=== block 1 ===
**Block 1: cells by drive strength**

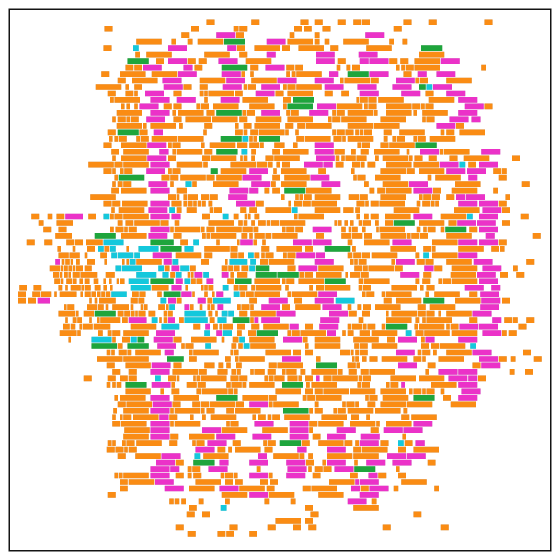

## config.mk

```make
export PLATFORM = sky130hd
export DESIGN_NAME = float_sort_seq
export DESIGN_NICKNAME = d
export VERILOG_FILES = /design/src/rtl/float_sort_pkg.sv /design/src/rtl/float_greater_than.sv /design/src/rtl/float_sort_seq.sv
export SDC_FILE = /design/constraint.sdc
export NUM_CORES = 1
export LEC_CHECK = 0
export CAP_MARGIN = 20
export CORE_MARGIN = 3
export CORE_UTILIZATION = 42
export DETAILED_ROUTE_END_ITERATION = 7
export PLACE_DENSITY = 0.68
export SLEW_MARGIN = 10
export SYNTH_ARGS = -nofsm -noshare
export SYNTH_HDL_FRONTEND = slang
export SYNTH_SLANG_ARGS = --single-unit
```

## constraint.sdc

```tcl
create_clock -name clk -period 12.18 [get_ports clk]
set_clock_uncertainty 0.15 [all_clocks]
set_input_delay 2.436 -clock clk [delete_from_list [all_inputs] [get_ports clk]]
set_output_delay 2.436 -clock clk [all_outputs]
set_load 0.05 [all_outputs]
```

## src/rtl/float_sort_pkg.sv

```systemverilog
// Shared types and widths for the sequential float sorter.
package float_sort_pkg;

    localparam int FLOAT_W = 32;

    typedef enum logic [1:0] {
        LOAD  = 2'd0,
        SORT  = 2'd1,
        DRAIN = 2'd2
    } sort_state_t;

endpackage

```

## src/rtl/float_greater_than.sv

```systemverilog
// Combinational IEEE-754 single-precision "float1 > float2" by bit fields.
module float_greater_than
    import float_sort_pkg::*;
(
    input  logic [FLOAT_W-1:0] float1,
    input  logic [FLOAT_W-1:0] float2,
    output logic               gt
);

    logic       sign1, sign2;
    logic [7:0] exp1, exp2;
    logic [22:0] mant1, mant2;
    logic       mag_gt, mag_lt;

    assign sign1 = float1[31];
    assign sign2 = float2[31];
    assign exp1  = float1[30:23];
    assign exp2  = float2[30:23];
    assign mant1 = float1[22:0];
    assign mant2 = float2[22:0];

    always_comb begin
        mag_gt = (exp1 > exp2) || ((exp1 == exp2) && (mant1 > mant2));
        mag_lt = (exp1 < exp2) || ((exp1 == exp2) && (mant1 < mant2));
        if (sign1 != sign2) begin
            // Any positive beats any negative, so +0 > -0.
            gt = sign2;
        end else if (sign1) begin
            gt = mag_lt;
        end else begin
            gt = mag_gt;
        end
    end

endmodule

```

## src/rtl/float_sort_seq.sv

```systemverilog
// Block sorter: load N floats, bubble-sort in place with one shared comparator, drain ascending.
module float_sort_seq
    import float_sort_pkg::*;
#(
    parameter  int N     = 8,
    localparam int IDX_W = $clog2(N)
) (
    input  logic        clk,
    input  logic        reset,
    input  logic        in_valid,
    output logic        in_ready,
    input  logic [31:0] in_data,
    output logic        out_valid,
    input  logic        out_ready,
    output logic [31:0] out_data,
    output logic        busy
);

    localparam logic [IDX_W-1:0] CNT_LAST = IDX_W'(N - 1);
    localparam logic [IDX_W-1:0] IDX_TOP  = IDX_W'(N - 2);

    sort_state_t        state, state_nxt;
    logic [31:0]        mem [N];
    logic [IDX_W-1:0]   cnt;
    logic [IDX_W-1:0]   pass;
    logic [IDX_W-1:0]   idx;
    logic [IDX_W-1:0]   idx_inc;
    logic               swapped;
    logic [31:0]        op_a, op_b;
    logic               gt;
    logic               swap;
    logic               idx_last;

    assign idx_inc  = idx + 1'b1;
    assign op_a     = mem[idx];
    assign op_b     = mem[idx_inc];
    // The last compare of pass p sits at N-2-p: each pass parks the largest remaining word.
    assign idx_last = (idx == (IDX_TOP - pass));

    float_greater_than u_cmp (
        .float1 (op_a),
        .float2 (op_b),
        .gt     (gt)
    );

    always_comb begin
        state_nxt = state;
        in_ready  = 1'b0;
        out_valid = 1'b0;
        out_data  = '0;
        busy      = 1'b0;
        // Bitwise-equal guard keeps equal words in place, so a pass of equals counts as clean.
        swap      = (state == SORT) && gt && (op_a != op_b);
        case (state)
            LOAD: begin
                in_ready = 1'b1;
                if (in_valid && (cnt == CNT_LAST)) begin
                    state_nxt = SORT;
                end
            end
            SORT: begin
                busy = 1'b1;
                if (idx_last && (!(swapped || swap) || (pass == IDX_TOP))) begin
                    state_nxt = DRAIN;
                end
            end
            DRAIN: begin
                busy      = 1'b1;
                out_valid = 1'b1;
                out_data  = mem[cnt];
                if (out_ready && (cnt == CNT_LAST)) begin
                    state_nxt = LOAD;
                end
            end
            default: begin
                state_nxt = LOAD;
            end
        endcase
    end

    always_ff @(posedge clk) begin
        if (reset) begin
            state   <= LOAD;
            cnt     <= '0;
            pass    <= '0;
            idx     <= '0;
            swapped <= 1'b0;
            for (int i = 0; i < N; i++) begin
                mem[i] <= '0;
            end
        end else begin
            state <= state_nxt;
            case (state)
                LOAD: begin
                    if (in_valid) begin
                        mem[cnt] <= in_data;
                        if (cnt == CNT_LAST) begin
                            cnt     <= '0;
                            idx     <= '0;
                            pass    <= '0;
                            swapped <= 1'b0;
                        end else begin
                            cnt <= cnt + 1'b1;
                        end
                    end
                end
                SORT: begin
                    if (swap) begin
                        mem[idx]     <= op_b;
                        mem[idx_inc] <= op_a;
                        swapped      <= 1'b1;
                    end
                    if (idx_last) begin
                        if (state_nxt == DRAIN) begin
                            cnt <= '0;
                        end else begin
                            pass    <= pass + 1'b1;
                            idx     <= '0;
                            swapped <= 1'b0;
                        end
                    end else begin
                        idx <= idx_inc;
                    end
                end
                DRAIN: begin
                    if (out_ready) begin
                        cnt <= (cnt == CNT_LAST) ? '0 : cnt + 1'b1;
                    end
                end
                default: begin
                    cnt <= '0;
                end
            endcase
        end
    end

endmodule
```

=== block 2 ===
==> src/rtl/wb_xfer_bridge.sv <==
// Single-outstanding Wishbone bridge from the I2C-side master to the SPI core.
// It validates the address range, enforces a downstream timeout, and counts error terminations.
module wb_xfer_bridge #(
  parameter int unsigned TIMEOUT  = 255,
  parameter int unsigned NUM_REGS = 5
) (
  input  logic       clk_i,
  input  logic       rst_i,
  input  logic       s_cyc_i,
  input  logic       s_stb_i,
  input  logic       s_we_i,
  input  logic [7:0] s_adr_i,
  input  logic [7:0] s_dat_i,
  output logic [7:0] s_dat_o,
  output logic       s_ack_o,
  output logic       s_err_o,
  output logic       m_cyc_o,
  output logic       m_stb_o,
  output logic       m_we_o,
  output logic [7:0] m_adr_o,
  output logic [7:0] m_dat_o,
  input  logic [7:0] m_dat_i,
  input  logic       m_ack_i,
  output logic       busy_o,
  output logic [7:0] err_cnt_o
);

  typedef enum logic [1:0] {
    ST_IDLE    = 2'd0,
    ST_ISSUE   = 2'd1,
    ST_RESP    = 2'd2,
    ST_RELEASE = 2'd3
  } state_t;

  localparam logic [8:0]  NUM_REGS_W = 9'(NUM_REGS);
  localparam logic [15:0] TMO_LAST   = 16'(TIMEOUT - 1);

  state_t      st_r, nxt_st_s;
  logic        nxt_err_s;
  logic [15:0] tmo_cnt_r, nxt_tmo_s;
  logic [7:0]  adr_r, nxt_adr_s, dat_r, nxt_dat_s;
  logic        we_r, nxt_we_s;
  logic [7:0]  s_dat_r, nxt_s_dat_s, err_cnt_r, nxt_err_cnt_s;
  logic        s_ack_r, nxt_s_ack_s, s_err_r, nxt_s_err_s;
  logic        m_cyc_r, nxt_m_cyc_s, busy_r, nxt_busy_s;

  // State and registered-output update; reset clears everything asynchronously.
  always_ff @(posedge clk_i or negedge rst_i) begin
    if (!rst_i) begin
      st_r      <= ST_IDLE;
      tmo_cnt_r <= 16'd0;
      adr_r     <= 8'h00;
      dat_r     <= 8'h00;
      we_r      <= 1'b0;
      s_dat_r   <= 8'h00;
      err_cnt_r <= 8'h00;
      s_ack_r   <= 1'b0;
      s_err_r   <= 1'b0;
      m_cyc_r   <= 1'b0;
      busy_r    <= 1'b0;
    end else begin
      st_r      <= nxt_st_s;
      tmo_cnt_r <= nxt_tmo_s;
      adr_r     <= nxt_adr_s;
      dat_r     <= nxt_dat_s;
      we_r      <= nxt_we_s;
      s_dat_r   <= nxt_s_dat_s;
      err_cnt_r <= nxt_err_cnt_s;
      s_ack_r   <= nxt_s_ack_s;
      s_err_r   <= nxt_s_err_s;
      m_cyc_r   <= nxt_m_cyc_s;
      busy_r    <= nxt_busy_s;
    end
  end

  // Next-state logic; an upstream abort outranks ack, and ack outranks timeout.
  always_comb begin
    nxt_st_s  = st_r;
    nxt_err_s = 1'b0;
    case (st_r)
      ST_IDLE: begin
        if (s_cyc_i && s_stb_i) begin
          if ({1'b0, s_adr_i} < NUM_REGS_W) begin
            nxt_st_s = ST_ISSUE;
          end else begin
            nxt_st_s  = ST_RESP;
            nxt_err_s = 1'b1;
          end
        end else begin
          nxt_st_s = ST_IDLE;
        end
      end
      ST_ISSUE: begin
        if (!s_cyc_i) begin
          nxt_st_s = ST_IDLE;
        end else if (m_ack_i) begin
          nxt_st_s = ST_RESP;
        end else if (tmo_cnt_r == TMO_LAST) begin
          nxt_st_s  = ST_RESP;
          nxt_err_s = 1'b1;
        end else begin
          nxt_st_s = ST_ISSUE;
        end
      end
      ST_RESP: nxt_st_s = ST_RELEASE;
      ST_RELEASE: begin
        if (!s_stb_i) begin
          nxt_st_s = ST_IDLE;
        end else begin
          nxt_st_s = ST_RELEASE;
        end
      end
      default: nxt_st_s = ST_IDLE;
    endcase
  end

  // Output and datapath logic, computed from the upcoming state so every output is a flop.
  always_comb begin
    nxt_m_cyc_s = (nxt_st_s == ST_ISSUE);
    nxt_busy_s  = (nxt_st_s != ST_IDLE);
    nxt_s_ack_s = (nxt_st_s == ST_RESP) && !nxt_err_s;
    nxt_s_err_s = (nxt_st_s == ST_RESP) && nxt_err_s;
    if (st_r == ST_ISSUE) begin
      nxt_tmo_s = tmo_cnt_r + 16'd1;
    end else begin
      nxt_tmo_s = 16'd0;
    end
    if ((st_r == ST_IDLE) && s_cyc_i && s_stb_i) begin
      nxt_adr_s = s_adr_i;
      nxt_dat_s = s_dat_i;
      nxt_we_s  = s_we_i;
    end else begin
      nxt_adr_s = adr_r;
      nxt_dat_s = dat_r;
      nxt_we_s  = we_r;
    end
    if (nxt_s_err_s) begin
      nxt_s_dat_s = 8'h00;
    end else if (nxt_s_ack_s && !we_r) begin
      nxt_s_dat_s = m_dat_i;
    end else begin
      nxt_s_dat_s = s_dat_r;
    end
    if (nxt_s_err_s && (err_cnt_r != 8'hFF)) begin
      nxt_err_cnt_s = err_cnt_r + 8'd1;
    end else begin
      nxt_err_cnt_s = err_cnt_r;
    end
  end

  assign s_dat_o   = s_dat_r;
  assign s_ack_o   = s_ack_r;
  assign s_err_o   = s_err_r;
  assign m_cyc_o   = m_cyc_r;
  assign m_stb_o   = m_cyc_r;
  assign m_we_o    = we_r;
  assign m_adr_o   = adr_r;
  assign m_dat_o   = dat_r;
  assign busy_o    = busy_r;
  assign err_cnt_o = err_cnt_r;

endmodule
==> config.mk <==
export PLATFORM = sky130hd
export DESIGN_NAME = wb_xfer_bridge
export DESIGN_NICKNAME = d
export VERILOG_FILES = /design/src/rtl/wb_xfer_bridge.sv
export SDC_FILE = /design/constraint.sdc
export NUM_CORES = 1
export LEC_CHECK = 0
export ABC_AREA = 1
export CAP_MARGIN = 20
export CORE_ASPECT_RATIO = 1.25
export CORE_UTILIZATION = 45
export CTS_BUF_LIST = sky130_fd_sc_hd__clkbuf_2
export DETAILED_ROUTE_END_ITERATION = 8
export PLACE_DENSITY = 0.75
export SYNTH_ARGS = -nofsm -noshare
export SYNTH_HDL_FRONTEND = slang
export SYNTH_SLANG_ARGS = --single-unit
export TNS_END_PERCENT = 30
==> constraint.sdc <==
create_clock -name clk_i -period 1.4 [get_ports clk_i]
set_input_delay 0.14 -clock clk_i [delete_from_list [all_inputs] [get_ports clk_i]]
set_output_delay 0.14 -clock clk_i [all_outputs]
set_load 0.05 [all_outputs]
=== block 3 ===
<file path="src/rtl/mem_dump_reader.sv">
// Debug-side memory dump reader: walks a word-address range of the data memory
// and streams each word as four bytes, MSB first, over a valid/ready interface.
module mem_dump_reader #(
  parameter int NB_DATA = 32,
  parameter int NB_ADDR = 8,
  parameter int NB_BYTE = 8
) (
  input  logic               clk,
  input  logic               i_rst_n,
  input  logic               i_start,
  input  logic [NB_ADDR-1:0] i_first_addr,
  input  logic [NB_ADDR:0]   i_word_count,
  input  logic               i_abort,
  output logic [NB_ADDR-1:0] o_mem_addr,
  input  logic [NB_DATA-1:0] i_mem_data,
  output logic [NB_BYTE-1:0] o_tx_data,
  output logic               o_tx_valid,
  input  logic               i_tx_ready,
  output logic               o_busy,
  output logic               o_done
);

  typedef enum logic [1:0] {
    ST_IDLE = 2'd0,
    ST_LOAD = 2'd1,
    ST_SEND = 2'd2
  } state_t;

  state_t             r_state;
  state_t             w_next_state;
  logic [NB_ADDR-1:0] r_addr;
  logic [NB_ADDR:0]   r_count;
  logic [1:0]         r_byte_idx;
  logic [NB_DATA-1:0] r_shift;
  logic               r_done_zero;

  logic w_start_ok;
  logic w_hs;
  logic w_last_byte;
  logic w_last_word;

  assign w_start_ok  = (r_state == ST_IDLE) && i_start && !i_abort;
  assign w_hs        = (r_state == ST_SEND) && i_tx_ready;
  assign w_last_byte = w_hs && (r_byte_idx == 2'd3);
  // r_count holds the words still to send, including the one in flight
  assign w_last_word = (r_count == {{NB_ADDR{1'b0}}, 1'b1});

  assign o_mem_addr = r_addr;
  assign o_tx_data  = r_shift[NB_DATA-1 -: NB_BYTE];

  // State register
  always_ff @(posedge clk or negedge i_rst_n) begin
    if (!i_rst_n) begin
      r_state <= ST_IDLE;
    end else begin
      r_state <= w_next_state;
    end
  end

  // Next-state and output decode; abort overrides every transition
  always_comb begin
    w_next_state = r_state;
    o_tx_valid   = 1'b0;
    o_busy       = 1'b1;
    o_done       = r_done_zero;
    case (r_state)
      ST_IDLE: begin
        o_busy = 1'b0;
        if (w_start_ok && (i_word_count != '0)) begin
          w_next_state = ST_LOAD;
        end else begin
          w_next_state = ST_IDLE;
        end
      end
      ST_LOAD: begin
        w_next_state = ST_SEND;
      end
      ST_SEND: begin
        o_tx_valid = 1'b1;
        if (w_last_byte) begin
          w_next_state = w_last_word ? ST_IDLE : ST_LOAD;
          o_done       = w_last_word && !i_abort;
        end else begin
          w_next_state = ST_SEND;
        end
      end
      default: begin
        w_next_state = ST_IDLE;
      end
    endcase
    if (i_abort) begin
      w_next_state = ST_IDLE;
    end else begin
      w_next_state = w_next_state;
    end
  end

  // Address, word counter, byte index and shift register
  always_ff @(posedge clk or negedge i_rst_n) begin
    if (!i_rst_n) begin
      r_addr      <= '0;
      r_count     <= '0;
      r_byte_idx  <= 2'd0;
      r_shift     <= '0;
      r_done_zero <= 1'b0;
    end else begin
      r_done_zero <= 1'b0;
      case (r_state)
        ST_IDLE: begin
          if (w_start_ok) begin
            if (i_word_count != '0) begin
              r_count <= i_word_count;
              r_addr  <= i_first_addr;
            end else begin
              r_done_zero <= 1'b1;
            end
          end
        end
        ST_LOAD: begin
          r_shift    <= i_mem_data;
          r_byte_idx <= 2'd0;
        end
        ST_SEND: begin
          if (w_hs) begin
            r_shift    <= {r_shift[NB_DATA-NB_BYTE-1:0], {NB_BYTE{1'b0}}};
            r_byte_idx <= r_byte_idx + 2'd1;
            if (w_last_byte && !w_last_word && !i_abort) begin
              r_addr  <= r_addr + {{(NB_ADDR-1){1'b0}}, 1'b1};
              r_count <= r_count - {{NB_ADDR{1'b0}}, 1'b1};
            end
          end
        end
        default: begin
          r_byte_idx <= 2'd0;
        end
      endcase
    end
  end

endmodule
</file>
<file path="config.mk">
export PLATFORM = sky130hd
export DESIGN_NAME = mem_dump_reader
export DESIGN_NICKNAME = d
export VERILOG_FILES = /design/src/rtl/mem_dump_reader.sv
export SDC_FILE = /design/constraint.sdc
export NUM_CORES = 1
export LEC_CHECK = 0
export CORE_AREA = 3 3 112 114
export DETAILED_ROUTE_END_ITERATION = 12
export DIE_AREA = 0 0 115 117
export PLACE_DENSITY = 0.51
export SLEW_MARGIN = 20
export SYNTH_ARGS = -nofsm -noshare
export SYNTH_HDL_FRONTEND = slang
export SYNTH_SLANG_ARGS = --single-unit
</file>
<file path="constraint.sdc">
create_clock -name clk -period 1.6 [get_ports clk]
set_input_delay 0.48 -clock clk [delete_from_list [all_inputs] [get_ports clk]]
set_output_delay 0.48 -clock clk [all_outputs]
set_load 0.05 [all_outputs]
</file>
=== block 4 ===
`config.mk`:
```
export PLATFORM = sky130hd
export DESIGN_NAME = adsr_envelope_poly
export DESIGN_NICKNAME = d
export VERILOG_FILES = /design/src/rtl/adsr_envelope_poly.sv
export SDC_FILE = /design/constraint.sdc
export NUM_CORES = 1
export LEC_CHECK = 0
export CORE_MARGIN = 1.5
export CORE_UTILIZATION = 35
export CTS_CLUSTER_SIZE = 25
export DETAILED_ROUTE_END_ITERATION = 8
export GPL_ROUTABILITY_DRIVEN = 0
export PLACE_DENSITY_LB_ADDON = 0.05
export SLEW_MARGIN = 25
export SYNTH_ARGS = -nofsm -noshare
export SYNTH_HDL_FRONTEND = slang
export SYNTH_SLANG_ARGS = --single-unit
```
`constraint.sdc`:
```
create_clock -name CLK -period 15.8 [get_ports CLK]
set_input_delay 1.58 -clock CLK [delete_from_list [all_inputs] [get_ports CLK]]
set_output_delay 1.58 -clock CLK [all_outputs]
set_load 0.005 [all_outputs]
```
`src/rtl/adsr_envelope_poly.sv`:
```
// Polyphonic ADSR envelope generator: NUM_VOICES envelopes sharing one A/D/S/R setting, stepped on tick.
// Define ADSR_EXP_RELEASE_EN to replace the linear R-based release with an exponential env>>REL_SHIFT release.
module adsr_envelope_poly #(
    parameter int NUM_VOICES = 4,
    parameter int WIDTH      = 16,
    parameter int REL_SHIFT  = 4
) (
    input  logic                          CLK,
    input  logic                          RESET,
    input  logic                          tick,
    input  logic [NUM_VOICES-1:0]         key_in,
    input  logic [WIDTH-1:0]              A,
    input  logic [WIDTH-1:0]              D,
    input  logic [WIDTH-1:0]              S,
    input  logic [WIDTH-1:0]              R,
    output logic [NUM_VOICES*WIDTH-1:0]   out,
    output logic [NUM_VOICES*3-1:0]       stage,
    output logic [NUM_VOICES-1:0]         active
);

    typedef enum logic [2:0] {
        IDLE    = 3'd0,
        ATTACK  = 3'd1,
        DECAY   = 3'd2,
        SUSTAIN = 3'd3,
        RELEASE = 3'd4
    } state_t;

    // All arithmetic is one bit wider than the envelope so sums never wrap.
    localparam logic [WIDTH:0] MAX_W = {2'b00, {(WIDTH-1){1'b1}}};

    logic [WIDTH:0] a_w, d_w, s_w, sc_w, dec_lim_w;

    logic [2:0]       st_q   [NUM_VOICES];
    logic [2:0]       st_d   [NUM_VOICES];
    logic [WIDTH-1:0] env_q  [NUM_VOICES];
    logic [WIDTH-1:0] env_d  [NUM_VOICES];
    logic [WIDTH:0]   env_w  [NUM_VOICES];
    logic [WIDTH:0]   att_w  [NUM_VOICES];
    logic [WIDTH:0]   step_w [NUM_VOICES];
    logic [NUM_VOICES-1:0] kp_q, kp_d, act_q, act_d;

    assign a_w       = {1'b0, A};
    assign d_w       = {1'b0, D};
    assign s_w       = {1'b0, S};
    assign sc_w      = (s_w > MAX_W) ? MAX_W : s_w;
    assign dec_lim_w = sc_w + d_w;

    for (genvar v = 0; v < NUM_VOICES; v++) begin : g_voice
        assign env_w[v] = {1'b0, env_q[v]};
        assign att_w[v] = env_w[v] + a_w;
`ifdef ADSR_EXP_RELEASE_EN
        // Exponential release never stalls: the step is at least one LSB.
        assign step_w[v] = ((env_w[v] >> REL_SHIFT) == '0) ? (WIDTH+1)'(1) : (env_w[v] >> REL_SHIFT);
`else
        assign step_w[v] = {1'b0, R};
`endif
        assign out[v*WIDTH +: WIDTH] = env_q[v];
        assign stage[v*3 +: 3]       = st_q[v];
        assign active[v]             = act_q[v];
    end

    always_comb begin
        st_d  = st_q;
        env_d = env_q;
        kp_d  = kp_q;
        act_d = act_q;
        if (tick) begin
            for (int v = 0; v < NUM_VOICES; v++) begin
                kp_d[v] = key_in[v];
                case (st_q[v])
                    IDLE: begin
                        if (key_in[v] && !kp_q[v]) st_d[v] = ATTACK;
                    end
                    ATTACK: begin
                        if (!key_in[v]) begin
                            st_d[v] = RELEASE;
                        end else if ((A == '0) || (att_w[v] >= MAX_W)) begin
                            env_d[v] = MAX_W[WIDTH-1:0];
                            st_d[v]  = DECAY;
                        end else begin
                            env_d[v] = att_w[v][WIDTH-1:0];
                        end
                    end
                    DECAY: begin
                        if (!key_in[v]) begin
                            st_d[v] = RELEASE;
                        end else if ((D == '0) || (env_w[v] <= dec_lim_w)) begin
                            env_d[v] = sc_w[WIDTH-1:0];
                            st_d[v]  = SUSTAIN;
                        end else begin
                            env_d[v] = env_q[v] - D;
                        end
                    end
                    SUSTAIN: begin
                        if (!key_in[v]) st_d[v] = RELEASE;
                        else            env_d[v] = sc_w[WIDTH-1:0];
                    end
                    RELEASE: begin
                        // Retrigger keeps the current level so the new attack starts without a click.
                        if (key_in[v] && !kp_q[v]) begin
                            st_d[v] = ATTACK;
                        end else if ((step_w[v] == '0) || (env_w[v] <= step_w[v])) begin
                            env_d[v] = '0;
                            st_d[v]  = IDLE;
                        end else begin
                            env_d[v] = env_q[v] - step_w[v][WIDTH-1:0];
                        end
                    end
                    default: begin
                        env_d[v] = '0;
                        st_d[v]  = IDLE;
                    end
                endcase
                act_d[v] = (st_d[v] != IDLE);
            end
        end
    end

    always_ff @(posedge CLK) begin
        if (RESET) begin
            for (int v = 0; v < NUM_VOICES; v++) begin
                st_q[v]  <= IDLE;
                env_q[v] <= '0;
            end
            kp_q  <= '0;
            act_q <= '0;
        end else begin
            st_q  <= st_d;
            env_q <= env_d;
            kp_q  <= kp_d;
            act_q <= act_d;
        end
    end

endmodule
```
=== block 5 ===
<file path="src/rtl/data_memory_access_controller_if.sv">
// data_memory_access_controller_if: request/response channels plus data memory port.
interface data_memory_access_controller_if;
  logic        req_valid;
  logic        req_ready;
  logic        req_write;
  logic [15:0] req_base;
  logic [15:0] req_offset;
  logic [15:0] req_wdata;
  logic        resp_valid;
  logic        resp_ready;
  logic [15:0] resp_rdata;
  logic        resp_error;
  logic [15:0] mem_address;
  logic [15:0] mem_write_data;
  logic        mem_write_enable;
  logic        mem_read_enable;
  logic [15:0] mem_read_data;
  modport slave (
    input  req_valid, req_write, req_base, req_offset, req_wdata, resp_ready, mem_read_data,
    output req_ready, resp_valid, resp_rdata, resp_error,
           mem_address, mem_write_data, mem_write_enable, mem_read_enable
  );
  modport master (
    output req_valid, req_write, req_base, req_offset, req_wdata, resp_ready, mem_read_data,
    input  req_ready, resp_valid, resp_rdata, resp_error,
           mem_address, mem_write_data, mem_write_enable, mem_read_enable
  );
endinterface

</file>
<file path="src/rtl/data_memory_access_controller.sv">
// data_memory_access_controller: one-at-a-time load/store initiator for the data memory port.
module data_memory_access_controller #(
  parameter int MEM_DEPTH = 512,
  parameter int READ_WAIT = 0
) (
  input logic clk,
  input logic reset,
  data_memory_access_controller_if.slave bus
);
  localparam logic [1:0] IDLE = 2'd0, ACCESS = 2'd1, RESP = 2'd2;
  localparam logic [16:0] DEPTH = 17'(MEM_DEPTH);
  localparam logic [3:0] RW = 4'(READ_WAIT);
  logic [1:0] state;
  logic [3:0] cnt;
  logic [15:0] ea;
  logic done;
  assign ea = bus.req_base + bus.req_offset;
  assign bus.req_ready = state == IDLE;
  // a store always finishes after one cycle; a load after READ_WAIT+1
  assign done = bus.mem_write_enable || cnt == RW;
  always_ff @(posedge clk or posedge reset) begin
    if (reset) begin
      state <= IDLE;
      cnt <= '0;
      bus.resp_valid <= 1'b0;
      bus.resp_rdata <= '0;
      bus.resp_error <= 1'b0;
      bus.mem_address <= '0;
      bus.mem_write_data <= '0;
      bus.mem_write_enable <= 1'b0;
      bus.mem_read_enable <= 1'b0;
    end else begin
      case (state)
        IDLE: if (bus.req_valid) begin
          if ({1'b0, ea} < DEPTH) begin
            state <= ACCESS;
            cnt <= '0;
            bus.mem_address <= ea;
            bus.mem_write_data <= bus.req_write ? bus.req_wdata : '0;
            bus.mem_write_enable <= bus.req_write;
            bus.mem_read_enable <= !bus.req_write;
          end else begin
            state <= RESP;
            bus.resp_valid <= 1'b1;
            bus.resp_error <= 1'b1;
            bus.resp_rdata <= '0;
          end
        end
        ACCESS: if (done) begin
          state <= RESP;
          bus.resp_valid <= 1'b1;
          bus.resp_rdata <= bus.mem_read_enable ? bus.mem_read_data : '0;
          bus.mem_address <= '0;
          bus.mem_write_data <= '0;
          bus.mem_write_enable <= 1'b0;
          bus.mem_read_enable <= 1'b0;
        end else cnt <= cnt + 4'd1;
        RESP: if (bus.resp_ready) begin
          state <= IDLE;
          bus.resp_valid <= 1'b0;
          bus.resp_error <= 1'b0;
          bus.resp_rdata <= '0;
        end
        default: state <= IDLE;
      endcase
    end
  end
endmodule
</file>
<file path="src/flat_wrapper.sv">
// flat-port wrapper written by rule: the top's interface ports become plain ports
module data_memory_access_controller_flat 
#(
  parameter int MEM_DEPTH = 512,
  parameter int READ_WAIT = 0
)
  (clk, reset, bus_req_valid, bus_req_write, bus_req_base, bus_req_offset, bus_req_wdata, bus_resp_ready, bus_mem_read_data, bus_req_ready, bus_resp_valid, bus_resp_rdata, bus_resp_error, bus_mem_address, bus_mem_write_data, bus_mem_write_enable, bus_mem_read_enable);
  data_memory_access_controller_if bus_i ();
  input logic clk;
  input logic reset;
  input wire logic [$bits(bus_i.req_valid)-1:0] bus_req_valid;
  input wire logic [$bits(bus_i.req_write)-1:0] bus_req_write;
  input wire logic [$bits(bus_i.req_base)-1:0] bus_req_base;
  input wire logic [$bits(bus_i.req_offset)-1:0] bus_req_offset;
  input wire logic [$bits(bus_i.req_wdata)-1:0] bus_req_wdata;
  input wire logic [$bits(bus_i.resp_ready)-1:0] bus_resp_ready;
  input wire logic [$bits(bus_i.mem_read_data)-1:0] bus_mem_read_data;
  output wire logic [$bits(bus_i.req_ready)-1:0] bus_req_ready;
  output wire logic [$bits(bus_i.resp_valid)-1:0] bus_resp_valid;
  output wire logic [$bits(bus_i.resp_rdata)-1:0] bus_resp_rdata;
  output wire logic [$bits(bus_i.resp_error)-1:0] bus_resp_error;
  output wire logic [$bits(bus_i.mem_address)-1:0] bus_mem_address;
  output wire logic [$bits(bus_i.mem_write_data)-1:0] bus_mem_write_data;
  output wire logic [$bits(bus_i.mem_write_enable)-1:0] bus_mem_write_enable;
  output wire logic [$bits(bus_i.mem_read_enable)-1:0] bus_mem_read_enable;
  assign bus_i.req_valid = bus_req_valid;
  assign bus_i.req_write = bus_req_write;
  assign bus_i.req_base = bus_req_base;
  assign bus_i.req_offset = bus_req_offset;
  assign bus_i.req_wdata = bus_req_wdata;
  assign bus_i.resp_ready = bus_resp_ready;
  assign bus_i.mem_read_data = bus_mem_read_data;
  assign bus_req_ready = bus_i.req_ready;
  assign bus_resp_valid = bus_i.resp_valid;
  assign bus_resp_rdata = bus_i.resp_rdata;
  assign bus_resp_error = bus_i.resp_error;
  assign bus_mem_address = bus_i.mem_address;
  assign bus_mem_write_data = bus_i.mem_write_data;
  assign bus_mem_write_enable = bus_i.mem_write_enable;
  assign bus_mem_read_enable = bus_i.mem_read_enable;
  data_memory_access_controller #(.MEM_DEPTH(MEM_DEPTH), .READ_WAIT(READ_WAIT)) u_core (.clk(clk), .reset(reset), .bus(bus_i));
endmodule
</file>
<file path="config.mk">
export PLATFORM = sky130hd
export DESIGN_NAME = data_memory_access_controller_flat
export DESIGN_NICKNAME = d
export VERILOG_FILES = /design/src/rtl/data_memory_access_controller_if.sv /design/src/rtl/data_memory_access_controller.sv /design/src/flat_wrapper.sv
export SDC_FILE = /design/constraint.sdc
export NUM_CORES = 1
export LEC_CHECK = 0
export CORE_MARGIN = 4
export CORE_UTILIZATION = 50
export CTS_CLUSTER_SIZE = 8
export DETAILED_ROUTE_END_ITERATION = 16
export DONT_BUFFER_PORTS = 1
export GPL_TIMING_DRIVEN = 1
export PLACE_DENSITY = 0.66
export SETUP_SLACK_MARGIN = 0.4
export SLEW_MARGIN = 20
export SYNTH_ARGS = -nofsm -noshare
export SYNTH_HDL_FRONTEND = slang
export SYNTH_SLANG_ARGS = --single-unit
</file>
<file path="constraint.sdc">
create_clock -name clk -period 2.2 [get_ports clk]
set_clock_uncertainty 0.1 [all_clocks]
set_input_delay 0.44 -clock clk [delete_from_list [all_inputs] [get_ports clk]]
set_output_delay 0.44 -clock clk [all_outputs]
set_load 0.02 [all_outputs]
</file>
**Block 1: clock routing**

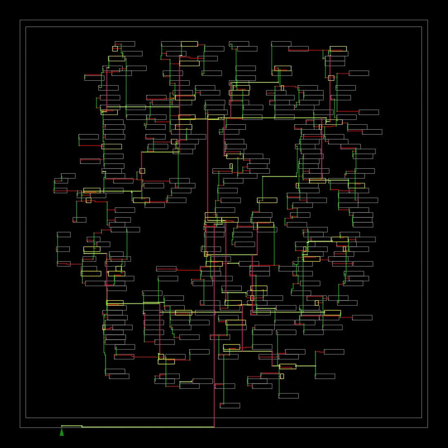
CTS buffer count: 31
Worst-Skew Late Latency: 0.60 ns
Clk. pwr: 1.04 mW
Sink Count: 274
num sequential: 274

**Block 1: gate families picked out**

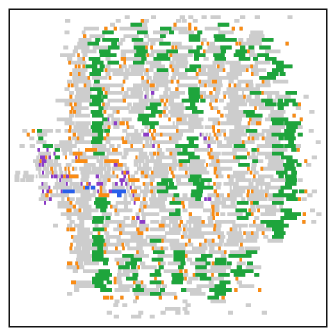
[green] mux cells | cells: 294 | most used: mux4_2
[orange] nor cells | cells: 332 | most used: nor3_1
[purple] nand cells | cells: 59 | most used: nand2_1
[blue] xor and xnor cells | cells: 5 | most used: xnor2_1 | where: left middle

Notes on 'cells by drive strength' of block 1 above:
[orange] _0 and _1 cells | cells: 1178
[magenta] _2 cells | cells: 249
[green] _6 and larger | cells: 48
[cyan] _3 and _4 cells | cells: 65

==> out/qor.yml, block 1 <==
outcome:
  status: "completed"
worst_setup_path:
  critPathTopFamily: "simple AND/OR/NAND/NOR gates"
  worstPathCellList: "ha_4, buf_4, mux4_2, mux2i_1, ha_1, nand4_1, nor4_1, o31ai_1, nand3_1, a211oi_1, o31ai_4, buf_4, and3b_2, a2111o_2"
  critPathMostFrequentCell: "buf_4"
  worstPathRequired_ns: 12.23
  startpoint_type: "register"
route:
  postRouteAntennaNets: 0
  met2_wirelength_microns: 32500
yosys:
  syn_area_sq_um: 20500
  ys_seq_share_pct: 39.3
  yosysChipArea_sq_um: 20500
  simple_gate_share_pct: 11.0
  floorplan.nets: 1661
  topCellsByArea: "edfxtp_1 38%, mux4_2 21%, a221o_1 13%"
  syn_area_per_cell_sq_um: 12.9
  yosysTopAreaCell: "edfxtp_1"
floorplan:
  placeableCoreArea_sq_um: 47900
  die_w_microns: 227
final_timing:
  relSlewSlack_pct: 20.9
  worst_slack_ns: 4.03
  worst_slew_pin_slew_ns: 1.19
clock_tree:
  cts_setup_buffers: 0
  htree_levels: 1
cells_and_area:
  stdcell_area_sq_um: 22500
  comb.multi_input.count: 1078
  logic_area_sq_um: 11400
power_and_ir_drop:
  leakage_nw: 6.86
placed_design:
  place_area_sq_um: 21300
  pre_cts_slack_ns: 4.10
global_route:
  gr-total-overflow: 0
  groute.layer.met2.usage_pct: 42.6
  grt_max_degree: 105
  grt_pass1_wl_microns: 104000
  use_met3_pct: 7.13
  grt.busiest_layer: "met2"
  grt_use_met1_pct: 35.3
block 1: sequential cells by signal, indices dropped and copies added, names as in the netlist, named ones only:
name and count:
state 2, cnt 3, pass 3, swapped 1
mem 256, idx 3
block 1: power by group through the flow:
| stage | logic (mW) | clock network, mW | registers, mW |
|---|---|---|---|
| finish | 0.308 | 1.04 | 1.11 |
| global route | 0.324 | 1.07 | 1.12 |
| CTS | 0.294 | 1.03 | 1.12 |
| detailed placement | 0.293 | 0 | 1.14 |
| global placement | 0.287 | 0 | 1.13 |
| floorplan | 0.216 | 0 | 1.11 |
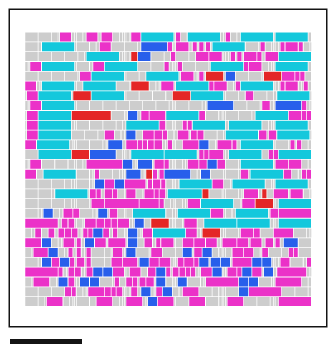
**Above:** block 5 (cells colored by class).
Scale bar: 20 microns. Fill, decap, tap and diode cells in gray.
[blue] remaining buffers and delay cells | cells: 56 | share of their area: 13%
[magenta] combinational and other logic | cells: 242 | share of their area: 46%
[cyan] sequential cells | cells: 58 | share of their area: 37%
[red] clock drivers and dummy loads | cells: 14 | share of their area: 4.4%

**Block 5: gate families picked out**

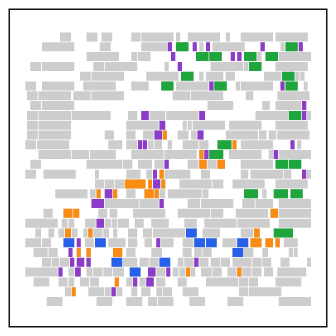
[blue] xor and xnor cells | cells: 10 | most used: xnor2_1
[green] mux cells | cells: 21 | most used: mux2i_1
[orange] nor cells | cells: 29 | most used: nor2_1
[purple] nand cells | cells: 45 | most used: nand2_1 | where: spread over the die

==> out/qor.yml, block 5 <==
power_and_ir_drop:
  total_power_mw: 4.02
  switching_share_pct: 38.1
  p_seq_share_pct: 47.0
  seq-power_mw: 1.89
cells_and_area:
  buf_share_pct: 12.4
  largestRegisters: "u_core.bus.mem_address (16), u_core.bus.mem_write_data (16), u_core.bus.resp_rdata (16)"
outcome:
  status: "finished, violations left"
  violations: "setup timing"
global_route:
  grt_pass1_vias: 2418
  gr-total-overflow: 0
final_timing:
  worst_slack_ns: -0.535
  finalSetupViolations: 58
yosys:
  ys_sh_aoi_pct: 18.5
  simple_gate_share_pct: 13.3
  adder_share_pct: 7.32
  synthDominantCellAreaShare_pct: 45.7
  xor_share_pct: 2.75
run:
  warnings: 30
worst_setup_path:
  arrival_ns: 2.90
clock_tree:
  root_buffer: "clkbuf_8"
## block 5: worst min-delay path by stage
| stage | end | slack, ns |
|---|---|---|
| 2_1_floorplan | u_core.cnt[3] | 0.42 |
| 3_5_place_dp | u_core.bus.mem_write_data[3] | 0.32 |
| 4_1_cts | u_core.bus.mem_write_data[8] | 0.12 |
| 3_3_place_gp | u_core.cnt[2] | 0.31 |
| 5_1_grt | u_core.bus.mem_write_data[8] | 0.13 |
| 6_report | u_core.bus.mem_write_data[8] | 0.14 |
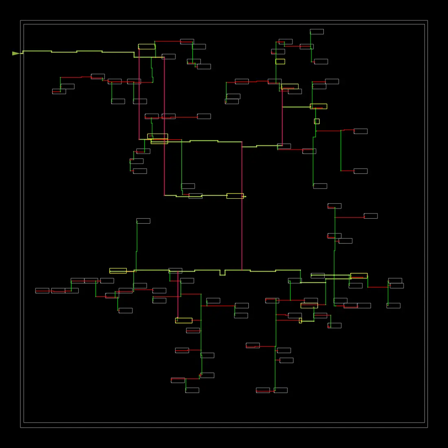
**Above:** block 4 (clock routing).
Worst-Skew Late Latency: 0.39 ns
Sink Count: 84
num sequential: 84

**Block 4: cells by drive strength**

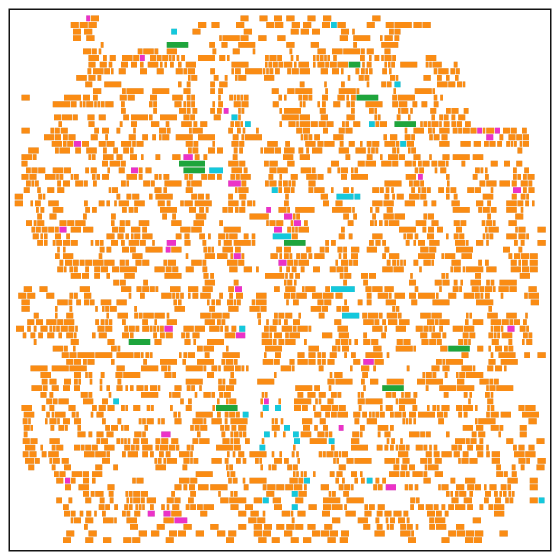
[green] _6 and larger | cells: 11
[magenta] _2 cells | cells: 34
[orange] _0 and _1 cells | cells: 2297
[cyan] _3 and _4 cells | cells: 31

==> out/qor.yml, block 4 <==
outcome:
  status: "completed"
yosys:
  topCellsByArea: "ha_1 19%, dfxtp_1 10%, a21oi_1 5.9%"
  synth_warnings: 0
  ys.flop_type: "dfxtp_1"
  syn_area_per_cell_sq_um: 7.51
  syn-instance-count: 2245
  ys_cells: 2245
  topCombFamilyByArea: "AND-OR/OR-AND gates"
  syn_area_sq_um: 16900
  ys_seq_share_pct: 9.98
floorplan:
  nWellTaps: 615
worst_setup_path:
  critical_path.max_fanout: 18
  critPathTopFamily: "AND-OR/OR-AND gates"
  startpoint_type: "input port"
  crit_path_end: "out[17]"
power_and_ir_drop:
  power.density_nw_per_um2: 42.9
  switching_share_pct: 43.2
  seq-power_mw: 0.223
  p_seq_share_pct: 26.8
final_timing:
  worst_slew_pin_slew_ns: 1.05
  min_period_ns: 8.17
  hold_viol: 0
  finalSetupViolations: 0
  fin_crit_sh_pct: 51.7
placed_design:
  pre_cts_slack_ns: 7.44
cells_and_area:
  comb.multi_input.count: 1995
  area_growth_pct: 14.9
  antennaDiodeCount: 1
  largest_class: "logic gates"
clock_tree:
  cts_setup_buffers: 0
  clkTransAtPathRegs_ns: 0.07
global_route:
  grt_pass1_wl_microns: 123000
  antenna_found_initial: 4
route:
  met1_length_microns: 36700
  drtPass1Iterations: 6
  met2_wirelength_microns: 37200
min_path:
  min-delay-start: "active[3]"
==> block 4: cell usage in the layout, fill, tap and decap left out, types with 33 or more instances in the layout <==
cell type and count:
nor3_1 69, a21o_1 73, o21a_1 40, xnor2_1 88, clkdlybuf4s50_1 149, a21oi_1 200
o21ai_0 132, dfxtp_1 84, nand2_1 184, nor2b_1 33, inv_1 104, a221oi_1 36
a211oi_1 50, ha_1 262, nor2_1 144, nand2b_1 47, xor2_1 64, o211ai_1 49
nand3_1 54
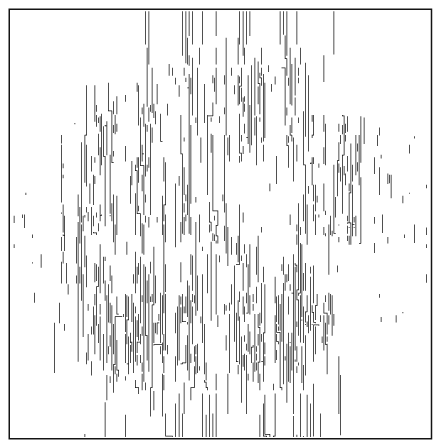
**Above:** block 3 (the metal 2 layer).
share of all routed wire: 48%
wire length on this layer: 4470 microns
longest straight run: 43.5 microns
main direction: vertical

==> out/qor.yml, block 3 <==
yosys:
  floorplan.nets: 388
  ys_cells: 330
  syn_area_sq_um: 2890
  ys_sh_aoi_pct: 22.9
  synthDominantCellAreaShare_pct: 46.8
  yosysTopAreaCell: "dfrtp_1"
  syn-instance-count: 330
  syn_area_per_cell_sq_um: 8.75
global_route:
  gr-total-overflow: 0
  grt_pass1_vias: 2867
  grt_max_degree: 49
  grtUsageTotal_pct: 13.4
power_and_ir_drop:
  pg_comb_mw: 2.48
  power_frac_clock_pct: 19.7
  intPower_mw: 3.59
  power_leader: "combinational logic"
  total_power_mw: 5.65
final_timing:
  slew_viol_final: 0
  hold_viol: 0
  finalSetupViolations: 21
  worst_slack_ns: -0.514
worst_setup_path:
  worst-r2r-cell-count: 5
route:
  wirelength_microns: 9350
  top_layer_used: "met4"
clock_tree:
  holdBufCountCts: 0
  clkTransAtPathRegs_ns: 0.08
  cts.path.max_buffers: 2
outcome:
  violations: "setup timing"
  status: "finished, violations left"
cells_and_area:
  clk_share_pct: 2.96
  stdcell_area_sq_um: 4950
  sh_seq_area_pct: 27.3
  final_util_pct: 43.0
  buf_share_pct: 32.6
floorplan:
  io_pins: 73
  die_w_microns: 115
min_path:
  hold_path_class: "input port to asynchronous set/reset pin"
==> block 3: registers in the layout, indices dropped and copies added (netlist names) <==
name         count
r_state          2
r_count          9
r_byte_idx       2
o_mem_addr       8
r_shift         32
r_done_zero      1
==> block 3: metrics by stage <==
| stage | instances | hold WS [ns] | worst slack (ns) |
|---|---|---|---|
| 2_1_floorplan | 330 | 0.184 | -0.345 |
| 3_3_place_gp | 566 | 0.468 | -0.739 |
| 3_5_place_dp | 566 | 0.479 | -0.726 |
| 4_1_cts | 586 | 0.162 | -0.610 |
| 5_1_grt | 593 | 0.173 | -0.600 |
| 6_report | 593 | 0.153 | -0.514 |
**Block 2: cells colored by class**

Scale bar: 20 microns. Fill, decap, tap and diode cells in gray.
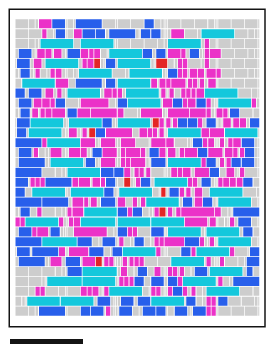
[magenta] combinational and other logic | cells: 225 | share of their area: 34%
[red] clock drivers and dummy loads | cells: 8 | share of their area: 1.1%
[cyan] sequential cells | cells: 55 | share of their area: 36%
[blue] remaining buffers and delay cells | cells: 116 | share of their area: 30%

==> out/qor.yml, block 2 <==
worst_setup_path:
  startpoint: "tmo_cnt_r[0]"
  path_depth: 14
  cpPeakStageDelay_ns: 0.44
  criticalPathCategory: "register to register"
  arrival_ns: 2.03
  critPathTopFamily: "simple AND/OR/NAND/NOR gates"
final_timing:
  hold_viol: 0
  worst_slew_pin_slew_ns: 0.304
  finalSetupViolations: 27
  rsz0062_at_grt: "true"
  worst_slack_ns: -0.257
cells_and_area:
  clkbuf_count: 6
  nFlopsAndLatches: 55
  flop_area_sq_um: 1380
  layout_top_cells: "75 x nand2_1, 64 x buf_4, 51 x dfrtp_1"
  final_cells: 468
  clk_share_pct: 1.07
  top_register: "tmo_cnt_r"
  comb_area_share_pct: 30.0
  num-nonclk-buffers: 116
clock_tree:
  cts_resized: 7
  cts_buffers: 5
  cts_tree: "done"
yosys:
  floorplan.nets: 318
  numSynthFlops: 55
  edf_count: 0
  synthDominantCellAreaShare_pct: 53.2
  top_cell: "nand2_1"
  ys.flop_type: "dfrtp_1"
route:
  postRouteAntennaNets: 0
  wirelength_microns: 5800
global_route:
  use_met3_pct: 4.07
  grt_max_degree: 56
  gr-total-overflow: 0
outcome:
  violations: "setup timing"
  status: "finished, violations left"
floorplan:
  io_pins: 68
power_and_ir_drop:
  power_leader: "combinational logic"
placed_design:
  dpl.cell_count: 456
run:
  warnings: 30
-- block 2: metrics by stage --
step / util [%] / setup TNS, ns / hold slack [ns] / area, sq um / total power, mW
2_1_floorplan: - / -1.79 / -0.156 / 2620 / 4.97
3_3_place_gp: 68.6 / -5.42 / 0.160 / 3760 / 6.64
3_5_place_dp: 68.6 / -6.47 / 0.161 / 3760 / 6.71
4_1_cts: 70.2 / -4.31 / 0.159 / 3850 / 7.38
5_1_grt: 72.3 / -8.98 / 0.151 / 3960 / 7.92
6_report: 72.3 / -4.76 / 0.177 / 3960 / 7.50

=== block 6 ===
**Block 6: gate families picked out**

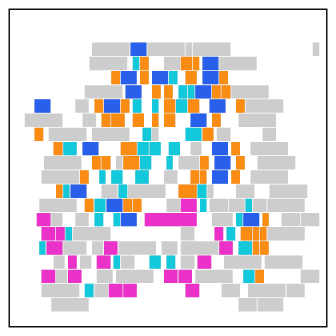

`src/rtl/button_event_decoder_pkg.sv`:
```
// Shared types and constants for the button event decoder.
// Holds the FSM state encoding and the default counter width.
package button_event_decoder_pkg;

  typedef enum logic [1:0] {
    IDLE    = 2'd0,
    PRESSED = 2'd1,
    HELD    = 2'd2
  } state_t;

  localparam int CNT_W_DEFAULT = 26;

endpackage

```
`src/rtl/button_event_timer.sv`:
```
// event_timer: CNT_W cycle counter with clear/increment and
// terminal compare. Ports: clk, reset, clr, inc, term -> done.
module event_timer
  import button_event_decoder_pkg::*;
#(
  parameter int CNT_W = CNT_W_DEFAULT
) (
  input  logic             clk,
  input  logic             reset,
  input  logic             clr,
  input  logic             inc,
  input  logic [CNT_W-1:0] term,
  output logic             done
);

  logic [CNT_W-1:0] count;

  always_ff @(posedge clk) begin
    if (reset || clr) begin
      count <= '0;
    end else if (inc) begin
      count <= count + 1'b1;
    end
  end

  assign done = (count == term);

endmodule

```
`src/rtl/button_event_decoder.sv`:
```
// Decodes a debounced button level into press/release/long/repeat
// pulses and a held level. Ports: clk, reset, enable, debounced ->
// press_pulse, release_pulse, long_pulse, repeat_pulse, held.
// Define BUTTON_AUTO_REPEAT_EN to enable auto-repeat while held.
module button_event_decoder
  import button_event_decoder_pkg::*;
#(
  parameter int LONG_CYCLES   = 50000000,
  parameter int REPEAT_CYCLES = 10000000,
  parameter int CNT_W         = CNT_W_DEFAULT
) (
  input  logic clk,
  input  logic reset,
  input  logic enable,
  input  logic debounced,
  output logic press_pulse,
  output logic release_pulse,
  output logic long_pulse,
  output logic repeat_pulse,
  output logic held
);

  localparam logic [CNT_W-1:0] LONG_TERM =
    CNT_W'(LONG_CYCLES - 1);
  localparam logic [CNT_W-1:0] REP_TERM =
    CNT_W'(REPEAT_CYCLES - 1);

  state_t state;
  state_t nxt;

  logic clr;
  logic inc;
  logic done;
  logic [CNT_W-1:0] term;

  logic press_d;
  logic release_d;
  logic long_d;
  logic repeat_d;
  logic held_d;

  event_timer #(.CNT_W(CNT_W)) u_timer (
    .clk   (clk),
    .reset (reset),
    .clr   (clr),
    .inc   (inc),
    .term  (term),
    .done  (done)
  );

  assign term = (state == HELD) ? REP_TERM : LONG_TERM;

  // state and output registers
  always_ff @(posedge clk) begin
    if (reset) begin
      state         <= IDLE;
      press_pulse   <= 1'b0;
      release_pulse <= 1'b0;
      long_pulse    <= 1'b0;
      repeat_pulse  <= 1'b0;
      held          <= 1'b0;
    end else begin
      state         <= nxt;
      press_pulse   <= press_d;
      release_pulse <= release_d;
      long_pulse    <= long_d;
      repeat_pulse  <= repeat_d;
      held          <= held_d;
    end
  end

  // next state and timer control
  always_comb begin
    nxt = state;
    clr = 1'b0;
    inc = 1'b0;
    if (!enable) begin
      nxt = IDLE;
      clr = 1'b1;
    end else begin
      unique case (1'b1)
        (state == IDLE): begin
          if (debounced) begin
            nxt = PRESSED;
            clr = 1'b1;
          end
        end
        (state == PRESSED): begin
          if (!debounced) begin
            nxt = IDLE;
            clr = 1'b1;
          end else if (done) begin
            nxt = HELD;
            clr = 1'b1;
          end else begin
            inc = 1'b1;
          end
        end
        (state == HELD): begin
          if (!debounced) begin
            nxt = IDLE;
            clr = 1'b1;
          end else begin
`ifdef BUTTON_AUTO_REPEAT_EN
            if (done) clr = 1'b1;
            else      inc = 1'b1;
`endif
          end
        end
        default: begin
          nxt = IDLE;
          clr = 1'b1;
        end
      endcase
    end
  end

  // next output values; release is checked before terminal
  // count so a simultaneous release suppresses long/repeat
  always_comb begin
    press_d   = enable && (state == IDLE) && debounced;
    release_d = enable && (state != IDLE) && !debounced;
    long_d    = enable && (state == PRESSED) && debounced && done;
`ifdef BUTTON_AUTO_REPEAT_EN
    repeat_d  = enable && (state == HELD) && debounced && done;
`else
    repeat_d  = 1'b0;
`endif
    held_d    = (nxt == HELD);
  end

endmodule

```
`config.mk`:
```
export PLATFORM = sky130hd
export DESIGN_NAME = button_event_decoder
export DESIGN_NICKNAME = d
export VERILOG_FILES = /design/src/rtl/button_event_decoder_pkg.sv /design/src/rtl/button_event_timer.sv /design/src/rtl/button_event_decoder.sv
export SDC_FILE = /design/constraint.sdc
export NUM_CORES = 1
export LEC_CHECK = 0
export CAP_MARGIN = 5
export CORE_UTILIZATION = 48
export CTS_BUF_LIST = sky130_fd_sc_hd__clkbuf_4 sky130_fd_sc_hd__clkbuf_8
export DETAILED_ROUTE_END_ITERATION = 12
export PLACE_DENSITY = 0.73
export SLEW_MARGIN = 20
export SYNTH_ARGS = -nofsm -noshare
export SYNTH_HDL_FRONTEND = slang
export SYNTH_SLANG_ARGS = --single-unit
```
`constraint.sdc`:
```
create_clock -name clk -period 3.67 [get_ports clk]
set_clock_uncertainty 0.05 [all_clocks]
set_input_delay 0.367 -clock clk [delete_from_list [all_inputs] [get_ports clk]]
set_output_delay 0.367 -clock clk [all_outputs]
set_load 0.01 [all_outputs]
```
=== block 7 ===
### config.mk
export PLATFORM = sky130hd
export DESIGN_NAME = jtag_tap_param
export DESIGN_NICKNAME = d
export VERILOG_FILES = /design/src/rtl/jtag_tap_param.sv
export SDC_FILE = /design/constraint.sdc
export NUM_CORES = 1
export LEC_CHECK = 0
export CAP_MARGIN = 40
export CORE_ASPECT_RATIO = 2
export CORE_UTILIZATION = 45
export CTS_BUF_LIST = sky130_fd_sc_hd__clkbuf_4 sky130_fd_sc_hd__clkbuf_8
export CTS_CLUSTER_SIZE = 24
export DETAILED_ROUTE_END_ITERATION = 10
export GPL_ROUTABILITY_DRIVEN = 0
export PLACE_DENSITY_LB_ADDON = 0.25
export SYNTH_ARGS = -nofsm -noshare
export SYNTH_HDL_FRONTEND = slang
export SYNTH_SLANG_ARGS = --single-unit
### constraint.sdc
create_clock -name tck -period 1.4 [get_ports tck]
set_input_delay 0.28 -clock tck [delete_from_list [all_inputs] [get_ports tck]]
set_output_delay 0.28 -clock tck [all_outputs]
set_load 0.03 [all_outputs]
### src/rtl/jtag_tap_param.sv
// jtag_tap_param: parametrised IEEE 1149.1-style TAP controller.
// 16-state TMS FSM (state visible on tap_state), instruction register with
// capture/shift/update, IDCODE / BYPASS / USER_COUNT user data registers.
// User registers are captured from core logic and written back on UpdDR.
// Optional build macro JTAG_TAP_IR_STATUS_EN adds a sticky ir_invalid bit
// reported in bit 2 of the IR capture value (needs IR_WIDTH >= 3).
// All state changes on posedge tck; trst is a synchronous active-high reset.
module jtag_tap_param #(
  parameter int                  IR_WIDTH       = 4,
  parameter logic [31:0]         IDCODE_VALUE   = 32'h000FAF01,
  parameter logic [IR_WIDTH-1:0] IDCODE_INSN    = 4'b1110,
  parameter int                  USER_COUNT     = 2,
  parameter int                  USER_WIDTH     = 8,
  parameter logic [IR_WIDTH-1:0] USER_INSN_BASE = 4'b0100
) (
  input  logic                             tck,
  input  logic                             trst,
  input  logic                             tms,
  input  logic                             tdi,
  output logic                             tdo,
  output logic                             tdo_en,
  output logic [3:0]                       tap_state,
  output logic [IR_WIDTH-1:0]              ir_value,
  input  logic [USER_COUNT*USER_WIDTH-1:0] user_dr_in,
  output logic [USER_COUNT*USER_WIDTH-1:0] user_dr_out,
  output logic [USER_COUNT-1:0]            user_update
);

  localparam int                  UW_ALL      = USER_COUNT * USER_WIDTH;
  localparam logic [IR_WIDTH-1:0] BYPASS_INSN = '1;

  localparam logic [3:0] S_TLR   = 4'd0;
  localparam logic [3:0] S_RTI   = 4'd1;
  localparam logic [3:0] S_SELDR = 4'd2;
  localparam logic [3:0] S_SELIR = 4'd3;
  localparam logic [3:0] S_CAPDR = 4'd4;
  localparam logic [3:0] S_CAPIR = 4'd5;
  localparam logic [3:0] S_SHDR  = 4'd6;
  localparam logic [3:0] S_SHIR  = 4'd7;
  localparam logic [3:0] S_EX1DR = 4'd8;
  localparam logic [3:0] S_EX1IR = 4'd9;
  localparam logic [3:0] S_PAUDR = 4'd10;
  localparam logic [3:0] S_PAUIR = 4'd11;
  localparam logic [3:0] S_EX2DR = 4'd12;
  localparam logic [3:0] S_EX2IR = 4'd13;
  localparam logic [3:0] S_UPDDR = 4'd14;
  localparam logic [3:0] S_UPDIR = 4'd15;

  logic [3:0]            state_q,       state_d;
  logic [IR_WIDTH-1:0]   ir_value_q,    ir_value_d;
  logic [IR_WIDTH-1:0]   ir_shift_q,    ir_shift_d;
  logic [31:0]           idcode_sr_q,   idcode_sr_d;
  logic                  bypass_q,      bypass_d;
  logic [USER_WIDTH-1:0] user_sr_q,     user_sr_d;
  logic [UW_ALL-1:0]     user_dr_out_q, user_dr_out_d;
  logic [USER_COUNT-1:0] user_update_q, user_update_d;
`ifdef JTAG_TAP_IR_STATUS_EN
  logic                  ir_invalid_q,  ir_invalid_d;
`endif

  logic                  sel_idcode;
  logic                  sel_user;
  logic [1:0]            user_idx;
  logic [IR_WIDTH-1:0]   ir_cap;

`ifdef JTAG_TAP_IR_STATUS_EN
  // True when opc selects IDCODE, BYPASS or an implemented user register.
  function automatic logic opc_known(input logic [IR_WIDTH-1:0] opc);
    logic hit;
    hit = (opc == IDCODE_INSN) || (opc == BYPASS_INSN);
    for (int k = 0; k < USER_COUNT; k++) begin
      if (opc == USER_INSN_BASE + IR_WIDTH'(k)) hit = 1'b1;
    end
    return hit;
  endfunction
`endif

  // Standard 1149.1 TMS graph.
  always_comb begin
    state_d = state_q;
    case (state_q)
      S_TLR:   state_d = tms ? S_TLR   : S_RTI;
      S_RTI:   state_d = tms ? S_SELDR : S_RTI;
      S_SELDR: state_d = tms ? S_SELIR : S_CAPDR;
      S_SELIR: state_d = tms ? S_TLR   : S_CAPIR;
      S_CAPDR: state_d = tms ? S_EX1DR : S_SHDR;
      S_CAPIR: state_d = tms ? S_EX1IR : S_SHIR;
      S_SHDR:  state_d = tms ? S_EX1DR : S_SHDR;
      S_SHIR:  state_d = tms ? S_EX1IR : S_SHIR;
      S_EX1DR: state_d = tms ? S_UPDDR : S_PAUDR;
      S_EX1IR: state_d = tms ? S_UPDIR : S_PAUIR;
      S_PAUDR: state_d = tms ? S_EX2DR : S_PAUDR;
      S_PAUIR: state_d = tms ? S_EX2IR : S_PAUIR;
      S_EX2DR: state_d = tms ? S_UPDDR : S_SHDR;
      S_EX2IR: state_d = tms ? S_UPDIR : S_SHIR;
      S_UPDDR: state_d = tms ? S_SELDR : S_RTI;
      S_UPDIR: state_d = tms ? S_SELDR : S_RTI;
      default: state_d = S_TLR;
    endcase
  end

  // Decode the active instruction into a DR select; IDCODE and all-ones win
  // over any user opcode that happens to alias them.
  always_comb begin
    sel_idcode = (ir_value_q == IDCODE_INSN);
    sel_user   = 1'b0;
    user_idx   = 2'd0;
    if (!sel_idcode && (ir_value_q != BYPASS_INSN)) begin
      for (int k = 0; k < USER_COUNT; k++) begin
        if (ir_value_q == USER_INSN_BASE + IR_WIDTH'(k)) begin
          sel_user = 1'b1;
          user_idx = 2'(k);
        end
      end
    end
  end

  // IR capture pattern: fixed 01 in the low bits, status bit 2 when enabled.
  always_comb begin
    ir_cap    = '0;
    ir_cap[0] = 1'b1;
`ifdef JTAG_TAP_IR_STATUS_EN
    ir_cap[2] = ir_invalid_q;
`endif
  end

  // Register datapath: capture, shift and update actions keyed on the state
  // being left at this edge. Pause/Exit states fall through and hold.
  always_comb begin
    ir_value_d    = ir_value_q;
    ir_shift_d    = ir_shift_q;
    idcode_sr_d   = idcode_sr_q;
    bypass_d      = bypass_q;
    user_sr_d     = user_sr_q;
    user_dr_out_d = user_dr_out_q;
    user_update_d = '0;
`ifdef JTAG_TAP_IR_STATUS_EN
    ir_invalid_d  = ir_invalid_q;
`endif
    case (state_q)
      S_TLR: begin
        ir_value_d = IDCODE_INSN;
`ifdef JTAG_TAP_IR_STATUS_EN
        ir_invalid_d = 1'b0;
`endif
      end
      S_CAPIR: ir_shift_d = ir_cap;
      S_SHIR: begin
        ir_shift_d = ir_shift_q >> 1;
        ir_shift_d[IR_WIDTH-1] = tdi;
      end
      S_UPDIR: begin
        ir_value_d = ir_shift_q;
`ifdef JTAG_TAP_IR_STATUS_EN
        if (!opc_known(ir_shift_q)) ir_invalid_d = 1'b1;
`endif
      end
      S_CAPDR: begin
        if (sel_idcode) begin
          idcode_sr_d = IDCODE_VALUE;
        end else if (sel_user) begin
          for (int k = 0; k < USER_COUNT; k++) begin
            if (user_idx == 2'(k)) user_sr_d = user_dr_in[k*USER_WIDTH +: USER_WIDTH];
          end
        end else begin
          bypass_d = 1'b0;
        end
      end
      S_SHDR: begin
        if (sel_idcode) begin
          idcode_sr_d = idcode_sr_q >> 1;
          idcode_sr_d[31] = tdi;
        end else if (sel_user) begin
          user_sr_d = user_sr_q >> 1;
          user_sr_d[USER_WIDTH-1] = tdi;
        end else begin
          bypass_d = tdi;
        end
      end
      S_UPDDR: begin
        if (sel_user) begin
          for (int k = 0; k < USER_COUNT; k++) begin
            if (user_idx == 2'(k)) begin
              user_dr_out_d[k*USER_WIDTH +: USER_WIDTH] = user_sr_q;
              user_update_d[k] = 1'b1;
            end
          end
        end
      end
      default: ;
    endcase
  end

  // State and register flops with synchronous reset.
  always_ff @(posedge tck) begin
    if (trst) begin
      state_q       <= S_TLR;
      ir_value_q    <= IDCODE_INSN;
      ir_shift_q    <= '0;
      idcode_sr_q   <= '0;
      bypass_q      <= 1'b0;
      user_sr_q     <= '0;
      user_dr_out_q <= '0;
      user_update_q <= '0;
`ifdef JTAG_TAP_IR_STATUS_EN
      ir_invalid_q  <= 1'b0;
`endif
    end else begin
      state_q       <= state_d;
      ir_value_q    <= ir_value_d;
      ir_shift_q    <= ir_shift_d;
      idcode_sr_q   <= idcode_sr_d;
      bypass_q      <= bypass_d;
      user_sr_q     <= user_sr_d;
      user_dr_out_q <= user_dr_out_d;
      user_update_q <= user_update_d;
`ifdef JTAG_TAP_IR_STATUS_EN
      ir_invalid_q  <= ir_invalid_d;
`endif
    end
  end

  // tdo mux: first bit of the selected register is visible in the first
  // shift cycle, so it is combinational from the current state.
  always_comb begin
    tdo    = 1'b0;
    tdo_en = 1'b0;
    if (state_q == S_SHIR) begin
      tdo    = ir_shift_q[0];
      tdo_en = 1'b1;
    end else if (state_q == S_SHDR) begin
      tdo_en = 1'b1;
      if (sel_idcode)    tdo = idcode_sr_q[0];
      else if (sel_user) tdo = user_sr_q[0];
      else               tdo = bypass_q;
    end
  end

  assign tap_state   = state_q;
  assign ir_value    = ir_value_q;
  assign user_dr_out = user_dr_out_q;
  assign user_update = user_update_q;

endmodule
=== block 8 ===
--- src/rtl/rgb_to_gray.sv ---
// rtl/rgb_to_gray.sv - RGB565 byte-pair receiver converting each pixel to 8-bit luma
// Reassembles lo/hi bytes into a pixel, registers its gray value with a frame-last flag.
module rgb_to_gray #(
  parameter int GRAY_PXL_W  = 8,
  parameter int RGB_PXL_W   = 16,
  parameter int RGB_SPLIT_W = 8,
  parameter int FRAME_PXL   = 76800,
  parameter int PXL_CNT_W   = 17
) (
  input  logic                   clk,
  input  logic                   rst_n,
  input  logic [RGB_SPLIT_W-1:0] rgb_pxl_dat_i,
  input  logic                   rgb_pxl_vld_i,
  output logic                   rgb_pxl_rdy_o,
  input  logic                   sync_clr_i,
  output logic [GRAY_PXL_W-1:0]  gray_pxl_dat_o,
  output logic                   gray_pxl_vld_o,
  output logic                   gray_pxl_last_o,
  input  logic                   gray_pxl_rdy_i,
  output logic [PXL_CNT_W-1:0]   pxl_cnt_o
);

  typedef enum logic {WAIT_LO = 1'b0, WAIT_HI = 1'b1} state_t;

  state_t                 r_state;
  state_t                 w_state_nxt;
  logic [RGB_SPLIT_W-1:0] r_lo_byte;
  logic [GRAY_PXL_W-1:0]  r_gray_dat;
  logic                   r_gray_vld;
  logic                   r_gray_last;
  logic [PXL_CNT_W-1:0]   r_pxl_cnt;

  logic                   w_rdy;
  logic                   w_in_hsk;
  logic                   w_out_hsk;
  logic                   w_load;
  logic                   w_cnt_last;
  logic [RGB_PXL_W-1:0]   w_pix;
  logic [7:0]             w_r8;
  logic [7:0]             w_g8;
  logic [7:0]             w_b8;
  logic [15:0]            w_sum;

  assign w_in_hsk   = rgb_pxl_vld_i & w_rdy;
  assign w_out_hsk  = r_gray_vld & gray_pxl_rdy_i;
  assign w_load     = w_in_hsk & (r_state == WAIT_HI) & ~sync_clr_i;
  assign w_cnt_last = (r_pxl_cnt == PXL_CNT_W'(FRAME_PXL - 1));

  always_ff @(posedge clk or negedge rst_n) begin
    if (!rst_n) begin
      r_state <= WAIT_LO;
    end else begin
      r_state <= w_state_nxt;
    end
  end

  always_comb begin
    w_state_nxt = r_state;
    if (sync_clr_i) begin
      w_state_nxt = WAIT_LO;
    end else if (w_in_hsk) begin
      w_state_nxt = (r_state == WAIT_LO) ? WAIT_HI : WAIT_LO;
    end
  end

  // The high byte may only be taken when the output register can accept a new pixel.
  always_comb begin
    w_rdy = 1'b1;
    if (r_state == WAIT_HI) begin
      w_rdy = ~r_gray_vld | gray_pxl_rdy_i;
    end
  end

  assign w_pix = {rgb_pxl_dat_i, r_lo_byte};
  assign w_r8  = {w_pix[15:11], w_pix[15:13]};
  assign w_g8  = {w_pix[10:5],  w_pix[10:9]};
  assign w_b8  = {w_pix[4:0],   w_pix[4:2]};
  assign w_sum = 16'd77 * 16'(w_r8) + 16'd150 * 16'(w_g8) + 16'd29 * 16'(w_b8);

  always_ff @(posedge clk or negedge rst_n) begin
    if (!rst_n) begin
      r_lo_byte <= '0;
    end else if (w_in_hsk && (r_state == WAIT_LO) && !sync_clr_i) begin
      r_lo_byte <= rgb_pxl_dat_i;
    end
  end

  always_ff @(posedge clk or negedge rst_n) begin
    if (!rst_n) begin
      r_gray_dat  <= '0;
      r_gray_vld  <= 1'b0;
      r_gray_last <= 1'b0;
    end else if (w_load) begin
      r_gray_dat  <= w_sum[15:8];
      r_gray_vld  <= 1'b1;
      r_gray_last <= w_cnt_last;
    end else if (w_out_hsk) begin
      r_gray_vld  <= 1'b0;
    end
  end

  always_ff @(posedge clk or negedge rst_n) begin
    if (!rst_n) begin
      r_pxl_cnt <= '0;
    end else if (sync_clr_i) begin
      r_pxl_cnt <= '0;
    end else if (w_load) begin
      r_pxl_cnt <= w_cnt_last ? '0 : r_pxl_cnt + 1'b1;
    end
  end

  assign rgb_pxl_rdy_o   = w_rdy;
  assign gray_pxl_dat_o  = r_gray_dat;
  assign gray_pxl_vld_o  = r_gray_vld;
  assign gray_pxl_last_o = r_gray_last;
  assign pxl_cnt_o       = r_pxl_cnt;

endmodule
--- config.mk ---
export PLATFORM = sky130hd
export DESIGN_NAME = rgb_to_gray
export DESIGN_NICKNAME = d
export VERILOG_FILES = /design/src/rtl/rgb_to_gray.sv
export SDC_FILE = /design/constraint.sdc
export NUM_CORES = 1
export LEC_CHECK = 0
export ABC_CLOCK_PERIOD_IN_PS = 12100
export CAP_MARGIN = 20
export CORE_MARGIN = 8
export CORE_UTILIZATION = 52
export DETAILED_ROUTE_END_ITERATION = 16
export PLACE_DENSITY = 0.72
export SKIP_LAST_GASP = 1
export SYNTH_ARGS = -nofsm -noshare
export SYNTH_HDL_FRONTEND = slang
export SYNTH_SLANG_ARGS = --single-unit
export TNS_END_PERCENT = 30
--- constraint.sdc ---
create_clock -name clk -period 12.1 [get_ports clk]
set_input_delay 2.42 -clock clk [delete_from_list [all_inputs] [get_ports clk]]
set_output_delay 2.42 -clock clk [all_outputs]
set_load 0.02 [all_outputs]
**Block 7: clock routing**

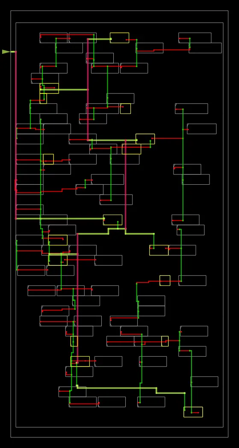
num sequential: 71
Sink Count: 71
Worst-Skew Late Latency: 0.36 ns

==> out/qor.yml, block 7 <==
outcome:
  status: "finished, violations left"
  violations: "setup timing"
yosys:
  floorplan.nets: 326
  ys_seq_share_pct: 49.7
  topCellsByArea: "dfxtp_1 50%, mux2i_1 7.3%, nor2_1 7.0%"
  numSynthFlops: 71
  yosysChipArea_sq_um: 2860
route:
  vias: 2571
  vias_per_cell: 5.38
  wl_met3_microns: 227
global_route:
  grtUsageTotal_pct: 23.5
  grt_max_degree: 29
  grt_use_met1_pct: 24.8
clock_tree:
  cts_resized: 91
  cts_setup_buffers: 12
  root_buffer: "clkbuf_8"
  cts_buffers: 9
min_path:
  hold_path_class: "input port to register"
final_timing:
  finalSetupViolations: 66
  worst_slack_ns: -0.489
worst_setup_path:
  path_depth: 6
  critical-path-slowest-cell: "dfxtp_4"
  critPathTopFamily: "flip-flops"
  worstPathRequired_ns: 1.12
cells_and_area:
  flop_area_sq_um: 1450
placed_design:
  dp_hpwl_microns: 4720
run:
  warnings: 29
## block 7: cell type report
type                       count  share of cell area (%)
sequential                    71                    32.8
clock inverter                 4                   0.510
multi-input combinational    209                    37.9
clock buffer                  12                    3.46
inverter                       4                   0.369
tap                           84                    2.38
timing repair buffer          94                    22.7
## block 7: logic make-up after synthesis
group	synth area share [%]
flops	49.7
buf+inv	4.33
compound gates	16.0
mux	10.9
simple gates	19.1
## block 7: flip-flops by register name, summed over array words and instances (netlist names)
register / flops
bypass_q: 1
idcode_sr_q: 32
ir_shift_q: 4
ir_value: 4
tap_state: 4
user_dr_out: 16
user_sr_q: 8
user_update: 2
**Block 6: the metal 2 layer**

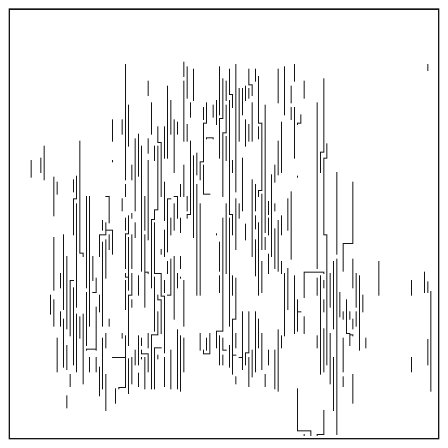
share of all routed wire: 47%
nets with wire on the layer: 159

About 'gate families picked out' of block 6:
[blue] xor and xnor cells | cells: 19 | most used: xnor2_1
[magenta] aoi and oai cells | cells: 19 | most used: a211oi_1
[cyan] nand cells | cells: 36 | most used: nand2_1
[orange] nor cells | cells: 48 | most used: nor3_1

==> out/qor.yml, block 6 <==
cells_and_area:
  clk_share_pct: 3.72
  buf_share_pct: 4.78
  sh_seq_area_pct: 36.0
  antennaDiodeCount: 0
  flop_area_sq_um: 641
min_path:
  hold_path_end: "u_timer.count[6]"
  min_path_cells: 2
worst_setup_path:
  rrSetupSlack_ns: 0.96
  critPathTopFamily: "simple AND/OR/NAND/NOR gates"
  r2r_end: "u_timer.count[19]"
  critical-path-slowest-cell: "or4_4"
  critical_path.max_fanout: 18
  worstPathCellList: "and2b_4, or4_4, a2111oi_4, buf_4, o22a_1, buf_4, nor3_1"
route:
  met1_length_microns: 1550
  drc: 0
outcome:
  status: "completed"
yosys:
  synth_warnings: 0
  topCellsByArea: "dfxtp_1 39%, xnor2_1 9.0%, nor3_1 8.5%"
  syn_area_per_cell_sq_um: 8.76
  synth_cell_types: 41
placed_design:
  dpl.cell_count: 230
  place_area_sq_um: 1710
  port_buffers: 7
final_timing:
  relSlewSlack_pct: 30.9
  slew_viol_final: 0
global_route:
  use_met3_pct: 5.76
floorplan:
  die_h_microns: 60.6
  fp-row-count: 20
block 6: cell usage in the layout (no fill, tap or decap), types with 4 or more instances in the layout:
master	count
nor4_1	6
nand3_1	10
a211oi_1	9
dfxtp_1	32
nand2_1	13
xnor2_1	17
inv_1	4
nand4_1	7
clkbuf_4	7
nor3_1	28
clkdlybuf4s50_1	7
nor2_1	8
o31ai_1	4
block 6: logic make-up after synthesis:
family	Yosys count
and+or+nand+nor	100
DFF	32
AOI/OAI and AO/OA	20
xor gates and xnor gates	19
buffers and inverters	15
adders and majority gates	1
other	1
**Block 8: the metal 2 layer**

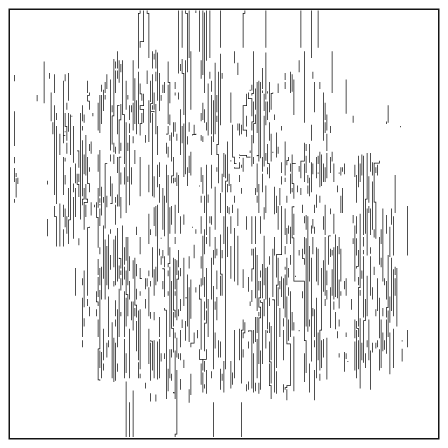
share of all routed wire: 51%
nets with wire on the layer: 621
wire length on this layer: 5400 microns

==> out/qor.yml, block 8 <==
outcome:
  status: "completed"
route:
  postRouteAntennaNets: 0
  drtIter0Drc: 107
clock_tree:
  cts_setup_buffers: 0
cells_and_area:
  antennaDiodeCount: 0
  largest_register_ffs: 17
  clk_share_pct: 1.97
  num-nonclk-buffers: 40
  sh_seq_area_pct: 16.5
worst_setup_path:
  r2r_end: "gray_pxl_dat_o[6]"
  arrival_ns: 8.94
floorplan:
  fp-utilization_pct: 53.2
yosys:
  syn-instance-count: 499
-- block 8: critical path, stage by stage --
cell and delay, ns:
clkdlybuf4s50_1 0.69, ha_1 0.30, ha_1 0.28, inv_1 0.05, fa_1 0.49, fa_1 0.51, inv_1 0.04, ha_1 0.36
xnor2_1 0.26, fa_1 0.48, fa_1 0.51, inv_1 0.05, fa_1 0.46, fa_1 0.54, inv_1 0.04, ha_1 0.24
a2111oi_2 0.40, and2b_1 0.19, a221oi_2 0.08, a221oi_2 0.29, xor2_1 0.16, o21ai_1 0.07

==> notes/layouts.md <==
Pictures saved along the way, in no particular order.

Cells by drive strength.
image #1
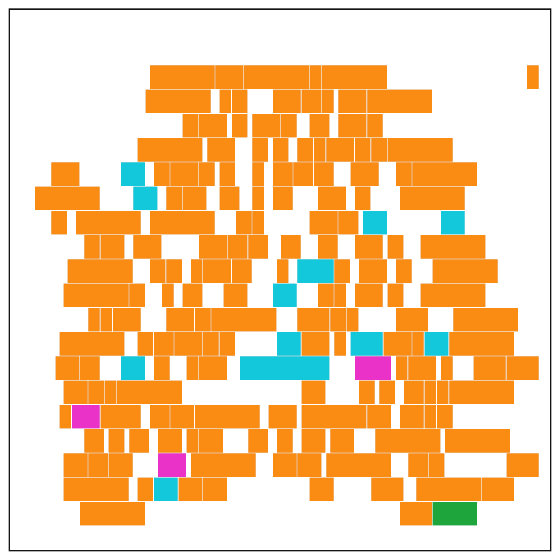
image #2
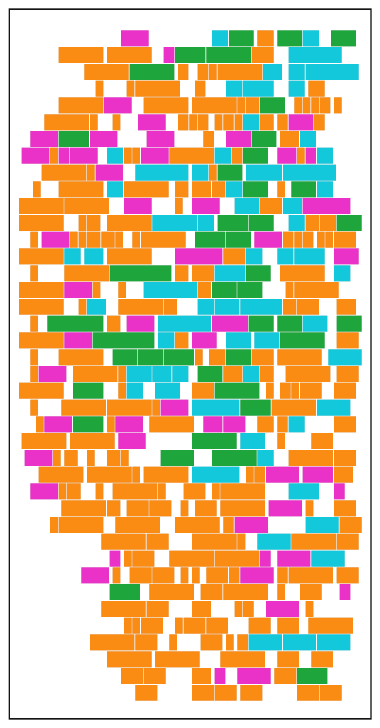
image #3
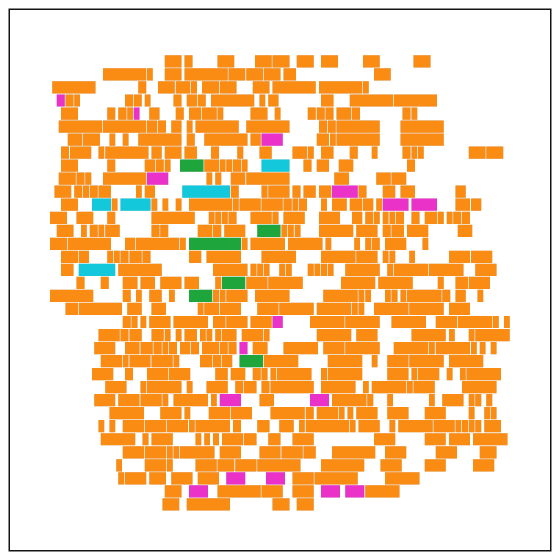
| picture | from |
|---|---|
| image #3 | block 8 |
| image #2 | block 7 |
| image #1 | block 6 |
The one with the fewest cells is image #1.
The one with the most cells is image #3.


=== block 9 ===
**Block 9: cells by drive strength**

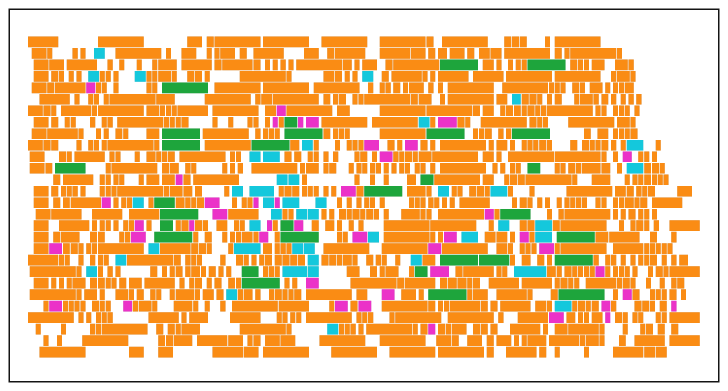

File: config.mk
export PLATFORM = sky130hd
export DESIGN_NAME = led_blink_sequencer_flat
export DESIGN_NICKNAME = d
export VERILOG_FILES = /design/src/rtl/led_blink_sequencer_if.sv /design/src/rtl/led_blink_sequencer.sv /design/src/flat_wrapper.sv
export SDC_FILE = /design/constraint.sdc
export NUM_CORES = 1
export LEC_CHECK = 0
export ABC_AREA = 1
export ABC_CLOCK_PERIOD_IN_PS = 2900
export CAP_MARGIN = 20
export CORE_ASPECT_RATIO = 0.5
export CORE_MARGIN = 4
export CORE_UTILIZATION = 61
export CTS_CLUSTER_SIZE = 20
export DETAILED_ROUTE_END_ITERATION = 7
export PLACE_DENSITY = 0.81
export REMOVE_ABC_BUFFERS = 1
export SYNTH_ARGS = -nofsm -noshare
export SYNTH_HDL_FRONTEND = slang
export SYNTH_SLANG_ARGS = --single-unit
export TNS_END_PERCENT = 100
File: constraint.sdc
create_clock -name clk -period 2.9 [get_ports clk]
set_input_delay 0.87 -clock clk [delete_from_list [all_inputs] [get_ports clk]]
set_output_delay 0.87 -clock clk [all_outputs]
set_load 0.005 [all_outputs]
File: src/rtl/led_blink_sequencer_if.sv
// Command bus for led_blink_sequencer.
// A host (UART decoder, button decoder) drives a command. The sequencer
// accepts it on any clock edge where cmd_valid and cmd_ready are both high.
//   cmd_valid  : command present (host -> sequencer)
//   cmd_ready  : sequencer can accept a command (sequencer -> host)
//   cmd_led    : target LED index, 3 bits
//   cmd_mode   : 0 = OFF, 1 = ON, 2 = BLINK, 3 = PULSE
//   cmd_period : half-period in base ticks; 0 behaves as 1
//   cmd_count  : number of on-pulses, used by PULSE only
interface led_blink_sequencer_if #(
  parameter int unsigned PERIOD_W = 16,
  parameter int unsigned COUNT_W  = 8
) ();
  logic                cmd_valid;
  logic                cmd_ready;
  logic [2:0]          cmd_led;
  logic [1:0]          cmd_mode;
  logic [PERIOD_W-1:0] cmd_period;
  logic [COUNT_W-1:0]  cmd_count;

  modport master (
    output cmd_valid, cmd_led, cmd_mode, cmd_period, cmd_count,
    input  cmd_ready
  );

  modport slave (
    input  cmd_valid, cmd_led, cmd_mode, cmd_period, cmd_count,
    output cmd_ready
  );
endinterface

File: src/rtl/led_blink_sequencer.sv
// Command-driven LED controller. Each LED channel can be OFF, ON, BLINK, or
// PULSE (a burst of N on-pulses). A shared prescaler produces one base tick
// every TICK_DIV clocks. Each channel has its own half-period timer.
//   clk     : system clock
//   rst_n   : synchronous, active-low reset
//   cmd     : command bus (slave side); see led_blink_sequencer_if
//   led     : LED drive, 1 = lit
//   busy    : channel is in BLINK, or its PULSE burst has not finished
//   done    : 1-cycle strobe when a PULSE burst completes
//   cmd_err : 1-cycle strobe when an accepted command targeted a missing LED
// A command accepted at edge N is registered first, then applied at edge N+1.
// All outputs are registered.
module led_blink_sequencer #(
  parameter int unsigned NUM_LEDS = 2,
  parameter int unsigned TICK_DIV = 50000,
  parameter int unsigned PERIOD_W = 16,
  parameter int unsigned COUNT_W  = 8
) (
  input  logic                  clk,
  input  logic                  rst_n,
  led_blink_sequencer_if.slave  cmd,
  output logic [NUM_LEDS-1:0]   led,
  output logic [NUM_LEDS-1:0]   busy,
  output logic [NUM_LEDS-1:0]   done,
  output logic                  cmd_err
);

  localparam int unsigned PRESC_W = (TICK_DIV > 2) ? $clog2(TICK_DIV) : 1;
  localparam logic [PRESC_W-1:0] PRESC_MAX = PRESC_W'(TICK_DIV - 1);

  localparam logic [1:0] MODE_OFF   = 2'd0;
  localparam logic [1:0] MODE_ON    = 2'd1;
  localparam logic [1:0] MODE_BLINK = 2'd2;
  localparam logic [1:0] MODE_PULSE = 2'd3;

  typedef enum logic [2:0] {
    StOff,
    StOn,
    StBlink,
    StPulseOn,
    StPulseOff
  } ch_state_e;

  logic [PRESC_W-1:0]  presc;
  logic                tick;
  logic                ready;
  logic                accept;

  // Registered copy of the accepted command, applied one edge later.
  logic                pend_valid;
  logic [2:0]          pend_led;
  logic [1:0]          pend_mode;
  logic [PERIOD_W-1:0] pend_period;
  logic [COUNT_W-1:0]  pend_count;
  logic [PERIOD_W-1:0] eff_period;
  logic [NUM_LEDS-1:0] pend_hit;
  logic                pend_oob;

  ch_state_e           state     [NUM_LEDS];
  logic [PERIOD_W-1:0] timer     [NUM_LEDS];
  logic [PERIOD_W-1:0] reload    [NUM_LEDS];
  logic [COUNT_W-1:0]  remaining [NUM_LEDS];

  assign cmd.cmd_ready = ready;

  always_comb begin
    tick       = (presc == PRESC_MAX);
    accept     = cmd.cmd_valid & ready;
    eff_period = (pend_period == '0) ? PERIOD_W'(1) : pend_period;
    pend_oob   = pend_valid && ({29'd0, pend_led} >= NUM_LEDS);
    pend_hit   = '0;
    for (int i = 0; i < int'(NUM_LEDS); i++) begin
      pend_hit[i] = pend_valid && (pend_led == 3'(i));
    end
  end

  always_ff @(posedge clk) begin
    if (!rst_n) begin
      presc       <= '0;
      ready       <= 1'b0;
      pend_valid  <= 1'b0;
      pend_led    <= '0;
      pend_mode   <= '0;
      pend_period <= '0;
      pend_count  <= '0;
      cmd_err     <= 1'b0;
      led         <= '0;
      busy        <= '0;
      done        <= '0;
      for (int i = 0; i < int'(NUM_LEDS); i++) begin
        state[i]     <= StOff;
        timer[i]     <= '0;
        reload[i]    <= '0;
        remaining[i] <= '0;
      end
    end else begin
      presc      <= tick ? '0 : presc + PRESC_W'(1);
      ready      <= 1'b1;
      pend_valid <= accept;
      if (accept) begin
        pend_led    <= cmd.cmd_led;
        pend_mode   <= cmd.cmd_mode;
        pend_period <= cmd.cmd_period;
        pend_count  <= cmd.cmd_count;
      end
      cmd_err <= pend_oob;

      for (int i = 0; i < int'(NUM_LEDS); i++) begin
        done[i] <= 1'b0;
        if (pend_hit[i]) begin
          // A new command always wins over a timer expiry in the same cycle.
          timer[i]     <= eff_period;
          reload[i]    <= eff_period;
          remaining[i] <= pend_count;
          unique case (pend_mode)
            MODE_OFF: begin
              state[i] <= StOff;
              led[i]   <= 1'b0;
              busy[i]  <= 1'b0;
            end
            MODE_ON: begin
              state[i] <= StOn;
              led[i]   <= 1'b1;
              busy[i]  <= 1'b0;
            end
            MODE_BLINK: begin
              state[i] <= StBlink;
              led[i]   <= 1'b1;
              busy[i]  <= 1'b1;
            end
            MODE_PULSE: begin
              if (pend_count == '0) begin
                // An empty burst completes at once.
                state[i] <= StOff;
                led[i]   <= 1'b0;
                busy[i]  <= 1'b0;
                done[i]  <= 1'b1;
              end else begin
                state[i] <= StPulseOn;
                led[i]   <= 1'b1;
                busy[i]  <= 1'b1;
              end
            end
          endcase
        end else if (tick && (state[i] == StBlink || state[i] == StPulseOn ||
                              state[i] == StPulseOff)) begin
          // Timer holds 1..eff_period while timed; expiry is the tick seen at 1.
          if (timer[i] != PERIOD_W'(1)) begin
            timer[i] <= timer[i] - PERIOD_W'(1);
          end else begin
            timer[i] <= reload[i];
            case (state[i])
              StBlink: led[i] <= ~led[i];
              StPulseOn: begin
                state[i]     <= StPulseOff;
                led[i]       <= 1'b0;
                remaining[i] <= remaining[i] - COUNT_W'(1);
              end
              StPulseOff: begin
                if (remaining[i] == '0) begin
                  state[i] <= StOff;
                  busy[i]  <= 1'b0;
                  done[i]  <= 1'b1;
                end else begin
                  state[i] <= StPulseOn;
                  led[i]   <= 1'b1;
                end
              end
              default: ;
            endcase
          end
        end
      end
    end
  end

endmodule

File: src/flat_wrapper.sv
// flat-port wrapper written by rule: the top's interface ports become plain ports
module led_blink_sequencer_flat 
#(
  parameter int unsigned NUM_LEDS = 2,
  parameter int unsigned TICK_DIV = 50000,
  parameter int unsigned PERIOD_W = 16,
  parameter int unsigned COUNT_W  = 8
)
  (clk, rst_n, led, busy, done, cmd_err, cmd_cmd_valid, cmd_cmd_led, cmd_cmd_mode, cmd_cmd_period, cmd_cmd_count, cmd_cmd_ready);
  led_blink_sequencer_if #(.PERIOD_W(PERIOD_W), .COUNT_W(COUNT_W)) cmd_i ();
  input  logic clk;
  input  logic rst_n;
  output logic [NUM_LEDS-1:0] led;
  output logic [NUM_LEDS-1:0] busy;
  output logic [NUM_LEDS-1:0] done;
  output logic cmd_err;
  input wire logic [$bits(cmd_i.cmd_valid)-1:0] cmd_cmd_valid;
  input wire logic [$bits(cmd_i.cmd_led)-1:0] cmd_cmd_led;
  input wire logic [$bits(cmd_i.cmd_mode)-1:0] cmd_cmd_mode;
  input wire logic [$bits(cmd_i.cmd_period)-1:0] cmd_cmd_period;
  input wire logic [$bits(cmd_i.cmd_count)-1:0] cmd_cmd_count;
  output wire logic [$bits(cmd_i.cmd_ready)-1:0] cmd_cmd_ready;
  assign cmd_i.cmd_valid = cmd_cmd_valid;
  assign cmd_i.cmd_led = cmd_cmd_led;
  assign cmd_i.cmd_mode = cmd_cmd_mode;
  assign cmd_i.cmd_period = cmd_cmd_period;
  assign cmd_i.cmd_count = cmd_cmd_count;
  assign cmd_cmd_ready = cmd_i.cmd_ready;
  led_blink_sequencer #(.NUM_LEDS(NUM_LEDS), .TICK_DIV(TICK_DIV), .PERIOD_W(PERIOD_W), .COUNT_W(COUNT_W)) u_core (.clk(clk), .rst_n(rst_n), .cmd(cmd_i), .led(led), .busy(busy), .done(done), .cmd_err(cmd_err));
endmodule
=== block 10 ===
**src/rtl/rr_enc16_pkg.sv**
```systemverilog
// Shared types and sizing for the rr_enc16 round-robin arbiter/encoder.
// N request lines encoded onto a W-bit index.
package rr_enc16_pkg;

  localparam int N = 16;
  localparam int W = 4;

  typedef enum logic {
    S_IDLE  = 1'b0,
    S_GRANT = 1'b1
  } state_e;

  function automatic logic [N-1:0] onehot(
    input logic [W-1:0] idx
  );
    logic [N-1:0] v;
    v = '0;
    v[idx] = 1'b1;
    return v;
  endfunction

endpackage

```
**src/rtl/rr_enc16_if.sv**
```systemverilog
// Request/grant bundle between requesters and the rr_enc16 arbiter.
// The arbiter side uses the slave modport.
interface rr_enc16_if;
  import rr_enc16_pkg::*;

  logic         en;
  logic [N-1:0] req;
  logic         ack;
  logic [W-1:0] sel;
  logic [N-1:0] grant;
  logic         valid;

  modport master (
    output en,
    output req,
    output ack,
    input  sel,
    input  grant,
    input  valid
  );

  modport slave (
    input  en,
    input  req,
    input  ack,
    output sel,
    output grant,
    output valid
  );

endinterface

```
**src/rtl/rr_enc16_penc16.sv**
```systemverilog
// Circular priority encoder: first set bit of req starting at start.
// Rotates right by start, finds lowest set bit, adds start back mod N.
module penc16
  import rr_enc16_pkg::*;
(
  input  logic [N-1:0] req,
  input  logic [W-1:0] start,
  output logic [W-1:0] idx,
  output logic         hit
);

  logic [N-1:0] rot;
  logic [W-1:0] off;
  logic [W:0]   lsh;

  // Left shift of N for start=0 yields zero, keeping the rotate exact.
  assign lsh = (W+1)'(N) - {1'b0, start};
  assign rot = (req >> start) | (req << lsh);

  always_comb begin
    off = '0;
    for (int i = N-1; i >= 0; i--) begin
      if (rot[i]) off = i[W-1:0];
    end
  end

  assign idx = off + start;
  assign hit = |req;

endmodule

```
**src/rtl/rr_enc16.sv**
```systemverilog
// Round-robin arbiter: registers a W-bit grant index and holds it
// until ack; search pointer advances past each completed grant.
module rr_enc16
  import rr_enc16_pkg::*;
(
  input  logic        clk,
  input  logic        rst_n,
  rr_enc16_if.slave   bus
);

  state_e       state_q, state_d;
  logic [W-1:0] sel_q,   sel_d;
  logic [W-1:0] ptr_q,   ptr_d;
  logic [W-1:0] pe_idx;
  logic         pe_hit;
  logic         valid;

  penc16 u_penc (
    .req   (bus.req),
    .start (ptr_q),
    .idx   (pe_idx),
    .hit   (pe_hit)
  );

  always_ff @(posedge clk or negedge rst_n) begin
    if (!rst_n) begin
      state_q <= S_IDLE;
      sel_q   <= '0;
      ptr_q   <= '0;
    end else begin
      state_q <= state_d;
      sel_q   <= sel_d;
      ptr_q   <= ptr_d;
    end
  end

  always_comb begin
    state_d = state_q;
    sel_d   = sel_q;
    ptr_d   = ptr_q;
    unique case (state_q)
      S_IDLE: begin
        if (bus.en && pe_hit) begin
          state_d = S_GRANT;
          sel_d   = pe_idx;
        end
      end
      S_GRANT: begin
        // Abort wins over ack and leaves the pointer alone.
        if (!bus.en) begin
          state_d = S_IDLE;
        end else if (bus.ack) begin
          state_d = S_IDLE;
          ptr_d   = sel_q + 1'b1;
        end
      end
      default: state_d = S_IDLE;
    endcase
  end

  assign valid     = (state_q == S_GRANT);
  assign bus.valid = valid;
  assign bus.sel   = sel_q;
  assign bus.grant = valid ? onehot(sel_q) : '0;

endmodule

```
**src/flat_wrapper.sv**
```systemverilog
// flat-port wrapper written by rule: the top's interface ports become plain ports
module rr_enc16_flat import rr_enc16_pkg::*;
  (clk, rst_n, bus_en, bus_req, bus_ack, bus_sel, bus_grant, bus_valid);
  rr_enc16_if bus_i ();
  input  logic clk;
  input  logic rst_n;
  input wire logic [$bits(bus_i.en)-1:0] bus_en;
  input wire logic [$bits(bus_i.req)-1:0] bus_req;
  input wire logic [$bits(bus_i.ack)-1:0] bus_ack;
  output wire logic [$bits(bus_i.sel)-1:0] bus_sel;
  output wire logic [$bits(bus_i.grant)-1:0] bus_grant;
  output wire logic [$bits(bus_i.valid)-1:0] bus_valid;
  assign bus_i.en = bus_en;
  assign bus_i.req = bus_req;
  assign bus_i.ack = bus_ack;
  assign bus_sel = bus_i.sel;
  assign bus_grant = bus_i.grant;
  assign bus_valid = bus_i.valid;
  rr_enc16 u_core (.clk(clk), .rst_n(rst_n), .bus(bus_i));
endmodule
```
**config.mk**
```make
export PLATFORM = sky130hd
export DESIGN_NAME = rr_enc16_flat
export DESIGN_NICKNAME = d
export VERILOG_FILES = /design/src/rtl/rr_enc16_pkg.sv /design/src/rtl/rr_enc16_if.sv /design/src/rtl/rr_enc16_penc16.sv /design/src/rtl/rr_enc16.sv /design/src/flat_wrapper.sv
export SDC_FILE = /design/constraint.sdc
export NUM_CORES = 1
export LEC_CHECK = 0
export CAP_MARGIN = 20
export CORE_MARGIN = 1
export CORE_UTILIZATION = 60
export DETAILED_ROUTE_END_ITERATION = 10
export MAX_ROUTING_LAYER = met4
export PLACE_DENSITY = 0.9
export SYNTH_ARGS = -nofsm -noshare
export SYNTH_HDL_FRONTEND = slang
export SYNTH_HIERARCHICAL = 1
export SYNTH_SLANG_ARGS = --single-unit
```
**constraint.sdc**
```tcl
create_clock -name clk -period 6.6 [get_ports clk]
set_input_delay 0.99 -clock clk [delete_from_list [all_inputs] [get_ports clk]]
set_output_delay 0.99 -clock clk [all_outputs]
set_load 0.01 [all_outputs]
```
=== block 11 ===
`src/rtl/mem_dport_responder_pkg.sv`:
```
// Shared types for the MEM-stage data-memory responder: word/mask types,
// the write-buffer entry layout and the word-address helper used for
// load/store hazard matching.
package mem_dport_responder_pkg;

   typedef logic [15:0] lc3b_word;
   typedef logic [1:0]  lc3b_mem_wmask;

   typedef struct packed {
      lc3b_word      addr;
      lc3b_mem_wmask wmask;
      lc3b_word      wdata;
   } wb_entry_t;

   // Loads always fetch the whole word; lane selection happens upstream.
   localparam lc3b_mem_wmask WMASK_FULL = 2'b11;

   // Word address of a byte address (drops the lane bit).
   function automatic logic [14:0] word_addr(input lc3b_word addr);
      return addr[15:1];
   endfunction

endpackage

```
`src/rtl/mem_dport_responder_write_buffer.sv`:
```
// Posted-store FIFO with a parallel word-address compare across all valid
// entries. Pointers wrap modulo WB_DEPTH (power of two). Push and pop in the
// same cycle leave the count unchanged while both pointers advance.
module mem_write_buffer
   import mem_dport_responder_pkg::*;
#(
   parameter int WB_DEPTH = 2
)
(
   input  logic                       clk,
   input  logic                       reset_n,
   input  logic                       push,
   input  wb_entry_t                  push_entry,
   input  logic                       pop,
   output wb_entry_t                  head,
   output logic [$clog2(WB_DEPTH):0]  count,
   input  logic [14:0]                match_addr,
   output logic                       hit
);

   localparam int PTR_W = $clog2(WB_DEPTH);
   localparam int CNT_W = PTR_W + 1;

   wb_entry_t            entry_r [WB_DEPTH];
   logic [PTR_W-1:0]     rd_ptr_r;
   logic [PTR_W-1:0]     wr_ptr_r;
   logic [CNT_W-1:0]     count_r;
   logic                 push_s;
   logic                 pop_s;
   logic [WB_DEPTH-1:0]  valid_s;

   // Guard against popping an empty buffer or pushing into a full one
   // (a push into a full buffer is only legal alongside a pop).
   assign pop_s  = pop && (count_r != CNT_W'(0));
   assign push_s = push && ((count_r != CNT_W'(WB_DEPTH)) || pop_s);

   assign head  = entry_r[rd_ptr_r];
   assign count = count_r;

   // Pointer and occupancy bookkeeping.
   always_ff @(posedge clk or negedge reset_n) begin
      if (!reset_n) begin
         rd_ptr_r <= PTR_W'(0);
         wr_ptr_r <= PTR_W'(0);
         count_r  <= CNT_W'(0);
      end else begin
         if (push_s) begin
            wr_ptr_r <= wr_ptr_r + PTR_W'(1);
         end
         if (pop_s) begin
            rd_ptr_r <= rd_ptr_r + PTR_W'(1);
         end
         case ({push_s, pop_s})
            2'b10:   count_r <= count_r + CNT_W'(1);
            2'b01:   count_r <= count_r - CNT_W'(1);
            default: count_r <= count_r;
         endcase
      end
   end

   // Entry storage; only the slot under the write pointer changes.
   always_ff @(posedge clk or negedge reset_n) begin
      if (!reset_n) begin
         for (int i = 0; i < WB_DEPTH; i++) begin
            entry_r[i] <= '0;
         end
      end else begin
         if (push_s) begin
            entry_r[wr_ptr_r] <= push_entry;
         end
      end
   end

   // An entry is live when its distance from the read pointer is below the
   // count; any live entry on the same word raises hit.
   always_comb begin
      hit     = 1'b0;
      valid_s = '0;
      for (int i = 0; i < WB_DEPTH; i++) begin
         valid_s[i] = ({1'b0, PTR_W'(PTR_W'(i) - rd_ptr_r)} < count_r);
         hit = hit | (valid_s[i] && (word_addr(entry_r[i].addr) == match_addr));
      end
   end

endmodule

```
`src/rtl/mem_dport_responder.sv`:
```
// Responder for the MEM-stage data-memory handshake. Stores are posted into
// mem_write_buffer and acknowledged after one cycle; loads go to the lower
// level ahead of buffered stores unless a buffered store hits the same word,
// in which case the buffer drains until the hazard clears.
module mem_dport_responder
   import mem_dport_responder_pkg::*;
#(
   parameter int WB_DEPTH = 2
)
(
   input  logic        clk,
   input  logic        reset_n,
   input  logic        mem_read,
   input  logic        mem_write,
   input  logic [1:0]  mem_wmask,
   input  logic [15:0] mem_address,
   input  logic [15:0] mem_wdata,
   output logic        mem_resp,
   output logic [15:0] mem_rdata,
   output logic        pmem_read,
   output logic        pmem_write,
   output logic [1:0]  pmem_wmask,
   output logic [15:0] pmem_address,
   output logic [15:0] pmem_wdata,
   input  logic        pmem_resp,
   input  logic [15:0] pmem_rdata,
   output logic        wb_empty
);

   localparam int CNT_W = $clog2(WB_DEPTH) + 1;

   typedef enum logic [1:0] {
      IDLE    = 2'd0,
      RD_WAIT = 2'd1,
      RD_DONE = 2'd2,
      WR_WAIT = 2'd3
   } state_t;

   state_t         state_r, state_next_s;
   logic           mem_resp_r, mem_resp_next_s;
   lc3b_word       rdata_r, rdata_next_s;
   logic           pmem_read_r, pmem_read_next_s;
   logic           pmem_write_r, pmem_write_next_s;
   lc3b_mem_wmask  pmem_wmask_r, pmem_wmask_next_s;
   lc3b_word       pmem_address_r, pmem_address_next_s;
   lc3b_word       pmem_wdata_r, pmem_wdata_next_s;

   wb_entry_t         push_entry_s;
   wb_entry_t         head_s;
   logic [CNT_W-1:0]  wb_count_s;
   logic              hit_s;
   logic              push_s;
   logic              pop_s;
   logic              wb_full_s;
   logic              wb_nonempty_s;

   assign push_entry_s  = '{addr: mem_address, wmask: mem_wmask, wdata: mem_wdata};
   assign wb_full_s     = (wb_count_s == CNT_W'(WB_DEPTH));
   assign wb_nonempty_s = (wb_count_s != CNT_W'(0));

   mem_write_buffer #(
      .WB_DEPTH (WB_DEPTH)
   ) u_wb (
      .clk        (clk),
      .reset_n    (reset_n),
      .push       (push_s),
      .push_entry (push_entry_s),
      .pop        (pop_s),
      .head       (head_s),
      .count      (wb_count_s),
      .match_addr (word_addr(mem_address)),
      .hit        (hit_s)
   );

   // Next-state, buffer control and next values of the registered outputs.
   always_comb begin
      state_next_s        = state_r;
      push_s              = 1'b0;
      pop_s               = 1'b0;
      mem_resp_next_s     = 1'b0;
      rdata_next_s        = rdata_r;
      pmem_read_next_s    = pmem_read_r;
      pmem_write_next_s   = pmem_write_r;
      pmem_wmask_next_s   = pmem_wmask_r;
      pmem_address_next_s = pmem_address_r;
      pmem_wdata_next_s   = pmem_wdata_r;
      case (state_r)
         IDLE: begin
            if (mem_resp_r) begin
               // The MEM stage is still showing the request just answered;
               // wait one cycle so a following load keeps priority over drain.
               state_next_s = IDLE;
            end else if (mem_read && !hit_s) begin
               state_next_s        = RD_WAIT;
               pmem_read_next_s    = 1'b1;
               pmem_address_next_s = mem_address;
               pmem_wmask_next_s   = WMASK_FULL;
               pmem_wdata_next_s   = 16'h0000;
            end else if (mem_write && !mem_read && !wb_full_s) begin
               push_s          = 1'b1;
               mem_resp_next_s = 1'b1;
            end else if (wb_nonempty_s) begin
               // Covers idle drain, full-buffer stores and same-word loads.
               state_next_s        = WR_WAIT;
               pmem_write_next_s   = 1'b1;
               pmem_address_next_s = head_s.addr;
               pmem_wmask_next_s   = head_s.wmask;
               pmem_wdata_next_s   = head_s.wdata;
            end else begin
               state_next_s = IDLE;
            end
         end
         RD_WAIT: begin
            if (pmem_resp) begin
               state_next_s     = RD_DONE;
               rdata_next_s     = pmem_rdata;
               pmem_read_next_s = 1'b0;
               mem_resp_next_s  = 1'b1;
            end else begin
               state_next_s = RD_WAIT;
            end
         end
         RD_DONE: begin
            state_next_s = IDLE;
         end
         WR_WAIT: begin
            if (pmem_resp) begin
               state_next_s      = IDLE;
               pop_s             = 1'b1;
               pmem_write_next_s = 1'b0;
            end else begin
               state_next_s = WR_WAIT;
            end
         end
         default: begin
            state_next_s      = IDLE;
            pmem_read_next_s  = 1'b0;
            pmem_write_next_s = 1'b0;
         end
      endcase
   end

   // FSM state register.
   always_ff @(posedge clk or negedge reset_n) begin
      if (!reset_n) begin
         state_r <= IDLE;
      end else begin
         state_r <= state_next_s;
      end
   end

   // Registered handshake outputs; reset abandons any lower-level access.
   always_ff @(posedge clk or negedge reset_n) begin
      if (!reset_n) begin
         mem_resp_r     <= 1'b0;
         rdata_r        <= 16'h0000;
         pmem_read_r    <= 1'b0;
         pmem_write_r   <= 1'b0;
         pmem_wmask_r   <= 2'b00;
         pmem_address_r <= 16'h0000;
         pmem_wdata_r   <= 16'h0000;
      end else begin
         mem_resp_r     <= mem_resp_next_s;
         rdata_r        <= rdata_next_s;
         pmem_read_r    <= pmem_read_next_s;
         pmem_write_r   <= pmem_write_next_s;
         pmem_wmask_r   <= pmem_wmask_next_s;
         pmem_address_r <= pmem_address_next_s;
         pmem_wdata_r   <= pmem_wdata_next_s;
      end
   end

   assign mem_resp     = mem_resp_r;
   assign mem_rdata    = rdata_r;
   assign pmem_read    = pmem_read_r;
   assign pmem_write   = pmem_write_r;
   assign pmem_wmask   = pmem_wmask_r;
   assign pmem_address = pmem_address_r;
   assign pmem_wdata   = pmem_wdata_r;
   assign wb_empty     = (wb_count_s == CNT_W'(0));

endmodule

```
`config.mk`:
```
export PLATFORM = sky130hd
export DESIGN_NAME = mem_dport_responder
export DESIGN_NICKNAME = d
export VERILOG_FILES = /design/src/rtl/mem_dport_responder_pkg.sv /design/src/rtl/mem_dport_responder_write_buffer.sv /design/src/rtl/mem_dport_responder.sv
export SDC_FILE = /design/constraint.sdc
export NUM_CORES = 1
export LEC_CHECK = 0
export CELL_PAD_IN_SITES_DETAIL_PLACEMENT = 1
export CELL_PAD_IN_SITES_GLOBAL_PLACEMENT = 2
export CORE_MARGIN = 3
export CORE_UTILIZATION = 40
export CTS_BUF_LIST = sky130_fd_sc_hd__clkbuf_2 sky130_fd_sc_hd__clkbuf_4 sky130_fd_sc_hd__clkbuf_8
export CTS_CLUSTER_SIZE = 20
export DETAILED_ROUTE_END_ITERATION = 8
export PLACE_DENSITY_LB_ADDON = 0.1
export RECOVER_POWER = 100
export SYNTH_ARGS = -nofsm -noshare
export SYNTH_HDL_FRONTEND = slang
export SYNTH_HIERARCHICAL = 1
export SYNTH_SLANG_ARGS = --single-unit
```
`constraint.sdc`:
```
create_clock -name clk -period 5.6 [get_ports clk]
set_input_delay 1.12 -clock clk [delete_from_list [all_inputs] [get_ports clk]]
set_output_delay 1.12 -clock clk [all_outputs]
set_load 0.01 [all_outputs]
```
=== block 12 ===
<file path="config.mk">
export PLATFORM = sky130hd
export DESIGN_NAME = instruction_queue_nbit
export DESIGN_NICKNAME = d
export VERILOG_FILES = /design/src/rtl/instruction_queue_nbit.sv
export SDC_FILE = /design/constraint.sdc
export NUM_CORES = 1
export LEC_CHECK = 0
export ABC_AREA = 1
export ABC_CLOCK_PERIOD_IN_PS = 2500
export CAP_MARGIN = 10
export CORE_UTILIZATION = 30
export DETAILED_ROUTE_END_ITERATION = 7
export PLACE_DENSITY = 0.52
export REMOVE_ABC_BUFFERS = 1
export SYNTH_ARGS = -nofsm -noshare
export SYNTH_HDL_FRONTEND = slang
export SYNTH_SLANG_ARGS = --single-unit
</file>
<file path="constraint.sdc">
create_clock -name CLK -period 2.5 [get_ports CLK]
set_input_delay 0.25 -clock CLK [delete_from_list [all_inputs] [get_ports CLK]]
set_output_delay 0.25 -clock CLK [all_outputs]
set_load 0.01 [all_outputs]
</file>
<file path="src/rtl/instruction_queue_nbit.sv">
// Instruction queue: fetches words from instruction memory or the switches into a DEPTH-entry FIFO
// feeding the decoder. Optional button synchroniser/debouncer enabled by `define IREG_DEBOUNCE_EN.
module instruction_queue_nbit #(
    parameter int                DATA_W          = 12,
    parameter int                DEPTH           = 4,
    parameter int                ADDR_W          = 8,
    parameter logic [DATA_W-1:0] IDLE_WORD       = {DATA_W{1'b1}},
    parameter int                DEBOUNCE_CYCLES = 4
) (
    input  logic                       CLK,
    input  logic                       clear_n,
    input  logic                       flush,
    input  logic                       fetch_btn,
    input  logic                       ext_btn,
    input  logic [DATA_W-1:0]          switches_data,
    output logic [ADDR_W-1:0]          mem_addr,
    output logic                       mem_req,
    input  logic                       mem_ack,
    input  logic [DATA_W-1:0]          mem_data,
    output logic [DATA_W-1:0]          instr,
    output logic                       instr_valid,
    input  logic                       instr_ready,
    output logic [$clog2(DEPTH):0]     count,
    output logic                       full,
    output logic                       drop
);

    localparam int PTR_W = $clog2(DEPTH);
    localparam int CNT_W = PTR_W + 1;

    typedef enum logic [1:0] {
        ST_IDLE     = 2'd0,
        ST_MEM_REQ  = 2'd1,
        ST_EXT_PUSH = 2'd2
    } state_t;

    state_t              state_r, state_nx_s;
    logic [ADDR_W-1:0]   pc_r;
    logic [CNT_W-1:0]    count_r;
    logic [PTR_W-1:0]    wr_ptr_r, rd_ptr_r;
    logic [DATA_W-1:0]   fifo_r [DEPTH];
    logic [DATA_W-1:0]   stage_r;
    logic                mem_req_r, mem_req_nx_s;
    logic                drop_r, drop_nx_s;
    logic                fetch_q_r, ext_q_r;
    logic                fetch_lvl_s, ext_lvl_s;
    logic                fe_s, ee_s;
    logic                full_s, empty_s;
    logic                push_s, pop_s, stage_load_s, pc_inc_s;
    logic [DATA_W-1:0]   push_data_s;

`ifdef IREG_DEBOUNCE_EN
    localparam int DB_W = $clog2(DEBOUNCE_CYCLES + 1);

    logic [1:0]          sync1_r, sync2_r, deb_r;
    logic [DB_W-1:0]     deb_cnt_r [2];
    logic [1:0]          btn_s;

    assign btn_s = {ext_btn, fetch_btn};

    // Two-flop synchroniser followed by a stable-count debouncer per button
    always_ff @(posedge CLK or negedge clear_n) begin
        if (!clear_n) begin
            sync1_r <= 2'b00;
            sync2_r <= 2'b00;
            deb_r   <= 2'b00;
            for (int i = 0; i < 2; i++) deb_cnt_r[i] <= '0;
        end else begin
            sync1_r <= btn_s;
            sync2_r <= sync1_r;
            for (int i = 0; i < 2; i++) begin
                if (sync2_r[i] == deb_r[i]) begin
                    deb_cnt_r[i] <= '0;
                end else if (deb_cnt_r[i] == DB_W'(DEBOUNCE_CYCLES - 1)) begin
                    deb_r[i]     <= sync2_r[i];
                    deb_cnt_r[i] <= '0;
                end else begin
                    deb_cnt_r[i] <= deb_cnt_r[i] + DB_W'(1);
                end
            end
        end
    end

    assign fetch_lvl_s = deb_r[0];
    assign ext_lvl_s   = deb_r[1];
`else
    assign fetch_lvl_s = fetch_btn;
    assign ext_lvl_s   = ext_btn;
`endif

    assign fe_s    = fetch_lvl_s & ~fetch_q_r;
    assign ee_s    = ext_lvl_s & ~ext_q_r;
    assign full_s  = (count_r == CNT_W'(DEPTH));
    assign empty_s = (count_r == CNT_W'(0));
    assign pop_s   = ~empty_s & instr_ready & ~flush;

    // Next-state, push and drop decisions; flush overrides everything and suppresses drop
    always_comb begin
        state_nx_s   = state_r;
        mem_req_nx_s = 1'b0;
        drop_nx_s    = 1'b0;
        push_s       = 1'b0;
        push_data_s  = stage_r;
        stage_load_s = 1'b0;
        pc_inc_s     = 1'b0;
        if (flush) begin
            state_nx_s = ST_IDLE;
        end else begin
            case (state_r)
                ST_IDLE: begin
                    if (fe_s | ee_s) begin
                        if (full_s | (fe_s & ee_s)) begin
                            drop_nx_s = 1'b1;
                        end else if (fe_s) begin
                            state_nx_s   = ST_MEM_REQ;
                            mem_req_nx_s = 1'b1;
                        end else begin
                            state_nx_s   = ST_EXT_PUSH;
                            stage_load_s = 1'b1;
                        end
                    end else begin
                        state_nx_s = ST_IDLE;
                    end
                end
                ST_MEM_REQ: begin
                    drop_nx_s = fe_s | ee_s;
                    if (mem_ack) begin
                        push_s      = 1'b1;
                        push_data_s = mem_data;
                        pc_inc_s    = 1'b1;
                        state_nx_s  = ST_IDLE;
                    end else begin
                        mem_req_nx_s = 1'b1;
                    end
                end
                ST_EXT_PUSH: begin
                    drop_nx_s  = fe_s | ee_s;
                    push_s     = 1'b1;
                    state_nx_s = ST_IDLE;
                end
                default: begin
                    state_nx_s = ST_IDLE;
                end
            endcase
        end
    end

    // Control registers: state, program counter, button history, staged switch word
    always_ff @(posedge CLK or negedge clear_n) begin
        if (!clear_n) begin
            state_r   <= ST_IDLE;
            pc_r      <= '0;
            mem_req_r <= 1'b0;
            drop_r    <= 1'b0;
            fetch_q_r <= 1'b0;
            ext_q_r   <= 1'b0;
            stage_r   <= '0;
        end else begin
            state_r   <= state_nx_s;
            mem_req_r <= mem_req_nx_s;
            drop_r    <= drop_nx_s;
            fetch_q_r <= fetch_lvl_s;
            ext_q_r   <= ext_lvl_s;
            if (pc_inc_s) pc_r <= pc_r + ADDR_W'(1);
            if (stage_load_s) stage_r <= switches_data;
        end
    end

    // FIFO storage and pointers; simultaneous push and pop leave the count unchanged
    always_ff @(posedge CLK or negedge clear_n) begin
        if (!clear_n) begin
            wr_ptr_r <= '0;
            rd_ptr_r <= '0;
            count_r  <= '0;
            for (int i = 0; i < DEPTH; i++) fifo_r[i] <= '0;
        end else if (flush) begin
            wr_ptr_r <= '0;
            rd_ptr_r <= '0;
            count_r  <= '0;
        end else begin
            if (push_s) begin
                fifo_r[wr_ptr_r] <= push_data_s;
                wr_ptr_r         <= wr_ptr_r + PTR_W'(1);
            end
            if (pop_s) rd_ptr_r <= rd_ptr_r + PTR_W'(1);
            case ({push_s, pop_s})
                2'b10:   count_r <= count_r + CNT_W'(1);
                2'b01:   count_r <= count_r - CNT_W'(1);
                default: count_r <= count_r;
            endcase
        end
    end

    assign mem_addr    = pc_r;
    assign mem_req     = mem_req_r;
    assign drop        = drop_r;
    assign count       = count_r;
    assign full        = full_s;
    assign instr_valid = ~empty_s;
    assign instr       = empty_s ? IDLE_WORD : fifo_r[rd_ptr_r];

endmodule

</file>
**Block 10: the metal 2 layer**

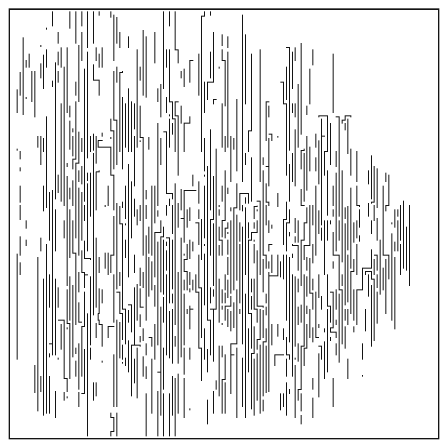
nets with wire on the layer: 283
share of all routed wire: 46%
longest straight run: 26.5 microns

==> out/qor.yml, block 10 <==
worst_setup_path:
  cp-end-kind: "register"
  startpoint_type: "register"
  rrSetupSlack_ns: 1.75
  r2r-start: "u_core/ptr_q[1]"
  r2r_end: "u_core/bus.sel[1]"
cells_and_area:
  buf_share_pct: 14.4
  logic_area_sq_um: 2140
final_timing:
  rsz0062_at_grt: "false"
  relSlewSlack_pct: 42.4
  setup_tns_ns: 0
  clock_skew_ns: 0.00421
  holdWs_ns: 0.656
yosys:
  synth_warnings: 6
  floorplan.nets: 302
  ys_seq_share_pct: 8.81
  synth_cell_types: 64
clock_tree:
  clkTransAtPathRegs_ns: 0.05
  cts_tree: "done"
outcome:
  status: "completed"
floorplan:
  die_h_microns: 67.3
  nWellTaps: 50
global_route:
  grt_max_degree: 46
power_and_ir_drop:
  power.density_nw_per_um2: 604
route:
  wirelength_microns: 7390
block 10: registers in the layout, indices dropped and copies added (netlist names):
name,count
u_core/bus.sel,4
u_core/bus.valid,1
u_core/ptr_q,4
block 10: routing by layer:
layer	wire, microns	vias up
met5	0	-
met3	849	21
met2	3380	190
li1	-	1128
met4	143	0
met1	3010	1186
block 10: power by group through the flow:
stage	sequential, mW	clock, mW	combinational (mW)
after floorplan	0.109	0	1.25
after global placement	0.151	0	1.46
after detailed placement	0.155	0	1.49
after CTS	0.155	0.0645	1.51
after global routing	0.164	0.0669	1.66
final	0.157	0.0637	1.55
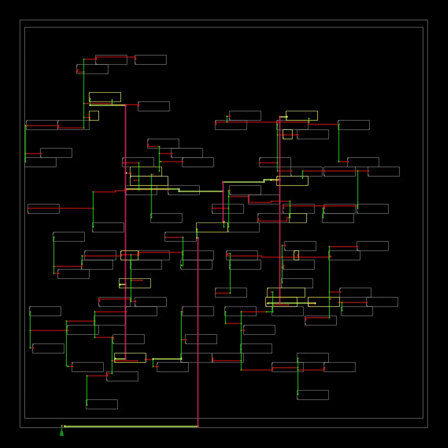
**Above:** block 12 (clock routing).
CTS buffer count: 9
Clk. pwr: 1.46 mW
Worst-Skew Late Latency: 0.34 ns
final-layout clock buffer total: 12
num sequential: 81

==> out/qor.yml, block 12 <==
yosys:
  synthTopCellsByCount: "169 x nand2_1, 81 x dfrtp_1, 71 x o21ai_0"
  synth_cell_types: 34
  syn_area_per_cell_sq_um: 8.08
  ys_seq_share_pct: 49.3
worst_setup_path:
  crit_buf_inv: 2
  worstPathCellList: "nor2_2, nand2_1, buf_4, nand3_1, clkdlybuf4s50_1"
  critPathTopFamily: "buffers and inverters"
  cpPeakStageDelay_ns: 0.55
  cp-end-kind: "output port"
route:
  wirelength_microns: 9950
  met2_wirelength_microns: 4500
  postRouteAntennaNets: 0
  drtPass1Iterations: 4
floorplan:
  die_w_microns: 119
  fp-row-count: 42
  nWellTaps: 176
global_route:
  use_met3_pct: 2.68
  groute.layer.met2.usage_pct: 24.0
  grt_use_met1_pct: 20.7
outcome:
  status: "completed"
cells_and_area:
  stdcell_area_sq_um: 5190
  buf_share_pct: 13.2
  fillCellCount: 1373
  final_cells: 748
power_and_ir_drop:
  total_power_mw: 4.60
block 12: what timing repair did:
action                                 in CTS  in global routing
hold buffers                                1                  0
resized                                     0                  0
endpoints found under the hold margin      44                  0
block 12: power breakdown:
group	total [mW]	internal [mW]	leakage [nW]	switching, mW
clock network	1.46	0.929	0.155	0.533
registers	1.60	1.48	0.963	0.119
logic	1.54	0.724	1.43	0.813
block 12: how the worst max path moves through the flow:
stage | endpoint | depth (start not counted)
after floorplan | count[2] | 10
after CTS | instr[2] | 5
after detailed placement | count[2] | 12
after global placement | count[2] | 12
after global routing | count[2] | 13
final | instr[2] | 5
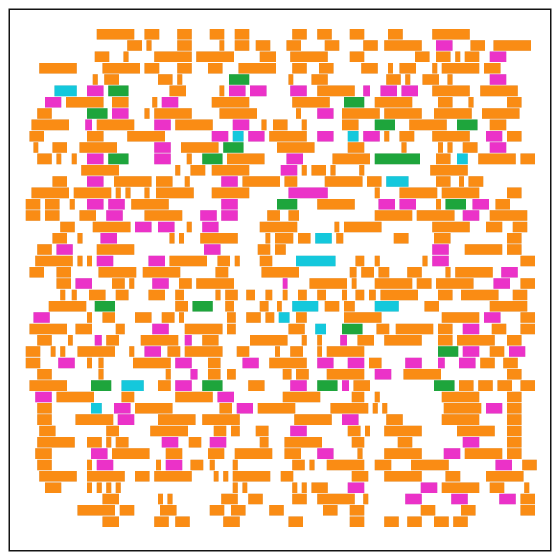
**Above:** block 11 (cells by drive strength).
[cyan] _3 and _4 cells | cells: 13
[orange] _0 and _1 cells | cells: 452
[green] _6 and larger | cells: 20
[magenta] _2 cells | cells: 101

==> out/qor.yml, block 11 <==
outcome:
  status: "finished, violations left"
  violations: "capacitance limit, slew limit"
clock_tree:
  cts_sinks: 127
  holdBufCountCts: 0
  clk_latency_ns: 0.44
route:
  vias: 3842
  vias_per_cell: 4.99
  drtPass1Iterations: 4
worst_setup_path:
  criticalPathCategory: "input port to register"
  crit_path_end: "u_wb/entry_r[9]"
run:
  cap_viol_max_count: 2
final_timing:
  slew_viol_final: 74
yosys:
  ys_sh_aoi_pct: 1.52
  topCellsByArea: "dfrtp_1 52%, mux2_2 17%, mux2_4 10%"
  xor_share_pct: 5.16
cells_and_area:
  fillCellCount: 1527
  comb.multi_input.count: 292
  stdcell_area_sq_um: 7500
  logic_area_sq_um: 2540
  largest_class: "registers"
  final_util_pct: 50.8
  clk_share_pct: 4.75
  antennaDiodeCount: 0
power_and_ir_drop:
  seq-power_mw: 1.61
  ir_drop_mv: 0.230
  power_leader: "registers"
global_route:
  grt_pass1_vias: 4241
  gr-total-overflow: 0
floorplan:
  die_h_microns: 130
  placeableCoreArea_sq_um: 14800
min_path:
  hold_path_end: "u_wb/entry_r[41]"
placed_design:
  gp_congestion: 0.750
## block 11: per-layer routing
layer | global-route usage (%) | routed length, microns
met1 | 23.4 | 6490
met4 | 5.32 | 145
met3 | 5.36 | 641
met2 | 28.2 | 6500
met5 | 0 | 0
## block 11: sequential cells by signal (all words and copies together) (netlist names)
name and count:
u_wb/entry_r 68, mem_rdata 16, pmem_address 16, pmem_wdata 16
pmem_wmask 2, state_r 2, u_wb/count 2, mem_resp 1
pmem_read 1, pmem_write 1, u_wb/rd_ptr_r 1, u_wb/wr_ptr_r 1
**Block 9: the metal 2 layer**

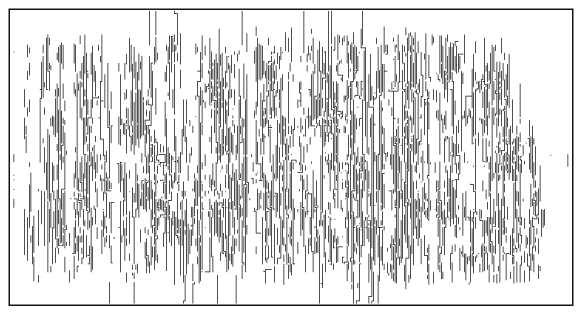
main direction: vertical
longest straight run: 45.7 microns

**Block 9: cells colored by class**

Scale bar: 50 microns. Fill, decap, tap and diode cells in gray.
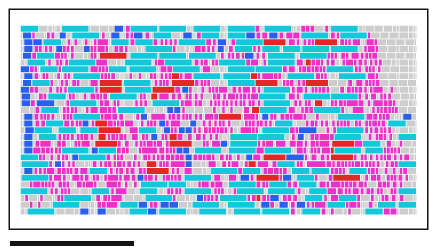
[red] clock drivers and dummy loads | cells: 32 | share of their area: 6.7%
[cyan] sequential cells | cells: 140 | share of their area: 41%
[magenta] combinational and other logic | cells: 826 | share of their area: 45%
[blue] remaining buffers and delay cells | cells: 70 | share of their area: 7.4%

About 'cells by drive strength' of block 9:
[orange] _0 and _1 cells | cells: 950
[cyan] _3 and _4 cells | cells: 44
[green] _6 and larger | cells: 30
[magenta] _2 cells | cells: 44

==> out/qor.yml, block 9 <==
yosys:
  ys_cells: 986
  adder_share_pct: 2.10
  syn_area_per_cell_sq_um: 7.87
  postSynth.asyncResetShare_pct: 0
final_timing:
  fin_crit_sh_pct: 88.1
  clock.fmax_mhz: 391
cells_and_area:
  clk_share_pct: 6.51
  comb_area_share_pct: 38.6
  stdcell_area_sq_um: 9110
  layout_top_cells: "249 x nand2_1, 150 x nor2_1, 115 x inv_1"
  logic_area_sq_um: 3520
worst_setup_path:
  crit_path_end: "u_core.timer[0][10]"
  worstPathCellList: "clkdlybuf4s50_1, nand2_1, inv_2, nand2_2, nor2_4, buf_12, o21ai_1, nor2_1, nor2_1"
route:
  postRouteAntennaNets: 0
min_path:
  hold_path_class: "register to register"
  min-delay-start: "u_core.presc[0]"
clock_tree:
  clk_latency_ns: 0.43
  clkTransAtPathRegs_ns: 0.06
  cts_sinks: 140
global_route:
  grt_pass1_vias: 6815
  grt.busiest_layer: "met2"
  grtUsageTotal_pct: 28.9
outcome:
  status: "completed"
power_and_ir_drop:
  power_leader: "registers"
-- block 9: registers in the layout (all words and copies together), names as in the netlist --
register	cells
u_core.done	2
u_core.pend_count	8
u_core.busy	2
u_core.cmd_err	1
u_core.state	6
u_core.pend_led	3
u_core.cmd.cmd_ready	1
u_core.timer	32
u_core.reload	32
u_core.pend_valid	1
u_core.pend_mode	2
u_core.presc	16
u_core.pend_period	16
u_core.remaining	16
u_core.led	2
-- block 9: kinds of logic (layout without fill, tap and decap cells) --
logic type	after synthesis	in the layout
compound gates	136	136
flops	140	140
simple gates	525	525
fa+ha+maj	13	13
buf+inv	145	227
xor+xnor	27	27


==> gallery <==
Cells by drive strength.
Plate I
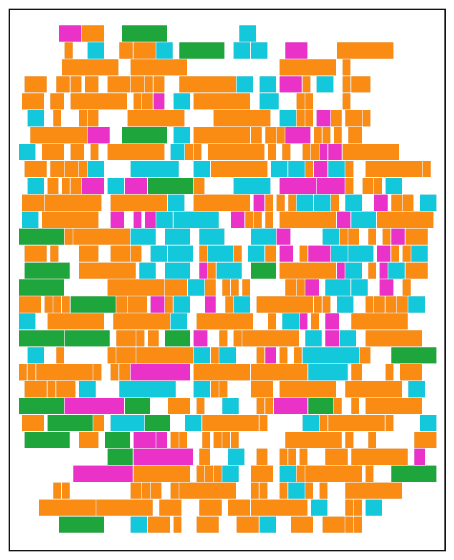
Plate II
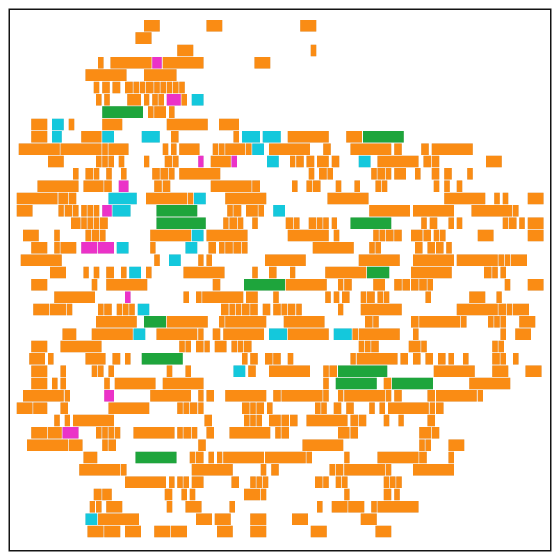
Plate III
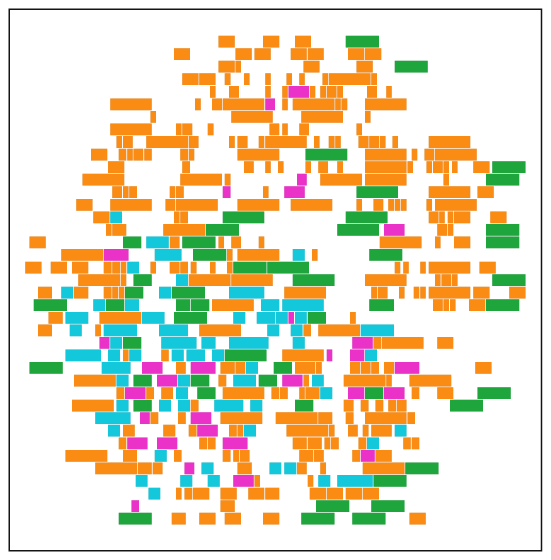
Plate IV
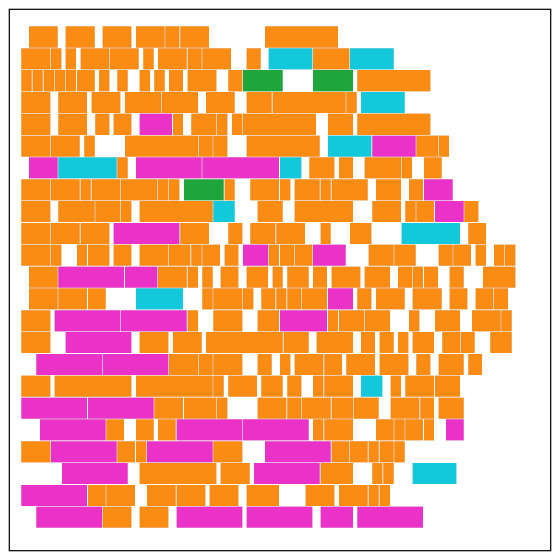
Plate V
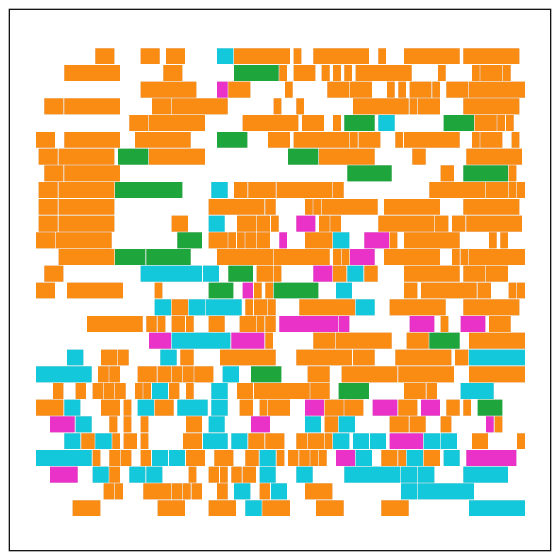
| from | picture |
|---|---|
| block 10 | Plate IV |
| block 5 | Plate V |
| block 12 | Plate II |
| block 2 | Plate I |
| block 3 | Plate III |
- most cells: Plate II
- fewest cells: Plate IV

Key to Plate III:
[orange] _0 and _1 cells | cells: 304
[magenta] _2 cells | cells: 30
[cyan] _3 and _4 cells | cells: 65
[green] _6 and larger | cells: 51


==> notes/layouts.md <==
Pictures saved along the way, in no particular order.

Gate families picked out.
picture 1
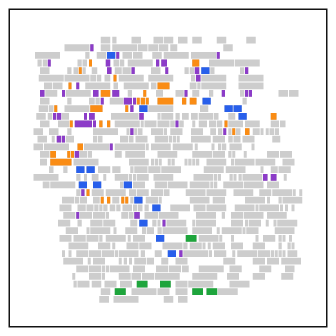
picture 2
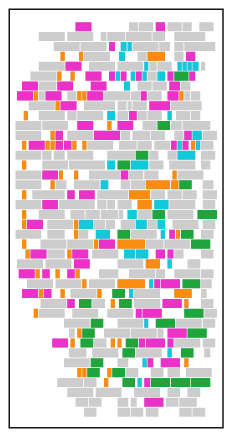
picture 3
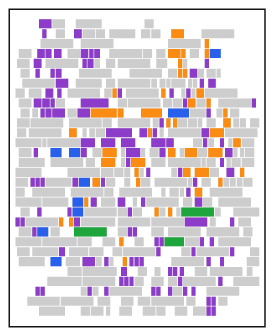
picture 4
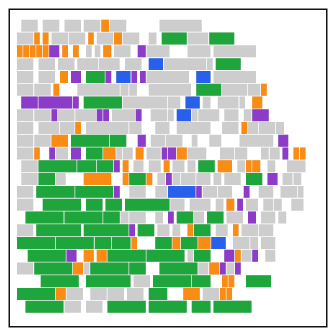
picture 5
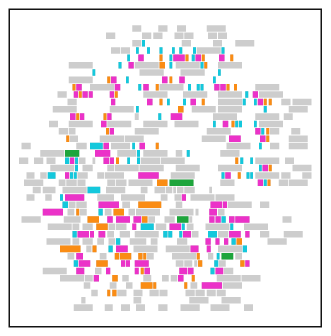
picture 6
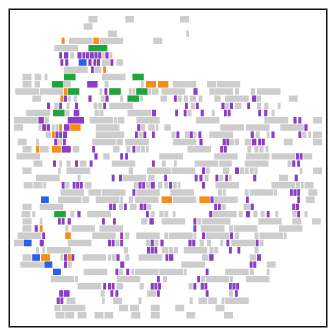
- picture 4 = block 10
- picture 1 = block 8
- picture 6 = block 12
- picture 5 = block 3
- picture 2 = block 7
- picture 3 = block 2

No activity file was given, so power comes from the tool's default toggle rates.
